# ---- qpimem_burst_ctl ----
## src/rtl/qpimem_pkg.sv

```systemverilog
// Shared definitions for the QPI line-burst front end: FSM state encoding,
// default line length and the counter-width helper.
package qpimem_pkg;

  typedef enum logic [2:0] {
    IDLE   = 3'd0,
    WFILL  = 3'd1,
    WAITQ  = 3'd2,
    WBURST = 3'd3,
    RBURST = 3'd4,
    RDRAIN = 3'd5
  } state_t;

  localparam int unsigned LINE_WORDS_DEF = 8;

  // Counter must reach LINE_WORDS itself, so one bit wider than the index.
  function automatic int unsigned cnt_w(input int unsigned words);
    return 32'($clog2(words) + 1);
  endfunction

endpackage

```

## src/rtl/qpimem_line_buf.sv

```systemverilog
// Line buffer: WORDS x 32 register array, one synchronous write port and one
// combinational read port. No reset; contents are only meaningful after a fill.
//   clk    clock
//   we     write enable
//   widx   write word index
//   wdata  write word
//   ridx   read word index
//   rdata  read word (combinational)
module qpimem_line_buf #(
  parameter int unsigned WORDS = 8,
  parameter int unsigned IDX_W = 3
) (
  input  logic             clk,
  input  logic             we,
  input  logic [IDX_W-1:0] widx,
  input  logic [31:0]      wdata,
  input  logic [IDX_W-1:0] ridx,
  output logic [31:0]      rdata
);

  logic [31:0] mem [WORDS];

  always_ff @(posedge clk) begin
    if (we) mem[widx] <= wdata;
  end

  assign rdata = mem[ridx];

endmodule

```

## src/rtl/qpimem_burst_ctl.sv

```systemverilog
// Line-burst front end for the dual-PSRAM QPI interface. Converts one cache-line
// request into a single do_read/do_write burst of LINE_WORDS words. Write lines
// are fully buffered before issue; read lines are captured into the same buffer
// and then streamed upstream under valid/ready.
//   clk, rst                      clock, synchronous active-high reset
//   req_valid/ready/write/addr    line request from the cache controller
//   wr_data/valid/ready           writeback words, word 0 first
//   rd_data/valid/ready           fill words, word 0 first
//   q_do_read, q_do_write, q_addr, q_wdata        to QPI interface
//   q_next_word, q_rdata, q_is_idle               from QPI interface
module qpimem_burst_ctl
  import qpimem_pkg::*;
#(
  parameter int unsigned LINE_WORDS = LINE_WORDS_DEF,
  parameter int unsigned AW         = 24
) (
  input  logic          clk,
  input  logic          rst,
  input  logic          req_valid,
  output logic          req_ready,
  input  logic          req_write,
  input  logic [AW-1:0] req_addr,
  input  logic [31:0]   wr_data,
  input  logic          wr_valid,
  output logic          wr_ready,
  output logic [31:0]   rd_data,
  output logic          rd_valid,
  input  logic          rd_ready,
  output logic          q_do_read,
  output logic          q_do_write,
  input  logic          q_next_word,
  output logic [AW-1:0] q_addr,
  output logic [31:0]   q_wdata,
  input  logic [31:0]   q_rdata,
  input  logic          q_is_idle
);

  localparam int unsigned CNT_W   = cnt_w(LINE_WORDS);
  localparam int unsigned IDX_W   = (LINE_WORDS > 1) ? $clog2(LINE_WORDS) : 1;
  localparam int unsigned OFF_W   = $clog2(LINE_WORDS * 4);
  localparam int unsigned RD_STOP = (LINE_WORDS > 2) ? LINE_WORDS - 2 : 0;

  localparam logic [CNT_W-1:0] CNT_LAST = CNT_W'(LINE_WORDS - 1);
  localparam logic [CNT_W-1:0] CNT_FULL = CNT_W'(LINE_WORDS);
  localparam logic [CNT_W-1:0] CNT_STOP = CNT_W'(RD_STOP);

  state_t            state_q, state_d;
  logic [CNT_W-1:0]  cnt_q, cnt_d;
  logic [AW-1:0]     addr_q, addr_d;
  logic              do_read_q, do_read_d;
  logic              is_wr_q, is_wr_d;
  logic              buf_we;
  logic [31:0]       buf_wdata;
  logic [31:0]       buf_rdata;
  logic              unused_addr_lsb;

  // Offset bits inside the line are dropped by design.
  assign unused_addr_lsb = ^req_addr[OFF_W-1:0];

  qpimem_line_buf #(
    .WORDS (LINE_WORDS),
    .IDX_W (IDX_W)
  ) u_buf (
    .clk   (clk),
    .we    (buf_we),
    .widx  (cnt_q[IDX_W-1:0]),
    .wdata (buf_wdata),
    .ridx  (cnt_q[IDX_W-1:0]),
    .rdata (buf_rdata)
  );

  // State, counter, latched address and the registered do_read.
  always_ff @(posedge clk) begin
    if (rst) begin
      state_q   <= IDLE;
      cnt_q     <= '0;
      addr_q    <= '0;
      do_read_q <= 1'b0;
      is_wr_q   <= 1'b0;
    end else begin
      state_q   <= state_d;
      cnt_q     <= cnt_d;
      addr_q    <= addr_d;
      do_read_q <= do_read_d;
      is_wr_q   <= is_wr_d;
    end
  end

  // Next-state, counter and buffer-write control.
  always_comb begin
    state_d   = state_q;
    cnt_d     = cnt_q;
    addr_d    = addr_q;
    do_read_d = do_read_q;
    is_wr_d   = is_wr_q;
    buf_we    = 1'b0;
    buf_wdata = q_rdata;

    case (state_q)
      IDLE: begin
        if (req_valid) begin
          addr_d  = {req_addr[AW-1:OFF_W], OFF_W'(0)};
          cnt_d   = '0;
          is_wr_d = req_write;
          state_d = req_write ? WFILL : WAITQ;
        end
      end

      WFILL: begin
        if (wr_valid) begin
          buf_we    = 1'b1;
          buf_wdata = wr_data;
          if (cnt_q == CNT_LAST) begin
            cnt_d   = '0;
            state_d = WAITQ;
          end else begin
            cnt_d = cnt_q + CNT_W'(1);
          end
        end
      end

      // Hold off until the interface has fully closed the previous burst.
      WAITQ: begin
        if (q_is_idle) begin
          state_d   = is_wr_q ? WBURST : RBURST;
          do_read_d = !is_wr_q;
        end
      end

      WBURST: begin
        if (q_next_word) begin
          if (cnt_q == CNT_LAST) begin
            cnt_d   = '0;
            state_d = IDLE;
          end else begin
            cnt_d = cnt_q + CNT_W'(1);
          end
        end
      end

      // Words past the line end are interface overrun and are dropped.
      RBURST: begin
        if (cnt_q == CNT_FULL) begin
          if (!do_read_q) begin
            cnt_d   = '0;
            state_d = RDRAIN;
          end
        end else if (q_next_word) begin
          buf_we = 1'b1;
          cnt_d  = cnt_q + CNT_W'(1);
          // Dropping do_read here lets the interface fetch exactly one more word.
          if (cnt_q == CNT_STOP) do_read_d = 1'b0;
        end
      end

      RDRAIN: begin
        if (rd_ready) begin
          if (cnt_q == CNT_LAST) begin
            cnt_d   = '0;
            state_d = IDLE;
          end else begin
            cnt_d = cnt_q + CNT_W'(1);
          end
        end
      end

      default: state_d = IDLE;
    endcase
  end

  assign req_ready = (state_q == IDLE);
  assign wr_ready  = (state_q == WFILL);
  assign rd_valid  = (state_q == RDRAIN);
  assign rd_data   = buf_rdata;
  assign q_wdata   = buf_rdata;
  assign q_addr    = addr_q;
  assign q_do_read = do_read_q;
  // The interface samples do_write in the next_word cycle, so the drop on the
  // last word must be combinational.
  assign q_do_write = (state_q == WBURST) && !(q_next_word && (cnt_q == CNT_LAST));

endmodule

```

## config.mk

```make
export PLATFORM = sky130hd
export DESIGN_NAME = qpimem_burst_ctl
export DESIGN_NICKNAME = d
export VERILOG_FILES = /design/src/rtl/qpimem_pkg.sv /design/src/rtl/qpimem_line_buf.sv /design/src/rtl/qpimem_burst_ctl.sv
export SDC_FILE = /design/constraint.sdc
export NUM_CORES = 1
export LEC_CHECK = 0
export CAP_MARGIN = 15
export CELL_PAD_IN_SITES_DETAIL_PLACEMENT = 0
export CELL_PAD_IN_SITES_GLOBAL_PLACEMENT = 1
export CORE_MARGIN = 1.5
export CORE_UTILIZATION = 41
export DETAILED_ROUTE_END_ITERATION = 8
export MAX_ROUTING_LAYER = met4
export PLACE_DENSITY_LB_ADDON = 0.1
export SYNTH_ARGS = -nofsm -noshare
export SYNTH_HDL_FRONTEND = slang
export SYNTH_SLANG_ARGS = --single-unit
export TNS_END_PERCENT = 30
```

## constraint.sdc

```tcl
create_clock -name clk -period 3.77 [get_ports clk]
set_clock_uncertainty 0.2 [all_clocks]
set_input_delay 0.377 -clock clk [delete_from_list [all_inputs] [get_ports clk]]
set_output_delay 0.377 -clock clk [all_outputs]
set_load 0.05 [all_outputs]
```

# ---- eth_frame_tx ----
[src/rtl/eth_pkg.sv]
// Shared Ethernet constants, CRC-32 parameters and the transmit FSM state type.
package eth_pkg;

  typedef enum logic [2:0] {
    StIdle,
    StPreamble,
    StSfd,
    StData,
    StPad,
    StFcs,
    StIfg
  } tx_state_e;

  localparam logic [7:0]  ETH_PREAMBLE_BYTE   = 8'h55;
  localparam logic [7:0]  ETH_SFD_BYTE        = 8'hD5;
  localparam int unsigned ETH_PREAMBLE_LEN    = 7;
  localparam int unsigned ETH_MIN_FRAME_BYTES = 60;

  localparam logic [31:0] CRC32_POLY      = 32'h04C11DB7;
  // Bit-reversed form of CRC32_POLY, used by the LSB-first shift register.
  localparam logic [31:0] CRC32_POLY_REFL = 32'hEDB88320;
  localparam logic [31:0] CRC32_INIT      = 32'hFFFFFFFF;
  localparam logic [31:0] CRC32_RESIDUE   = 32'hDEBB20E3;

endpackage

[src/rtl/crc32_byte.sv]
// Combinational reflected CRC-32 update over one byte, LSB first.
module crc32_byte
  import eth_pkg::*;
(
  input  logic [31:0] crc_i,
  input  logic [7:0]  data_i,
  output logic [31:0] crc_o
);

  logic [31:0] c;

  always_comb begin
    c = crc_i ^ {24'h000000, data_i};
    for (int i = 0; i < 8; i++) begin
      c = c[0] ? ((c >> 1) ^ CRC32_POLY_REFL) : (c >> 1);
    end
    crc_o = c;
  end

endmodule

[src/rtl/eth_frame_tx.sv]
// GMII frame transmitter: preamble/SFD, payload, optional min-length pad, FCS, inter-frame gap.
// Define ETH_FRAME_TX_PAD_EN to build the PAD state and minimum-length counter.
module eth_frame_tx
  import eth_pkg::*;
#(
  parameter int unsigned IFG_BYTES       = 12,
  parameter int unsigned MIN_FRAME_BYTES = ETH_MIN_FRAME_BYTES
) (
  input  logic       clk,
  input  logic       rst,
  input  logic [7:0] s_data_i,
  input  logic       s_valid_i,
  input  logic       s_last_i,
  output logic       s_ready_o,
  output logic [7:0] gmii_txd_o,
  output logic       gmii_tx_en_o,
  output logic       gmii_tx_er_o,
  output logic       busy_o
);

  localparam int unsigned CntMax = (IFG_BYTES > ETH_PREAMBLE_LEN) ? IFG_BYTES : ETH_PREAMBLE_LEN;
  localparam int unsigned CntW   = $clog2(CntMax + 1);

  tx_state_e       state_q, state_d;
  logic [CntW-1:0] cnt_q, cnt_d;
  logic [31:0]     crc_q, crc_d, crc_next, fcs_shift;
  logic [7:0]      crc_byte;
  logic [7:0]      txd_q, txd_d;
  logic            tx_en_q, tx_en_d, tx_er_q, tx_er_d;

`ifdef ETH_FRAME_TX_PAD_EN
  localparam int unsigned LenW = $clog2(MIN_FRAME_BYTES + 1);
  logic [LenW-1:0] len_q, len_d, len_inc;

  assign len_inc = (len_q == LenW'(MIN_FRAME_BYTES)) ? len_q : len_q + 1'b1;
`endif

  crc32_byte u_crc (
    .crc_i  (crc_q),
    .data_i (crc_byte),
    .crc_o  (crc_next)
  );

  // FCS goes out as ~CRC, least significant byte first.
  assign fcs_shift = (~crc_q) >> {cnt_q[1:0], 3'b000};

  always_comb begin
    state_d  = state_q;
    cnt_d    = cnt_q;
    crc_d    = crc_q;
    crc_byte = s_data_i;
    txd_d    = 8'h00;
    tx_en_d  = 1'b0;
    tx_er_d  = 1'b0;
`ifdef ETH_FRAME_TX_PAD_EN
    len_d    = len_q;
`endif
    unique case (state_q)
      StIdle: begin
        cnt_d = '0;
        crc_d = CRC32_INIT;
`ifdef ETH_FRAME_TX_PAD_EN
        len_d = '0;
`endif
        if (s_valid_i) state_d = StPreamble;
      end
      StPreamble: begin
        txd_d   = ETH_PREAMBLE_BYTE;
        tx_en_d = 1'b1;
        if (cnt_q == CntW'(ETH_PREAMBLE_LEN - 1)) begin
          cnt_d   = '0;
          state_d = StSfd;
        end else begin
          cnt_d = cnt_q + 1'b1;
        end
      end
      StSfd: begin
        txd_d   = ETH_SFD_BYTE;
        tx_en_d = 1'b1;
        state_d = StData;
      end
      StData: begin
        tx_en_d = 1'b1;
        cnt_d   = '0;
        if (s_valid_i) begin
          txd_d = s_data_i;
          crc_d = crc_next;
`ifdef ETH_FRAME_TX_PAD_EN
          len_d = len_inc;
`endif
          if (s_last_i) begin
`ifdef ETH_FRAME_TX_PAD_EN
            state_d = (len_inc == LenW'(MIN_FRAME_BYTES)) ? StFcs : StPad;
`else
            state_d = StFcs;
`endif
          end
        end else begin
          // Underrun: abort the frame with a single error byte, no FCS.
          tx_er_d = 1'b1;
          state_d = StIfg;
        end
      end
`ifdef ETH_FRAME_TX_PAD_EN
      StPad: begin
        tx_en_d  = 1'b1;
        crc_byte = 8'h00;
        crc_d    = crc_next;
        len_d    = len_inc;
        if (len_inc == LenW'(MIN_FRAME_BYTES)) state_d = StFcs;
      end
`endif
      StFcs: begin
        tx_en_d = 1'b1;
        txd_d   = fcs_shift[7:0];
        if (cnt_q == CntW'(3)) begin
          cnt_d   = '0;
          state_d = StIfg;
        end else begin
          cnt_d = cnt_q + 1'b1;
        end
      end
      StIfg: begin
        crc_d = CRC32_INIT;
`ifdef ETH_FRAME_TX_PAD_EN
        len_d = '0;
`endif
        if (cnt_q == CntW'(IFG_BYTES - 1)) begin
          cnt_d   = '0;
          // Skip the IDLE cycle when a frame is waiting, so the gap is exactly IFG_BYTES.
          state_d = s_valid_i ? StPreamble : StIdle;
        end else begin
          cnt_d = cnt_q + 1'b1;
        end
      end
      default: state_d = StIdle;
    endcase
  end

  always_ff @(posedge clk) begin
    if (rst) begin
      state_q <= StIdle;
      cnt_q   <= '0;
      crc_q   <= '0;
      txd_q   <= 8'h00;
      tx_en_q <= 1'b0;
      tx_er_q <= 1'b0;
`ifdef ETH_FRAME_TX_PAD_EN
      len_q   <= '0;
`endif
    end else begin
      state_q <= state_d;
      cnt_q   <= cnt_d;
      crc_q   <= crc_d;
      txd_q   <= txd_d;
      tx_en_q <= tx_en_d;
      tx_er_q <= tx_er_d;
`ifdef ETH_FRAME_TX_PAD_EN
      len_q   <= len_d;
`endif
    end
  end

  assign s_ready_o    = (state_q == StData);
  assign busy_o       = (state_q != StIdle);
  assign gmii_txd_o   = txd_q;
  assign gmii_tx_en_o = tx_en_q;
  assign gmii_tx_er_o = tx_er_q;

endmodule
[config.mk]
export PLATFORM = sky130hd
export DESIGN_NAME = eth_frame_tx
export DESIGN_NICKNAME = d
export VERILOG_FILES = /design/src/rtl/eth_pkg.sv /design/src/rtl/crc32_byte.sv /design/src/rtl/eth_frame_tx.sv
export SDC_FILE = /design/constraint.sdc
export NUM_CORES = 1
export LEC_CHECK = 0
export CAP_MARGIN = 20
export CORE_MARGIN = 2
export CORE_UTILIZATION = 39
export CTS_CLUSTER_DIAMETER = 30
export DETAILED_ROUTE_END_ITERATION = 10
export PLACE_DENSITY = 0.71
export SETUP_SLACK_MARGIN = 0.3
export SLEW_MARGIN = 20
export SYNTH_ARGS = -nofsm -noshare
export SYNTH_HDL_FRONTEND = slang
export SYNTH_HIERARCHICAL = 1
export SYNTH_SLANG_ARGS = --single-unit
[constraint.sdc]
create_clock -name clk -period 2.3 [get_ports clk]
set_clock_uncertainty 0.05 [all_clocks]
set_input_delay 0.69 -clock clk [delete_from_list [all_inputs] [get_ports clk]]
set_output_delay 0.69 -clock clk [all_outputs]
set_load 0.1 [all_outputs]
Figure 1. Cell outlines without signal wires (qpimem_burst_ctl).
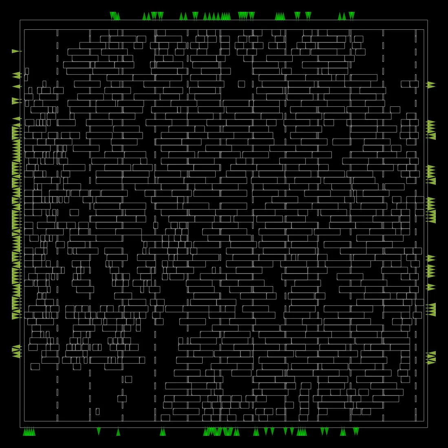
Layout Cells excl Fill: 1203
sequential cell count: 287
n_taps: 378
core area: 0.0281 mm2

==> impl_metrics.ini, qpimem_burst_ctl <==
; implementation run metrics
[status]
status = complete, no violations

[die]
fp-utilization_pct = 42.0
io_pins = 189

[cells_and_area]
seqCellArea_mm2 = 0.00832
final.fill_count = 2264
n_antenna_cell = 0
layout.cells.most_common = edfxtp_1

[synth]
top_area_cell = edfxtp_1
top_cells_by_count = edfxtp_1 (256), mux2_2 (65), mux4_2 (64)
adder_share_pct = 0.318
xor_share_pct = 0
synth.mux.area_fraction_pct = 18.7

[route]
drt-wirelength-per-cell_um = 20.4
drt_first_pass_iters = 6

[cts]
clk_pin_slew_ns = 0.06
cts_hold_buf = 0

[power_and_ir_drop]
leakagePower_uw = 0.00478
power_report.internal_total_uw = 6770
p_sw_uw = 3040

[critical_path]
start_kind = register
worst_path_max_delay_cell = clkdlybuf4s50_1

[min_path]
hold_end = q_addr[13]$_SDFFE_PP0P_
[qpimem_burst_ctl: routing by layer]
metal | GRT usage, % | wire, um | up-vias
li1 | - | - | 2815
met5 | - | 0 | -
met2 | 28.5 | 12200 | 185
met1 | 22.0 | 10800 | 3183
met4 | 3.80 | 408 | 0
met3 | 2.73 | 1060 | 41
[qpimem_burst_ctl: critical path, delay by kind of cell, from the launching register on]
kind                   cells  cell delay [ns]
flip-flops                 1             0.54
multiplexers               2             0.85
buffers and inverters      2             1.09
Figure 2. Signal wires on met2 (eth_frame_tx).
(3 px per um)
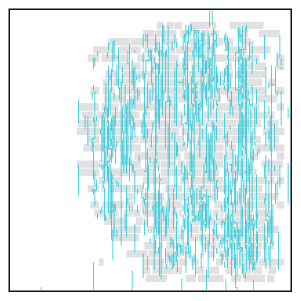
nets with wire on the layer = 329
share of all routed wire = 50%

==> impl_metrics.ini, eth_frame_tx <==
; implementation run metrics
[critical_path]
worst_path_max_delay_cell = xnor3_2
crit_buf_inv = 3
critPathLaunch = s_data_i[5]
end_kind = register
start_kind = input pin

[status]
status = complete, no violations

[min_path]
hp-class = reg2reg

[route]
wl_met3_um = 250
wl_met2_um = 4070

[global_routing]
grt.overflow.total = 0
grt_pass1_vias = 2435
busiest_layer = met2
antenna_found_initial = 0
met1_usage_pct = 24.7

[synth]
topCombFamilyByArea = XOR/XNOR gates
top_cell = dfxtp_1
synth-async-reset-ratio_pct = 0
ys_warn_count = 6
syn_area_mm2 = 0.00313
edf_count = 0
ys_types = 49

[die]
num_tap_cells = 102
die_h_um = 93.5

[final_timing]
layout_setup_ws_ns = 0.290
fin_crit_ns = 2.01
finalCritPeriodShare_pct = 87.4

[power_and_ir_drop]
p_total_uw = 5250
powerComb_uw = 3480
swShare_pct = 36.4

[placement]
place_inst = 406
eth_frame_tx: placed cells by master, fill, tap and decap left out, drive strengths merged, types with 2 or more instances in the layout:
cell           Yosys  final
nor2              14     14
nand2b             3      3
xnor3             12     12
nand2             18     18
xor3               8      8
o211a              2      2
a2bb2oi            3      3
or3                4      4
a21oi              4      4
mux4               8      8
a31oi              4      4
clkbuf             8      7
dfxtp             49     49
a211oi             4      4
buf               11     87
o221a             32     32
xnor2             40     40
clkdlybuf4s50      0      3
inv                6      6
nor3               2      2
nand3b             2      2
ha                 3      3
xor2               8      8
o22ai              2      2
nand3              2      2
o21ai              2      2

# ---- fft8_sequencer ----
Figure 3. Met1 routing (fft8_sequencer).
(2 px per um) Supply wires on this layer in grey.
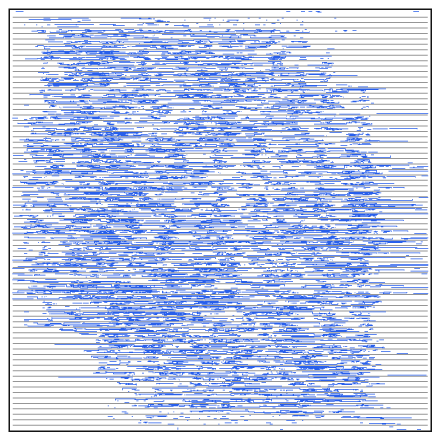

### src/rtl/fft8_sequencer.sv
// fft8_sequencer
// Sequencer for an in-place radix-2 decimation-in-time FFT. It buffers one N-point frame
// (written in bit-reversed order), drives a single external combinational butterfly unit
// once per cycle for LOG2N stages, fetches twiddles from an external ROM, and then streams
// the frequency bins out in natural order.
//
// Optional feature: define FFT_STAGE_SCALE_EN to arithmetic-shift each 16-bit half of the
// butterfly results right by one before writeback (overall 1/N scaling).
//
// Ports:
//   clk, reset           system clock, synchronous active-high reset
//   in_valid/in_ready    time-domain sample handshake, in_data in natural order
//   out_valid/out_ready  frequency-bin handshake, out_data with bin number out_index
//   bf_a, bf_b, bf_w     butterfly operands (bf_w is tw_data passed through)
//   bf_sum, bf_diff      butterfly results a+W*b and a-W*b
//   tw_addr, tw_data     twiddle ROM index k (W_N^k) and its data
//   busy                 high while computing or unloading
//   done                 one-cycle pulse on acceptance of the last output bin
module fft8_sequencer #(
    parameter int unsigned N     = 8,
    parameter int unsigned LOG2N = 3,
    parameter int unsigned DW    = 32
) (
    input  logic             clk,
    input  logic             reset,
    input  logic             in_valid,
    output logic             in_ready,
    input  logic [DW-1:0]    in_data,
    output logic             out_valid,
    input  logic             out_ready,
    output logic [DW-1:0]    out_data,
    output logic [LOG2N-1:0] out_index,
    output logic [DW-1:0]    bf_a,
    output logic [DW-1:0]    bf_b,
    output logic [DW-1:0]    bf_w,
    input  logic [DW-1:0]    bf_sum,
    input  logic [DW-1:0]    bf_diff,
    output logic [LOG2N-2:0] tw_addr,
    input  logic [DW-1:0]    tw_data,
    output logic             busy,
    output logic             done
);

    localparam logic [LOG2N-2:0] LastBfly  = (LOG2N-1)'(N / 2 - 1);
    localparam logic [LOG2N-1:0] LastStage = LOG2N'(LOG2N - 1);
    localparam logic [LOG2N-1:0] LastIdx   = LOG2N'(N - 1);
    localparam logic [LOG2N-1:0] One       = LOG2N'(1);

    typedef enum logic [1:0] {StLoad, StCompute, StUnload} state_t;

    state_t           state_q, state_d;
    logic [LOG2N-1:0] load_cnt_q, load_cnt_d;
    logic [LOG2N-1:0] stage_q, stage_d;
    logic [LOG2N-2:0] bfly_q, bfly_d;
    logic [LOG2N-1:0] idx_q, idx_d;

    // Frame buffer, deliberately not reset.
    logic [DW-1:0] mem [N];

    function automatic logic [LOG2N-1:0] bitrev(input logic [LOG2N-1:0] v);
        logic [LOG2N-1:0] r;
        for (int b = 0; b < LOG2N; b++) begin
            r[b] = v[LOG2N-1-b];
        end
        return r;
    endfunction

    function automatic logic [DW-1:0] writeback(input logic [DW-1:0] v);
`ifdef FFT_STAGE_SCALE_EN
        localparam int unsigned HW = DW / 2;
        // Each half shifted independently so the imaginary sign never leaks into the real half.
        return {v[DW-1], v[DW-1:HW+1], v[HW-1], v[HW-1:1]};
`else
        return v;
`endif
    endfunction

    // Butterfly addressing: half = 2^stage, k = j mod half,
    // top = (j / half) * 2 * half + k, bot = top + half, twiddle = k * N / (2 * half).
    logic [LOG2N-1:0] bfly_ext, mask, k_full, top_idx, bot_idx;
    logic [LOG2N-2:0] k_small;
    logic             in_compute;

    always_comb begin
        bfly_ext   = {1'b0, bfly_q};
        mask       = (One << stage_q) - One;
        k_full     = bfly_ext & mask;
        top_idx    = ((bfly_ext >> stage_q) << (stage_q + One)) | k_full;
        bot_idx    = top_idx | (One << stage_q);
        // k < half <= N/2, so the narrower copy is lossless.
        k_small    = (LOG2N-1)'(k_full);
        in_compute = (state_q == StCompute);

        bf_a    = in_compute ? mem[top_idx] : '0;
        bf_b    = in_compute ? mem[bot_idx] : '0;
        tw_addr = in_compute ? (k_small << (LastStage - stage_q)) : '0;
        bf_w    = tw_data;

        out_data  = (state_q == StUnload) ? mem[idx_q] : '0;
        out_index = idx_q;
    end

    always_comb begin
        state_d    = state_q;
        load_cnt_d = load_cnt_q;
        stage_d    = stage_q;
        bfly_d     = bfly_q;
        idx_d      = idx_q;
        in_ready   = 1'b0;
        out_valid  = 1'b0;
        busy       = 1'b0;
        done       = 1'b0;

        unique case (state_q)
            StLoad: begin
                in_ready = 1'b1;
                if (in_valid) begin
                    load_cnt_d = load_cnt_q + One;
                    if (load_cnt_q == LastIdx) begin
                        state_d = StCompute;
                    end
                end
            end
            StCompute: begin
                busy   = 1'b1;
                bfly_d = bfly_q + (LOG2N-1)'(1);
                if (bfly_q == LastBfly) begin
                    if (stage_q == LastStage) begin
                        stage_d = '0;
                        state_d = StUnload;
                    end else begin
                        stage_d = stage_q + One;
                    end
                end
            end
            StUnload: begin
                busy      = 1'b1;
                out_valid = 1'b1;
                if (out_ready) begin
                    idx_d = idx_q + One;
                    if (idx_q == LastIdx) begin
                        done    = 1'b1;
                        state_d = StLoad;
                    end
                end
            end
            default: begin
                state_d = StLoad;
            end
        endcase
    end

    always_ff @(posedge clk) begin
        if (reset) begin
            state_q    <= StLoad;
            load_cnt_q <= '0;
            stage_q    <= '0;
            bfly_q     <= '0;
            idx_q      <= '0;
        end else begin
            state_q    <= state_d;
            load_cnt_q <= load_cnt_d;
            stage_q    <= stage_d;
            bfly_q     <= bfly_d;
            idx_q      <= idx_d;
        end
    end

    always_ff @(posedge clk) begin
        if (!reset) begin
            if (state_q == StLoad && in_valid) begin
                mem[bitrev(load_cnt_q)] <= in_data;
            end else if (state_q == StCompute) begin
                mem[top_idx] <= writeback(bf_sum);
                mem[bot_idx] <= writeback(bf_diff);
            end
        end
    end

endmodule

### config.mk
export PLATFORM = sky130hd
export DESIGN_NAME = fft8_sequencer
export DESIGN_NICKNAME = d
export VERILOG_FILES = /design/src/rtl/fft8_sequencer.sv
export SDC_FILE = /design/constraint.sdc
export NUM_CORES = 1
export LEC_CHECK = 0
export CAP_MARGIN = 0
export CELL_PAD_IN_SITES_DETAIL_PLACEMENT = 1
export CELL_PAD_IN_SITES_GLOBAL_PLACEMENT = 1
export CORE_MARGIN = 1
export CORE_UTILIZATION = 43
export CTS_CLUSTER_SIZE = 20
export DETAILED_ROUTE_END_ITERATION = 6
export PLACE_DENSITY = 0.81
export SETUP_SLACK_MARGIN = 0.5
export SYNTH_ARGS = -nofsm -noshare
export SYNTH_HDL_FRONTEND = slang
export SYNTH_SLANG_ARGS = --single-unit
### constraint.sdc
create_clock -name clk -period 7.2 [get_ports clk]
set_input_delay 2.16 -clock clk [delete_from_list [all_inputs] [get_ports clk]]
set_output_delay 2.16 -clock clk [all_outputs]
set_load 0.005 [all_outputs]
# ---- ad_bus_cycle_seq ----
File: src/rtl/ad_bus_pkg.sv
// Shared types and helpers for the multiplexed address/data bus sequencer.
package ad_bus_pkg;

  // Bus cycle phases in the order they occur.
  typedef enum logic [2:0] {
    IDLE,
    ADDR_SU,
    ADDR_STB,
    ADDR_HLD,
    TURN,
    DATA_STB,
    DATA_HLD,
    RECOVER
  } ad_state_e;

  // Pin bundle as seen on the peripheral side; strobes are active low.
  typedef struct packed {
    logic cs;
    logic rd;
    logic wr;
    logic ad;
    logic dir;
  } ad_pins_t;

  // Levels the pins rest at whenever no cycle is running.
  localparam logic PIN_CS_OFF  = 1'b1;
  localparam logic PIN_RD_OFF  = 1'b1;
  localparam logic PIN_WR_OFF  = 1'b1;
  localparam logic PIN_AD_OFF  = 1'b1;
  localparam logic PIN_DIR_OFF = 1'b0;

  localparam ad_pins_t PINS_IDLE = '{cs: PIN_CS_OFF, rd: PIN_RD_OFF, wr: PIN_WR_OFF,
                                     ad: PIN_AD_OFF, dir: PIN_DIR_OFF};

  // Cycles from acceptance to acceptance when start is held high; this
  // includes the IDLE cycle that carries the done pulse.
  function automatic int unsigned cycle_len(int unsigned t_as, int unsigned t_ta,
                                            int unsigned t_ds, int unsigned t_rec);
    return 4 + t_as + t_ta + t_ds + t_rec;
  endfunction

  // Largest of the four phase widths, used to size the phase counter.
  function automatic int max4(int a, int b, int c, int d);
    int m;
    m = a;
    if (b > m) m = b;
    if (c > m) m = c;
    if (d > m) m = d;
    return m;
  endfunction

  // Pin levels for a phase; rw only matters once the bus turns around.
  function automatic ad_pins_t pins_for(ad_state_e s, logic rw);
    ad_pins_t p;
    p = PINS_IDLE;
    case (s)
      ADDR_SU, ADDR_HLD: begin
        p.cs = 1'b0; p.rd = 1'b1; p.wr = 1'b1; p.ad = 1'b0; p.dir = 1'b1;
      end
      ADDR_STB: begin
        p.cs = 1'b0; p.rd = 1'b1; p.wr = 1'b0; p.ad = 1'b0; p.dir = 1'b1;
      end
      TURN: begin
        p.cs = 1'b1; p.rd = 1'b1; p.wr = 1'b1; p.ad = 1'b1; p.dir = ~rw;
      end
      DATA_STB: begin
        p.cs = 1'b0; p.ad = 1'b1;
        p.rd = ~rw; p.wr = rw; p.dir = ~rw;
      end
      DATA_HLD: begin
        p.cs = 1'b0; p.rd = 1'b1; p.wr = 1'b1; p.ad = 1'b1; p.dir = ~rw;
      end
      default: p = PINS_IDLE;
    endcase
    return p;
  endfunction

endpackage

File: src/rtl/ad_phase_timer.sv
// Loadable down-counter that times how long the sequencer stays in a phase.
module ad_phase_timer #(
  parameter int W = 2
) (
  input  logic         clk,
  input  logic         rst,
  input  logic         load,
  input  logic [W-1:0] load_val,
  output logic         zero
);

  logic [W-1:0] cnt_q, cnt_d;

  // Load wins over counting; the count parks at zero until reloaded.
  always_comb begin
    cnt_d = cnt_q;
    if (load) begin
      cnt_d = load_val;
    end else if (cnt_q != '0) begin
      cnt_d = cnt_q - W'(1);
    end
  end

  // Counter register.
  always_ff @(posedge clk) begin
    if (rst) begin
      cnt_q <= '0;
    end else begin
      cnt_q <= cnt_d;
    end
  end

  assign zero = (cnt_q == '0);

endmodule

File: src/rtl/ad_bus_cycle_seq.sv
// Read/write cycle sequencer for the multiplexed address/data peripheral bus.
// All pin outputs are registered so the pads see glitch-free levels.
module ad_bus_cycle_seq
  import ad_bus_pkg::*;
#(
  parameter int DATA_W = 8,
  parameter int T_AS   = 2,
  parameter int T_TA   = 1,
  parameter int T_DS   = 4,
  parameter int T_REC  = 2
) (
  input  logic              clkAD,
  input  logic              resetAD,
  input  logic              start,
  input  logic              rw,
  input  logic [DATA_W-1:0] addr,
  input  logic [DATA_W-1:0] wdata,
  input  logic [DATA_W-1:0] bus_in,
  output logic [DATA_W-1:0] bus_out,
  output logic [DATA_W-1:0] rdata,
  output logic              busy,
  output logic              done,
  output logic              CS,
  output logic              RD,
  output logic              WR,
  output logic              AD,
  output logic              DIR
);

  localparam int T_MAX = max4(T_AS, T_TA, T_DS, T_REC);
  localparam int CNT_W = (T_MAX > 1) ? $clog2(T_MAX) : 1;

  localparam logic [CNT_W-1:0] LD_ONE = '0;
  localparam logic [CNT_W-1:0] LD_AS  = CNT_W'(T_AS - 1);
  localparam logic [CNT_W-1:0] LD_TA  = CNT_W'(T_TA - 1);
  localparam logic [CNT_W-1:0] LD_DS  = CNT_W'(T_DS - 1);
  localparam logic [CNT_W-1:0] LD_REC = CNT_W'(T_REC - 1);

  if (T_AS < 1 || T_TA < 1 || T_DS < 1 || T_REC < 1) begin : g_bad_timing
    $error("ad_bus_cycle_seq: every phase width must be at least one cycle");
  end

  if (DATA_W < 1) begin : g_bad_width
    $error("ad_bus_cycle_seq: DATA_W must be at least 1");
  end

  ad_state_e           state_q, state_d;
  logic                rw_q, rw_d;
  logic [DATA_W-1:0]   wdata_q, wdata_d;
  logic [DATA_W-1:0]   bus_out_q, bus_out_d;
  logic [DATA_W-1:0]   rdata_q, rdata_d;
  logic                busy_q, busy_d;
  logic                done_q, done_d;
  ad_pins_t            pins_q, pins_d;

  logic                tmr_load;
  logic [CNT_W-1:0]    tmr_val;
  logic                tmr_zero;

  ad_phase_timer #(
    .W (CNT_W)
  ) u_timer (
    .clk      (clkAD),
    .rst      (resetAD),
    .load     (tmr_load),
    .load_val (tmr_val),
    .zero     (tmr_zero)
  );

  // Next phase, latched request fields and the pin levels of the next phase;
  // every phase change reloads the timer with that phase's width minus one.
  always_comb begin
    state_d   = state_q;
    rw_d      = rw_q;
    wdata_d   = wdata_q;
    bus_out_d = bus_out_q;
    rdata_d   = rdata_q;
    done_d    = 1'b0;
    tmr_load  = 1'b0;
    tmr_val   = LD_ONE;

    case (state_q)
      IDLE: begin
        if (start) begin
          state_d   = ADDR_SU;
          rw_d      = rw;
          wdata_d   = wdata;
          bus_out_d = addr;
          tmr_load  = 1'b1;
          tmr_val   = LD_ONE;
        end
      end
      ADDR_SU: begin
        if (tmr_zero) begin
          state_d  = ADDR_STB;
          tmr_load = 1'b1;
          tmr_val  = LD_AS;
        end
      end
      ADDR_STB: begin
        if (tmr_zero) begin
          state_d  = ADDR_HLD;
          tmr_load = 1'b1;
          tmr_val  = LD_ONE;
        end
      end
      ADDR_HLD: begin
        if (tmr_zero) begin
          state_d   = TURN;
          bus_out_d = wdata_q;
          tmr_load  = 1'b1;
          tmr_val   = LD_TA;
        end
      end
      TURN: begin
        if (tmr_zero) begin
          state_d  = DATA_STB;
          tmr_load = 1'b1;
          tmr_val  = LD_DS;
        end
      end
      DATA_STB: begin
        if (tmr_zero) begin
          state_d  = DATA_HLD;
          tmr_load = 1'b1;
          tmr_val  = LD_ONE;
          if (rw_q) begin
            rdata_d = bus_in;
          end
        end
      end
      DATA_HLD: begin
        if (tmr_zero) begin
          state_d  = RECOVER;
          tmr_load = 1'b1;
          tmr_val  = LD_REC;
        end
      end
      RECOVER: begin
        if (tmr_zero) begin
          state_d = IDLE;
          done_d  = 1'b1;
        end
      end
      default: begin
        state_d = IDLE;
      end
    endcase

    busy_d = (state_d != IDLE);
    pins_d = pins_for(state_d, rw_d);
  end

  // Sequencer state and registered outputs.
  always_ff @(posedge clkAD) begin
    if (resetAD) begin
      state_q   <= IDLE;
      rw_q      <= 1'b0;
      wdata_q   <= '0;
      bus_out_q <= '0;
      rdata_q   <= '0;
      busy_q    <= 1'b0;
      done_q    <= 1'b0;
      pins_q    <= PINS_IDLE;
    end else begin
      state_q   <= state_d;
      rw_q      <= rw_d;
      wdata_q   <= wdata_d;
      bus_out_q <= bus_out_d;
      rdata_q   <= rdata_d;
      busy_q    <= busy_d;
      done_q    <= done_d;
      pins_q    <= pins_d;
    end
  end

  assign bus_out = bus_out_q;
  assign rdata   = rdata_q;
  assign busy    = busy_q;
  assign done    = done_q;
  assign CS      = pins_q.cs;
  assign RD      = pins_q.rd;
  assign WR      = pins_q.wr;
  assign AD      = pins_q.ad;
  assign DIR     = pins_q.dir;

endmodule

File: config.mk
export PLATFORM = sky130hd
export DESIGN_NAME = ad_bus_cycle_seq
export DESIGN_NICKNAME = d
export VERILOG_FILES = /design/src/rtl/ad_bus_pkg.sv /design/src/rtl/ad_phase_timer.sv /design/src/rtl/ad_bus_cycle_seq.sv
export SDC_FILE = /design/constraint.sdc
export NUM_CORES = 1
export LEC_CHECK = 0
export CELL_PAD_IN_SITES_DETAIL_PLACEMENT = 1
export CELL_PAD_IN_SITES_GLOBAL_PLACEMENT = 2
export CORE_MARGIN = 10
export CORE_UTILIZATION = 24
export CTS_BUF_LIST = sky130_fd_sc_hd__clkbuf_4 sky130_fd_sc_hd__clkbuf_8
export CTS_CLUSTER_DIAMETER = 80
export CTS_CLUSTER_SIZE = 30
export DETAILED_ROUTE_END_ITERATION = 16
export GPL_TIMING_DRIVEN = 0
export PLACE_DENSITY_LB_ADDON = 0.1
export RECOVER_POWER = 50
export SETUP_SLACK_MARGIN = 0.4
export SLEW_MARGIN = 20
export SYNTH_ARGS = -nofsm -noshare
export SYNTH_HDL_FRONTEND = slang
export SYNTH_SLANG_ARGS = --single-unit
File: constraint.sdc
create_clock -name clkAD -period 1.7 [get_ports clkAD]
set_input_delay 0.34 -clock clkAD [delete_from_list [all_inputs] [get_ports clkAD]]
set_output_delay 0.34 -clock clkAD [all_outputs]
set_load 0.01 [all_outputs]
# ---- binary16_div_arbiter ----
$ cat src/rtl/binary16_div_arbiter.sv
// Round-robin arbiter sharing one binary16 divider between NUM_REQ requesters.
// One division in flight at a time; a watchdog aborts with qNaN if the divider never answers.
module binary16_div_arbiter #(
  parameter int unsigned NUM_REQ = 4,
  parameter int unsigned TIMEOUT = 32
) (
  input  logic                   clk_in,
  input  logic                   rst,
  input  logic [NUM_REQ-1:0]     req_valid,
  input  logic [16*NUM_REQ-1:0]  req_a,
  input  logic [16*NUM_REQ-1:0]  req_b,
  output logic [NUM_REQ-1:0]     req_ready,
  output logic [NUM_REQ-1:0]     resp_valid,
  output logic [15:0]            resp_result,
  output logic [15:0]            div_a,
  output logic [15:0]            div_b,
  output logic                   div_valid_in,
  input  logic [15:0]            div_result,
  input  logic                   div_valid_out,
  output logic                   busy,
  output logic                   timeout_err
);

  localparam int unsigned ID_W  = $clog2(NUM_REQ);
  localparam int unsigned CNT_W = $clog2(TIMEOUT) + 1;
  localparam logic [15:0] QNAN  = 16'h7E00;

  typedef enum logic [1:0] {StIdle, StIssue, StWait, StRespond} state_e;

  state_e            state;
  logic [ID_W-1:0]   rr_ptr;
  logic [ID_W-1:0]   gid;
  logic [ID_W-1:0]   grant_id;
  logic              grant_found;
  logic [CNT_W-1:0]  cnt;

  // (base + off) mod NUM_REQ, valid for off < NUM_REQ and non-power-of-two NUM_REQ
  function automatic logic [ID_W-1:0] wrap_inc(input logic [ID_W-1:0] base,
                                               input int unsigned off);
    int unsigned sum;
    sum = 32'(base) + off;
    if (sum >= NUM_REQ) sum = sum - NUM_REQ;
    return sum[ID_W-1:0];
  endfunction

  always_comb begin
    grant_found = 1'b0;
    grant_id    = rr_ptr;
    for (int unsigned i = 0; i < NUM_REQ; i++) begin
      if (!grant_found && req_valid[wrap_inc(rr_ptr, i)]) begin
        grant_found = 1'b1;
        grant_id    = wrap_inc(rr_ptr, i);
      end
    end
  end

  assign req_ready = (state == StIdle && grant_found) ? (NUM_REQ'(1) << grant_id) : '0;

  always_ff @(posedge clk_in or posedge rst) begin
    if (rst) begin
      state        <= StIdle;
      rr_ptr       <= '0;
      gid          <= '0;
      cnt          <= '0;
      div_a        <= '0;
      div_b        <= '0;
      resp_result  <= '0;
      resp_valid   <= '0;
      div_valid_in <= 1'b0;
      timeout_err  <= 1'b0;
      busy         <= 1'b0;
    end else begin
      case (state)
        StIdle: begin
          if (grant_found) begin
            div_a        <= req_a[{grant_id, 4'b0000} +: 16];
            div_b        <= req_b[{grant_id, 4'b0000} +: 16];
            gid          <= grant_id;
            rr_ptr       <= wrap_inc(grant_id, 1);
            div_valid_in <= 1'b1;
            busy         <= 1'b1;
            state        <= StIssue;
          end
        end
        StIssue: begin
          div_valid_in <= 1'b0;
          cnt          <= '0;
          state        <= StWait;
        end
        StWait: begin
          cnt <= cnt + 1'b1;
          // A result arriving on the watchdog's last cycle still counts as success
          if (div_valid_out) begin
            resp_result <= div_result;
            resp_valid  <= NUM_REQ'(1) << gid;
            state       <= StRespond;
          end else if (cnt == CNT_W'(TIMEOUT - 1)) begin
            resp_result <= QNAN;
            resp_valid  <= NUM_REQ'(1) << gid;
            timeout_err <= 1'b1;
            state       <= StRespond;
          end
        end
        StRespond: begin
          resp_valid  <= '0;
          timeout_err <= 1'b0;
          busy        <= 1'b0;
          state       <= StIdle;
        end
        default: state <= StIdle;
      endcase
    end
  end

endmodule

$ cat config.mk
export PLATFORM = sky130hd
export DESIGN_NAME = binary16_div_arbiter
export DESIGN_NICKNAME = d
export VERILOG_FILES = /design/src/rtl/binary16_div_arbiter.sv
export SDC_FILE = /design/constraint.sdc
export NUM_CORES = 1
export LEC_CHECK = 0
export CORE_MARGIN = 1
export CORE_UTILIZATION = 42
export CTS_CLUSTER_DIAMETER = 100
export DETAILED_ROUTE_END_ITERATION = 8
export MAX_ROUTING_LAYER = met4
export PLACE_DENSITY = 0.95
export RECOVER_POWER = 25
export SYNTH_ARGS = -nofsm -noshare
export SYNTH_HDL_FRONTEND = slang
export SYNTH_SLANG_ARGS = --single-unit
export TNS_END_PERCENT = 100
$ cat constraint.sdc
create_clock -name clk_in -period 5.2 [get_ports clk_in]
set_clock_uncertainty 0.1 [all_clocks]
set_input_delay 1.04 -clock clk_in [delete_from_list [all_inputs] [get_ports clk_in]]
set_output_delay 1.04 -clock clk_in [all_outputs]
set_load 0.01 [all_outputs]
# ---- ralu_sequencer_flat ----
## src/rtl/ralu_sequencer_if.sv

```systemverilog
// Command and RALU control bundle for ralu_sequencer.
//   slave  : sequencer side (takes commands and RALU results, drives control word and status)
//   master : decoder/RALU side
//   cmd_*      : command handshake and fields
//   ralu_*     : RALU result/carry feeding back to the sequencer
//   DataIn..v  : RALU control word
//   done/result/carry/err : command completion status
interface ralu_sequencer_if #(
    parameter int unsigned ADDR_WIDTH = 3,
    parameter int unsigned DATA_WIDTH = 4
);
    logic                  cmd_valid;
    logic                  cmd_ready;
    logic [2:0]            cmd_op;
    logic [ADDR_WIDTH-1:0] cmd_rd;
    logic [ADDR_WIDTH-1:0] cmd_ra;
    logic [ADDR_WIDTH-1:0] cmd_rb;
    logic [DATA_WIDTH-1:0] cmd_imm;
    logic [DATA_WIDTH-1:0] ralu_r;
    logic                  ralu_pout;
    logic [DATA_WIDTH-1:0] DataIn;
    logic [3:0]            S;
    logic                  M;
    logic                  Pin;
    logic                  ISR;
    logic                  ISL;
    logic                  A;
    logic                  wr;
    logic [ADDR_WIDTH-1:0] adr;
    logic [3:0]            v;
    logic                  done;
    logic [DATA_WIDTH-1:0] result;
    logic                  carry;
    logic                  err;

    modport slave (
        input  cmd_valid, cmd_op, cmd_rd, cmd_ra, cmd_rb, cmd_imm, ralu_r, ralu_pout,
        output cmd_ready, DataIn, S, M, Pin, ISR, ISL, A, wr, adr, v, done, result, carry, err
    );

    modport master (
        output cmd_valid, cmd_op, cmd_rd, cmd_ra, cmd_rb, cmd_imm, ralu_r, ralu_pout,
        input  cmd_ready, DataIn, S, M, Pin, ISR, ISL, A, wr, adr, v, done, result, carry, err
    );
endinterface

```

## src/rtl/ralu_sequencer.sv

```systemverilog
// Macro-command sequencer for the RALU datapath.
// Accepts one LDI/ADD/SHL/MUL command per handshake and steps the RALU control
// word one clock per step, capturing R/Pout on the final step and pulsing done.
//   clock : rising-edge clock
//   reset : asynchronous active-low reset
//   bus   : ralu_sequencer_if slave (command, RALU feedback, control word, status)
module ralu_sequencer #(
    parameter int unsigned ADDR_WIDTH = 3,
    parameter int unsigned DATA_WIDTH = 4
) (
    input  logic              clock,
    input  logic              reset,
    ralu_sequencer_if.slave   bus
);
    localparam int unsigned AW = ADDR_WIDTH;
    localparam int unsigned DW = DATA_WIDTH;

    localparam logic [2:0] OP_NOP = 3'b000;
    localparam logic [2:0] OP_LDI = 3'b001;
    localparam logic [2:0] OP_ADD = 3'b011;
    localparam logic [2:0] OP_SHL = 3'b100;
    localparam logic [2:0] OP_MUL = 3'b101;

    typedef enum logic [2:0] {
        ST_IDLE, ST_L_IMM, ST_WR, ST_LD_A, ST_LD_B, ST_EXEC, ST_SHIFT, ST_DONE
    } state_t;

    state_t        r_state, w_state_nxt;
    logic [2:0]    r_op, w_op_nxt;
    logic [AW-1:0] r_rd, r_ra, r_rb, w_rd_nxt, w_ra_nxt, w_rb_nxt;
    logic [DW-1:0] r_imm, w_imm_nxt;
    logic [1:0]    r_cnt, w_cnt_nxt;
    logic          r_err, w_err_nxt;
    logic          w_capture;

    logic [DW-1:0] r_result, r_datain, w_datain;
    logic          r_carry;
    logic [3:0]    r_s, w_s, r_v, w_v;
    logic          r_m, w_m, r_a, w_a, r_wr, w_wr;
    logic [AW-1:0] r_adr, w_adr;
    logic          r_done, r_ready;

    // Next-state and field latching
    always_comb begin
        w_state_nxt = r_state;
        w_op_nxt    = r_op;
        w_rd_nxt    = r_rd;
        w_ra_nxt    = r_ra;
        w_rb_nxt    = r_rb;
        w_imm_nxt   = r_imm;
        w_cnt_nxt   = r_cnt;
        w_err_nxt   = r_err;
        w_capture   = 1'b0;
        case (r_state)
            ST_IDLE: begin
                if (bus.cmd_valid) begin
                    w_op_nxt  = bus.cmd_op;
                    w_rd_nxt  = bus.cmd_rd;
                    w_ra_nxt  = bus.cmd_ra;
                    w_rb_nxt  = bus.cmd_rb;
                    w_imm_nxt = bus.cmd_imm;
                    w_err_nxt = 1'b0;
                    case (bus.cmd_op)
                        OP_NOP: w_state_nxt = ST_DONE;
                        OP_LDI: w_state_nxt = ST_L_IMM;
                        OP_ADD: w_state_nxt = ST_LD_A;
                        OP_MUL: w_state_nxt = ST_LD_A;
                        OP_SHL: begin
                            w_state_nxt = ST_LD_B;
                            w_cnt_nxt   = bus.cmd_imm[1:0];
                        end
                        default: begin
                            w_state_nxt = ST_DONE;
                            w_err_nxt   = 1'b1;
                        end
                    endcase
                end
            end
            ST_L_IMM: w_state_nxt = ST_WR;
            ST_WR: begin
                w_capture   = 1'b1;
                w_state_nxt = ST_DONE;
            end
            ST_LD_A: w_state_nxt = ST_LD_B;
            ST_LD_B: w_state_nxt = (r_op == OP_SHL) ? ST_SHIFT : ST_EXEC;
            ST_EXEC: begin
                w_capture   = 1'b1;
                w_state_nxt = ST_DONE;
            end
            ST_SHIFT: begin
                if (r_cnt == 2'd0) begin
                    w_capture   = 1'b1;
                    w_state_nxt = ST_DONE;
                end else begin
                    w_cnt_nxt = r_cnt - 2'd1;
                end
            end
            ST_DONE: w_state_nxt = ST_IDLE;
            default: w_state_nxt = ST_IDLE;
        endcase
    end

    // Control word for the upcoming state, so the word register lines up with the state register
    always_comb begin
        w_datain = '0;
        w_s      = 4'b0000;
        w_m      = 1'b0;
        w_a      = 1'b0;
        w_wr     = 1'b0;
        w_adr    = '0;
        w_v      = 4'b0000;
        case (w_state_nxt)
            ST_L_IMM: begin
                w_datain = w_imm_nxt;
                w_a      = 1'b1;
                w_v      = 4'b0001;
            end
            ST_WR: begin
                w_wr  = 1'b1;
                w_adr = w_rd_nxt;
            end
            ST_LD_A: begin
                w_adr = w_ra_nxt;
                w_v   = 4'b0001;
            end
            ST_LD_B: begin
                w_adr = (w_op_nxt == OP_SHL) ? w_ra_nxt : w_rb_nxt;
                w_v   = 4'b0110;
            end
            ST_EXEC: begin
                if (w_op_nxt == OP_ADD) begin
                    w_s   = 4'b1001;
                    w_m   = 1'b1;
                    w_wr  = 1'b1;
                    w_adr = w_rd_nxt;
                end else begin
                    w_s = 4'b0100;
                end
            end
            ST_SHIFT: begin
                w_s = 4'b0101;
                w_v = 4'b0010;
                // last shift also writes the destination
                if (w_cnt_nxt == 2'd0) begin
                    w_wr  = 1'b1;
                    w_adr = w_rd_nxt;
                end
            end
            default: ;
        endcase
    end

    // State, fields, registered outputs
    always_ff @(posedge clock or negedge reset) begin
        if (!reset) begin
            r_state  <= ST_IDLE;
            r_op     <= 3'b000;
            r_rd     <= '0;
            r_ra     <= '0;
            r_rb     <= '0;
            r_imm    <= '0;
            r_cnt    <= 2'd0;
            r_err    <= 1'b0;
            r_result <= '0;
            r_carry  <= 1'b0;
            r_datain <= '0;
            r_s      <= 4'b0000;
            r_m      <= 1'b0;
            r_a      <= 1'b0;
            r_wr     <= 1'b0;
            r_adr    <= '0;
            r_v      <= 4'b0000;
            r_done   <= 1'b0;
            r_ready  <= 1'b1;
        end else begin
            r_state  <= w_state_nxt;
            r_op     <= w_op_nxt;
            r_rd     <= w_rd_nxt;
            r_ra     <= w_ra_nxt;
            r_rb     <= w_rb_nxt;
            r_imm    <= w_imm_nxt;
            r_cnt    <= w_cnt_nxt;
            r_err    <= w_err_nxt;
            r_datain <= w_datain;
            r_s      <= w_s;
            r_m      <= w_m;
            r_a      <= w_a;
            r_wr     <= w_wr;
            r_adr    <= w_adr;
            r_v      <= w_v;
            r_done   <= (w_state_nxt == ST_DONE);
            r_ready  <= (w_state_nxt == ST_IDLE);
            if (w_capture) begin
                r_result <= bus.ralu_r;
                r_carry  <= bus.ralu_pout;
            end
        end
    end

    assign bus.cmd_ready = r_ready;
    assign bus.DataIn    = r_datain;
    assign bus.S         = r_s;
    assign bus.M         = r_m;
    assign bus.Pin       = 1'b0;
    assign bus.ISR       = 1'b0;
    assign bus.ISL       = 1'b0;
    assign bus.A         = r_a;
    assign bus.wr        = r_wr;
    assign bus.adr       = r_adr;
    assign bus.v         = r_v;
    assign bus.done      = r_done;
    assign bus.result    = r_result;
    assign bus.carry     = r_carry;
    assign bus.err       = r_err;
endmodule

```

## src/flat_wrapper.sv

```systemverilog
// flat-port wrapper written by rule: the top's interface ports become plain ports
module ralu_sequencer_flat 
#(
    parameter int unsigned ADDR_WIDTH = 3,
    parameter int unsigned DATA_WIDTH = 4
)
  (clock, reset, bus_cmd_valid, bus_cmd_op, bus_cmd_rd, bus_cmd_ra, bus_cmd_rb, bus_cmd_imm, bus_ralu_r, bus_ralu_pout, bus_cmd_ready, bus_DataIn, bus_S, bus_M, bus_Pin, bus_ISR, bus_ISL, bus_A, bus_wr, bus_adr, bus_v, bus_done, bus_result, bus_carry, bus_err);
  ralu_sequencer_if #(.ADDR_WIDTH(ADDR_WIDTH), .DATA_WIDTH(DATA_WIDTH)) bus_i ();
  input  logic clock;
  input  logic reset;
  input wire logic [$bits(bus_i.cmd_valid)-1:0] bus_cmd_valid;
  input wire logic [$bits(bus_i.cmd_op)-1:0] bus_cmd_op;
  input wire logic [$bits(bus_i.cmd_rd)-1:0] bus_cmd_rd;
  input wire logic [$bits(bus_i.cmd_ra)-1:0] bus_cmd_ra;
  input wire logic [$bits(bus_i.cmd_rb)-1:0] bus_cmd_rb;
  input wire logic [$bits(bus_i.cmd_imm)-1:0] bus_cmd_imm;
  input wire logic [$bits(bus_i.ralu_r)-1:0] bus_ralu_r;
  input wire logic [$bits(bus_i.ralu_pout)-1:0] bus_ralu_pout;
  output wire logic [$bits(bus_i.cmd_ready)-1:0] bus_cmd_ready;
  output wire logic [$bits(bus_i.DataIn)-1:0] bus_DataIn;
  output wire logic [$bits(bus_i.S)-1:0] bus_S;
  output wire logic [$bits(bus_i.M)-1:0] bus_M;
  output wire logic [$bits(bus_i.Pin)-1:0] bus_Pin;
  output wire logic [$bits(bus_i.ISR)-1:0] bus_ISR;
  output wire logic [$bits(bus_i.ISL)-1:0] bus_ISL;
  output wire logic [$bits(bus_i.A)-1:0] bus_A;
  output wire logic [$bits(bus_i.wr)-1:0] bus_wr;
  output wire logic [$bits(bus_i.adr)-1:0] bus_adr;
  output wire logic [$bits(bus_i.v)-1:0] bus_v;
  output wire logic [$bits(bus_i.done)-1:0] bus_done;
  output wire logic [$bits(bus_i.result)-1:0] bus_result;
  output wire logic [$bits(bus_i.carry)-1:0] bus_carry;
  output wire logic [$bits(bus_i.err)-1:0] bus_err;
  assign bus_i.cmd_valid = bus_cmd_valid;
  assign bus_i.cmd_op = bus_cmd_op;
  assign bus_i.cmd_rd = bus_cmd_rd;
  assign bus_i.cmd_ra = bus_cmd_ra;
  assign bus_i.cmd_rb = bus_cmd_rb;
  assign bus_i.cmd_imm = bus_cmd_imm;
  assign bus_i.ralu_r = bus_ralu_r;
  assign bus_i.ralu_pout = bus_ralu_pout;
  assign bus_cmd_ready = bus_i.cmd_ready;
  assign bus_DataIn = bus_i.DataIn;
  assign bus_S = bus_i.S;
  assign bus_M = bus_i.M;
  assign bus_Pin = bus_i.Pin;
  assign bus_ISR = bus_i.ISR;
  assign bus_ISL = bus_i.ISL;
  assign bus_A = bus_i.A;
  assign bus_wr = bus_i.wr;
  assign bus_adr = bus_i.adr;
  assign bus_v = bus_i.v;
  assign bus_done = bus_i.done;
  assign bus_result = bus_i.result;
  assign bus_carry = bus_i.carry;
  assign bus_err = bus_i.err;
  ralu_sequencer #(.ADDR_WIDTH(ADDR_WIDTH), .DATA_WIDTH(DATA_WIDTH)) u_core (.clock(clock), .reset(reset), .bus(bus_i));
endmodule
```

## config.mk

```make
export PLATFORM = sky130hd
export DESIGN_NAME = ralu_sequencer_flat
export DESIGN_NICKNAME = d
export VERILOG_FILES = /design/src/rtl/ralu_sequencer_if.sv /design/src/rtl/ralu_sequencer.sv /design/src/flat_wrapper.sv
export SDC_FILE = /design/constraint.sdc
export NUM_CORES = 1
export LEC_CHECK = 0
export CAP_MARGIN = 5
export CELL_PAD_IN_SITES_DETAIL_PLACEMENT = 0
export CELL_PAD_IN_SITES_GLOBAL_PLACEMENT = 1
export CORE_UTILIZATION = 35
export DETAILED_ROUTE_END_ITERATION = 16
export HOLD_SLACK_MARGIN = 0.1
export PLACE_DENSITY_LB_ADDON = 0.1
export SLEW_MARGIN = 20
export SYNTH_ARGS = -nofsm -noshare
export SYNTH_HDL_FRONTEND = slang
export SYNTH_SLANG_ARGS = --single-unit
```

## constraint.sdc

```tcl
create_clock -name clock -period 2.4 [get_ports clock]
set_clock_uncertainty 0.15 [all_clocks]
set_input_delay 0.36 -clock clock [delete_from_list [all_inputs] [get_ports clock]]
set_output_delay 0.36 -clock clock [all_outputs]
set_load 0.05 [all_outputs]
```


## Gallery

The metal 3 layer.
panel A
(4 px per um)
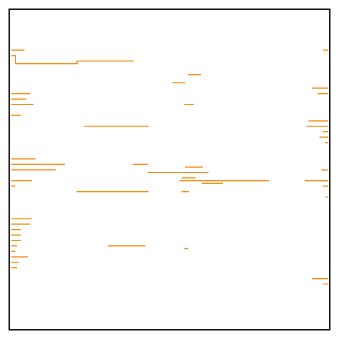
panel B
(4 px per um)
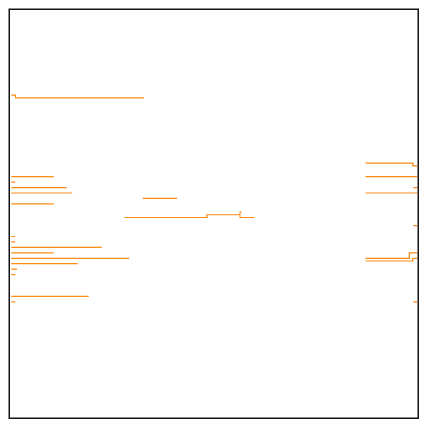
panel C
(4 px per um)
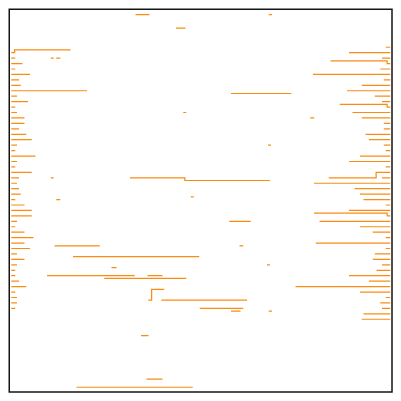
panel D
(2 px per um)
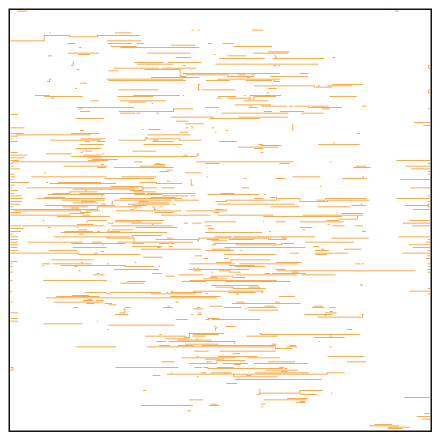
binary16_div_arbiter -> panel C
fft8_sequencer -> panel D
ralu_sequencer_flat -> panel A
ad_bus_cycle_seq -> panel B
- smallest die: panel A
- largest die: panel D

Key to panel C:
wire length on this layer = 715 um
share of all routed wire = 6.2%
longest straight run = 31.3 um
main direction = horizontal
nets with wire on the layer = 119

Figure 4. Signal wires on met2 (fft8_sequencer).
(1.5 px per um)
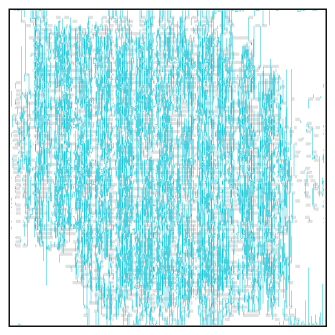
main direction = vertical
nets with wire on the layer = 1785
share of all routed wire = 48%
wire length on this layer = 35.0 mm
longest straight run = 141 um

## Picture notes: Figure 3
nets with wire on the layer = 1844
wire length on this layer = 26.3 mm
share of all routed wire = 36%

==> impl_metrics.ini, fft8_sequencer <==
; implementation run metrics
[critical_path]
r2r-start = stage_q[0]$_SDFFE_PP0P_
reg2reg_to = mem[5][11]$_DFFE_PP_
crit_required_ns = 5.04
crit_family = AND-OR/OR-AND gates
crit_buf_inv = 3

[placement]
finalWeightedCongestion = 0.844

[synth]
synth.mux.area_fraction_pct = 20.4
syn-num-nets = 1953
syn_area_mm2 = 0.0187
top_area_cell = edfxtp_1
yosys_cells = 1808
xor_share_pct = 0.282

[global_routing]
grt_max_degree = 93
antenna_found_initial = 4

[die]
row_count = 75

[cts]
h-tree-depth = 1
cts-root-buf = clkbuf_16
clock_path_buffers = 3

[cells_and_area]
layout.cells.most_common = a21oi_1
seq_area_share_pct = 36.6
seqCellArea_mm2 = 0.00802
area.combinational_mm2 = 0.00972

[final_timing]
layout_setup_ws_ns = 0.523

[min_path]
hold_depth = 2
hp-class = reg2reg

[power_and_ir_drop]
swShare_pct = 33.0
ir_worst_vdd_mv = 0.210

[route]
vias = 16540

[status]
status = complete, no violations
## fft8_sequencer: state kept, by name, summed over array words and instances, names as in the netlist, named ones only
register	count
bfly_q	2
load_cnt_q	3
mem	256
out_index	3
stage_q	3
state_q	2
## fft8_sequencer: layer usage
| layer | track usage [%] | up-vias | share of wire, % |
|---|---|---|---|
| met3 | 6.00 | 262 | 10 |
| met1 | 39.5 | 8263 | 36 |
| li1 | - | 6936 | - |
| met2 | 54.2 | 1075 | 48 |
| met5 | 0 | - | 0.041 |
| met4 | 16.4 | 4 | 5.1 |
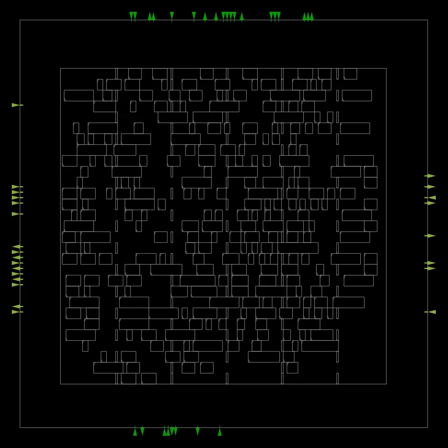
Figure 5: ad_bus_cycle_seq, cell outlines without signal wires.
core area: 0.00642 mm2
sequential cell count: 37
post-layout util: 40.1%
Layout fillers: 767
Layout Cells excl Fill: 338

==> impl_metrics.ini, ad_bus_cycle_seq <==
; implementation run metrics
[power_and_ir_drop]
leakagePower_uw = 0.00111
p_total_uw = 3720
ir_worst_vdd_mv = 0.406

[synth]
top_cell = dfxtp_1
synthAoiAreaFrac_pct = 13.2
synth_chip_area_mm2 = 0.00161
xor_share_pct = 2.72

[route]
drt-wirelength-per-cell_um = 16.0

[final_timing]
finalMaxSlewViolations = 0
tns_ns = 0

[die]
row_count = 29

[cells_and_area]
buffers = 84
inv_count = 2
layout.cells.most_common = dfxtp_1
nMultiInputCombCells = 132
comb_area_share_pct = 34.3
nNetsFinal = 291

[critical_path]
start_kind = register
crit_family = AND-OR/OR-AND gates
critPathLaunch = state_q[1]$_SDFF_PP0_
ff2ff_setup_slack_ns = 0.13

[global_routing]
antenna_found_initial = 0

[status]
status = complete, no violations

[cts]
clk_pin_slew_ns = 0.08
cts_buffers = 5
-- ad_bus_cycle_seq: what timing repair did --
| action | in CTS | in global routing |
|---|---|---|
| resized | 48 | 21 |
| hold buffers | 0 | 0 |
| setup buffers | 11 | 8 |
| pin swaps | 14 | 14 |
| gates cloned | 1 | 0 |
| endpoints found under the setup margin | 59 | 35 |
-- ad_bus_cycle_seq: report_power, final --
part / switching, uW / leakage (uW) / internal, uW / total, uW
logic: 1000 / 0.000766 / 1010 / 2010
clock network: 303 / 0.0000399 / 270 / 574
registers: 86.4 / 0.000305 / 1050 / 1140
total: 1390 / 0.00111 / 2330 / 3720
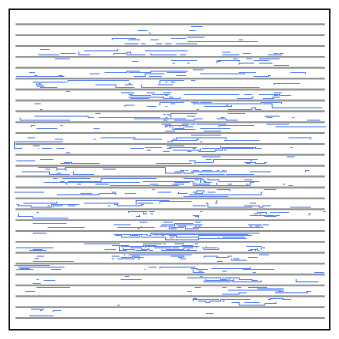
Figure 6: ralu_sequencer_flat, met1 routing.
(4 px per um) Supply wires on this layer in grey.
longest straight run = 29.4 um
main direction = horizontal

==> impl_metrics.ini, ralu_sequencer_flat <==
; implementation run metrics
[die]
io_pins = 53
dieArea_mm2 = 0.00636
row_count = 27

[synth]
topCombFamilyByArea = multiplexers

[cells_and_area]
layout.cells.most_common = clkdlybuf4s50_1
n_antenna_cell = 0

[route]
vias_per_cell = 4.90
wl_met1_um = 2000
drtAntennaViolNets = 0

[global_routing]
grt_pass1_vias = 1507

[power_and_ir_drop]
p_sw_uw = 1720
pwr-share-clk_pct = 11.8

[placement]
place.detailed.hpwl_um = 3310

[critical_path]
endpoint = u_core.bus.adr[2]$_DFF_PN0_
start_kind = register

[status]
status = complete, no violations
-- ralu_sequencer_flat: area by class of cell --
| cell class | instances | share of cell area [%] |
|---|---|---|
| tap | 72 | 3.27 |
| clock buffer | 7 | 2.77 |
| timing repair buffer | 54 | 19.3 |
| sequential | 45 | 40.9 |
| inverter | 15 | 2.32 |
| multi-input combinational | 105 | 31.1 |
| clock inverter | 1 | 0.272 |
-- ralu_sequencer_flat: tightest hold or removal path, delay by kind of cell (launching register included) --
family   cells  cell delay [ns]
flops        1             0.32
mux          1             0.08
buf+inv      1             0.06
Figure 7. Metal 4 (binary16_div_arbiter).
(4 px per um) Supply wires on this layer in grey.
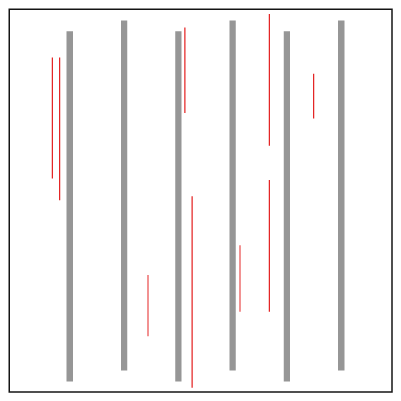
main direction = vertical
wire length on this layer = 241 um
nets with wire on the layer = 9
share of all routed wire = 2.1%
longest straight run = 47.6 um

==> impl_metrics.ini, binary16_div_arbiter <==
; implementation run metrics
[min_path]
hold_end = div_b[6]$_DFFE_PP0P_

[critical_path]
critPathLaunch = req_valid[0]
r2r_cells = 6
critPathMostFrequentCell = clkdlybuf4s50_1
crit_required_ns = 4.06
worst_path_max_delay_cell = clkdlybuf4s50_1
cp_num_cells = 8

[power_and_ir_drop]
leakagePower_uw = 0.00256
ir_worst_vdd_mv = 0.338
maxPowerGroup = combinational cells
power_frac_seq_pct = 31.3
p_clk_uw = 368
swShare_pct = 38.7
pwr-share-clk_pct = 12.7
p_sw_uw = 1120

[synth]
synthSimpleGateAreaFrac_pct = 10.3
syn-num-nets = 496
topCombFamilyByArea = AND-OR/OR-AND gates
synth-async-reset-ratio_pct = 100

[die]
core_mm2 = 0.00834
dieArea_mm2 = 0.00909
chipWidth_um = 95.3

[placement]
place.detailed.hpwl_um = 8830

[final_timing]
maxSlewHeadroom_pct = 27.4
hold_viol = 0

[cells_and_area]
syn_to_final_growth_pct = 62.6

[status]
status = complete, no violations

[cts]
clock_sinks = 67

[route]
wl_met1_um = 4360
==> binary16_div_arbiter: through the flow <==
stage          hold slack (ns)  area [um2]  instances
5_1_grt                  0.409        5950        652
2_1_floorplan            0.378        3660        339
3_5_place_dp             0.371        5790        637
3_3_place_gp             0.363        5790        637
6_report                 0.385        5950        652
4_1_cts                  0.388        5950        652
==> binary16_div_arbiter: area by class of cell <==
type | instances | area, um2
fill | 620 | 2390
timing repair buffer | 216 | 2140
multi-input combinational | 240 | 1800
sequential | 67 | 1680
clock buffer | 12 | 145
tap | 105 | 131
inverter | 9 | 33.8
clock inverter | 3 | 15.0


==> notes/layouts.md <==
Pictures saved along the way, in no particular order.

Cell outlines without signal wires.
picture 1
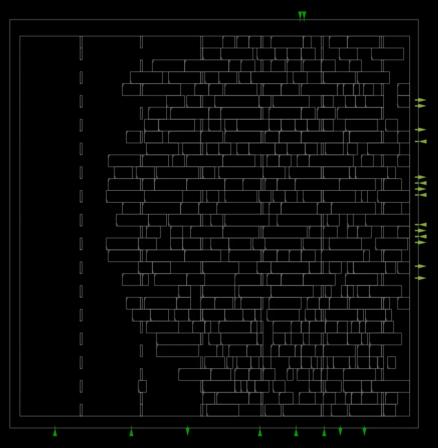
picture 2
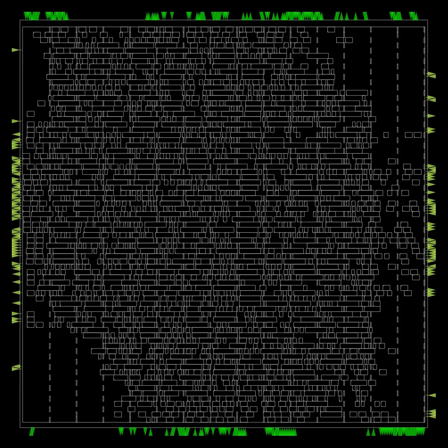
picture 3
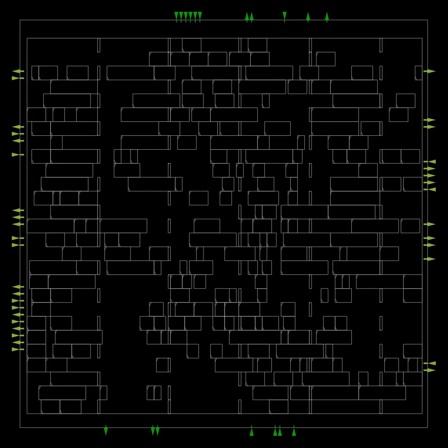
picture 4
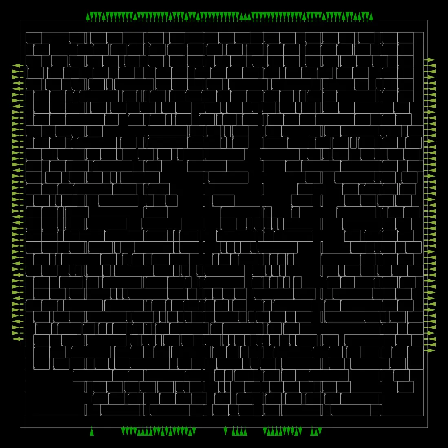
picture 2: fft8_sequencer
picture 1: eth_frame_tx
picture 3: ralu_sequencer_flat
picture 4: binary16_div_arbiter


==> screenshots <==
Pin map.
(4 px per um) Pins as bars across the die edge, other pins in grey.
(a)
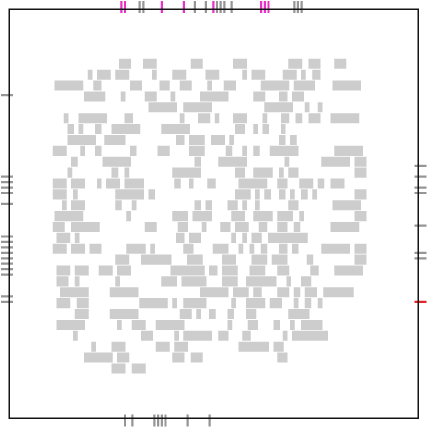
(b)
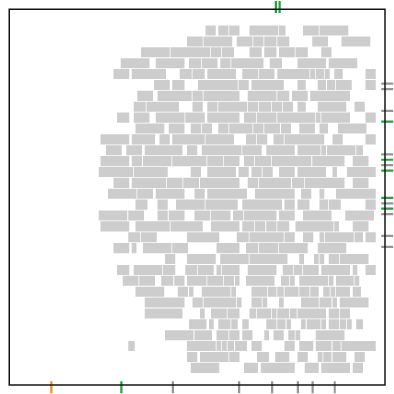
(c)
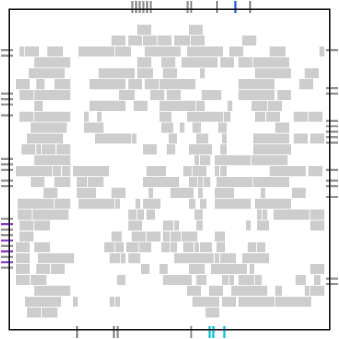
- fewest pins: (b)
- largest die: (a)
| from | picture |
|---|---|
| ralu_sequencer_flat | (c) |
| eth_frame_tx | (b) |
| ad_bus_cycle_seq | (a) |

Power figures rest on the tool's default switching activity, not on a simulated workload.
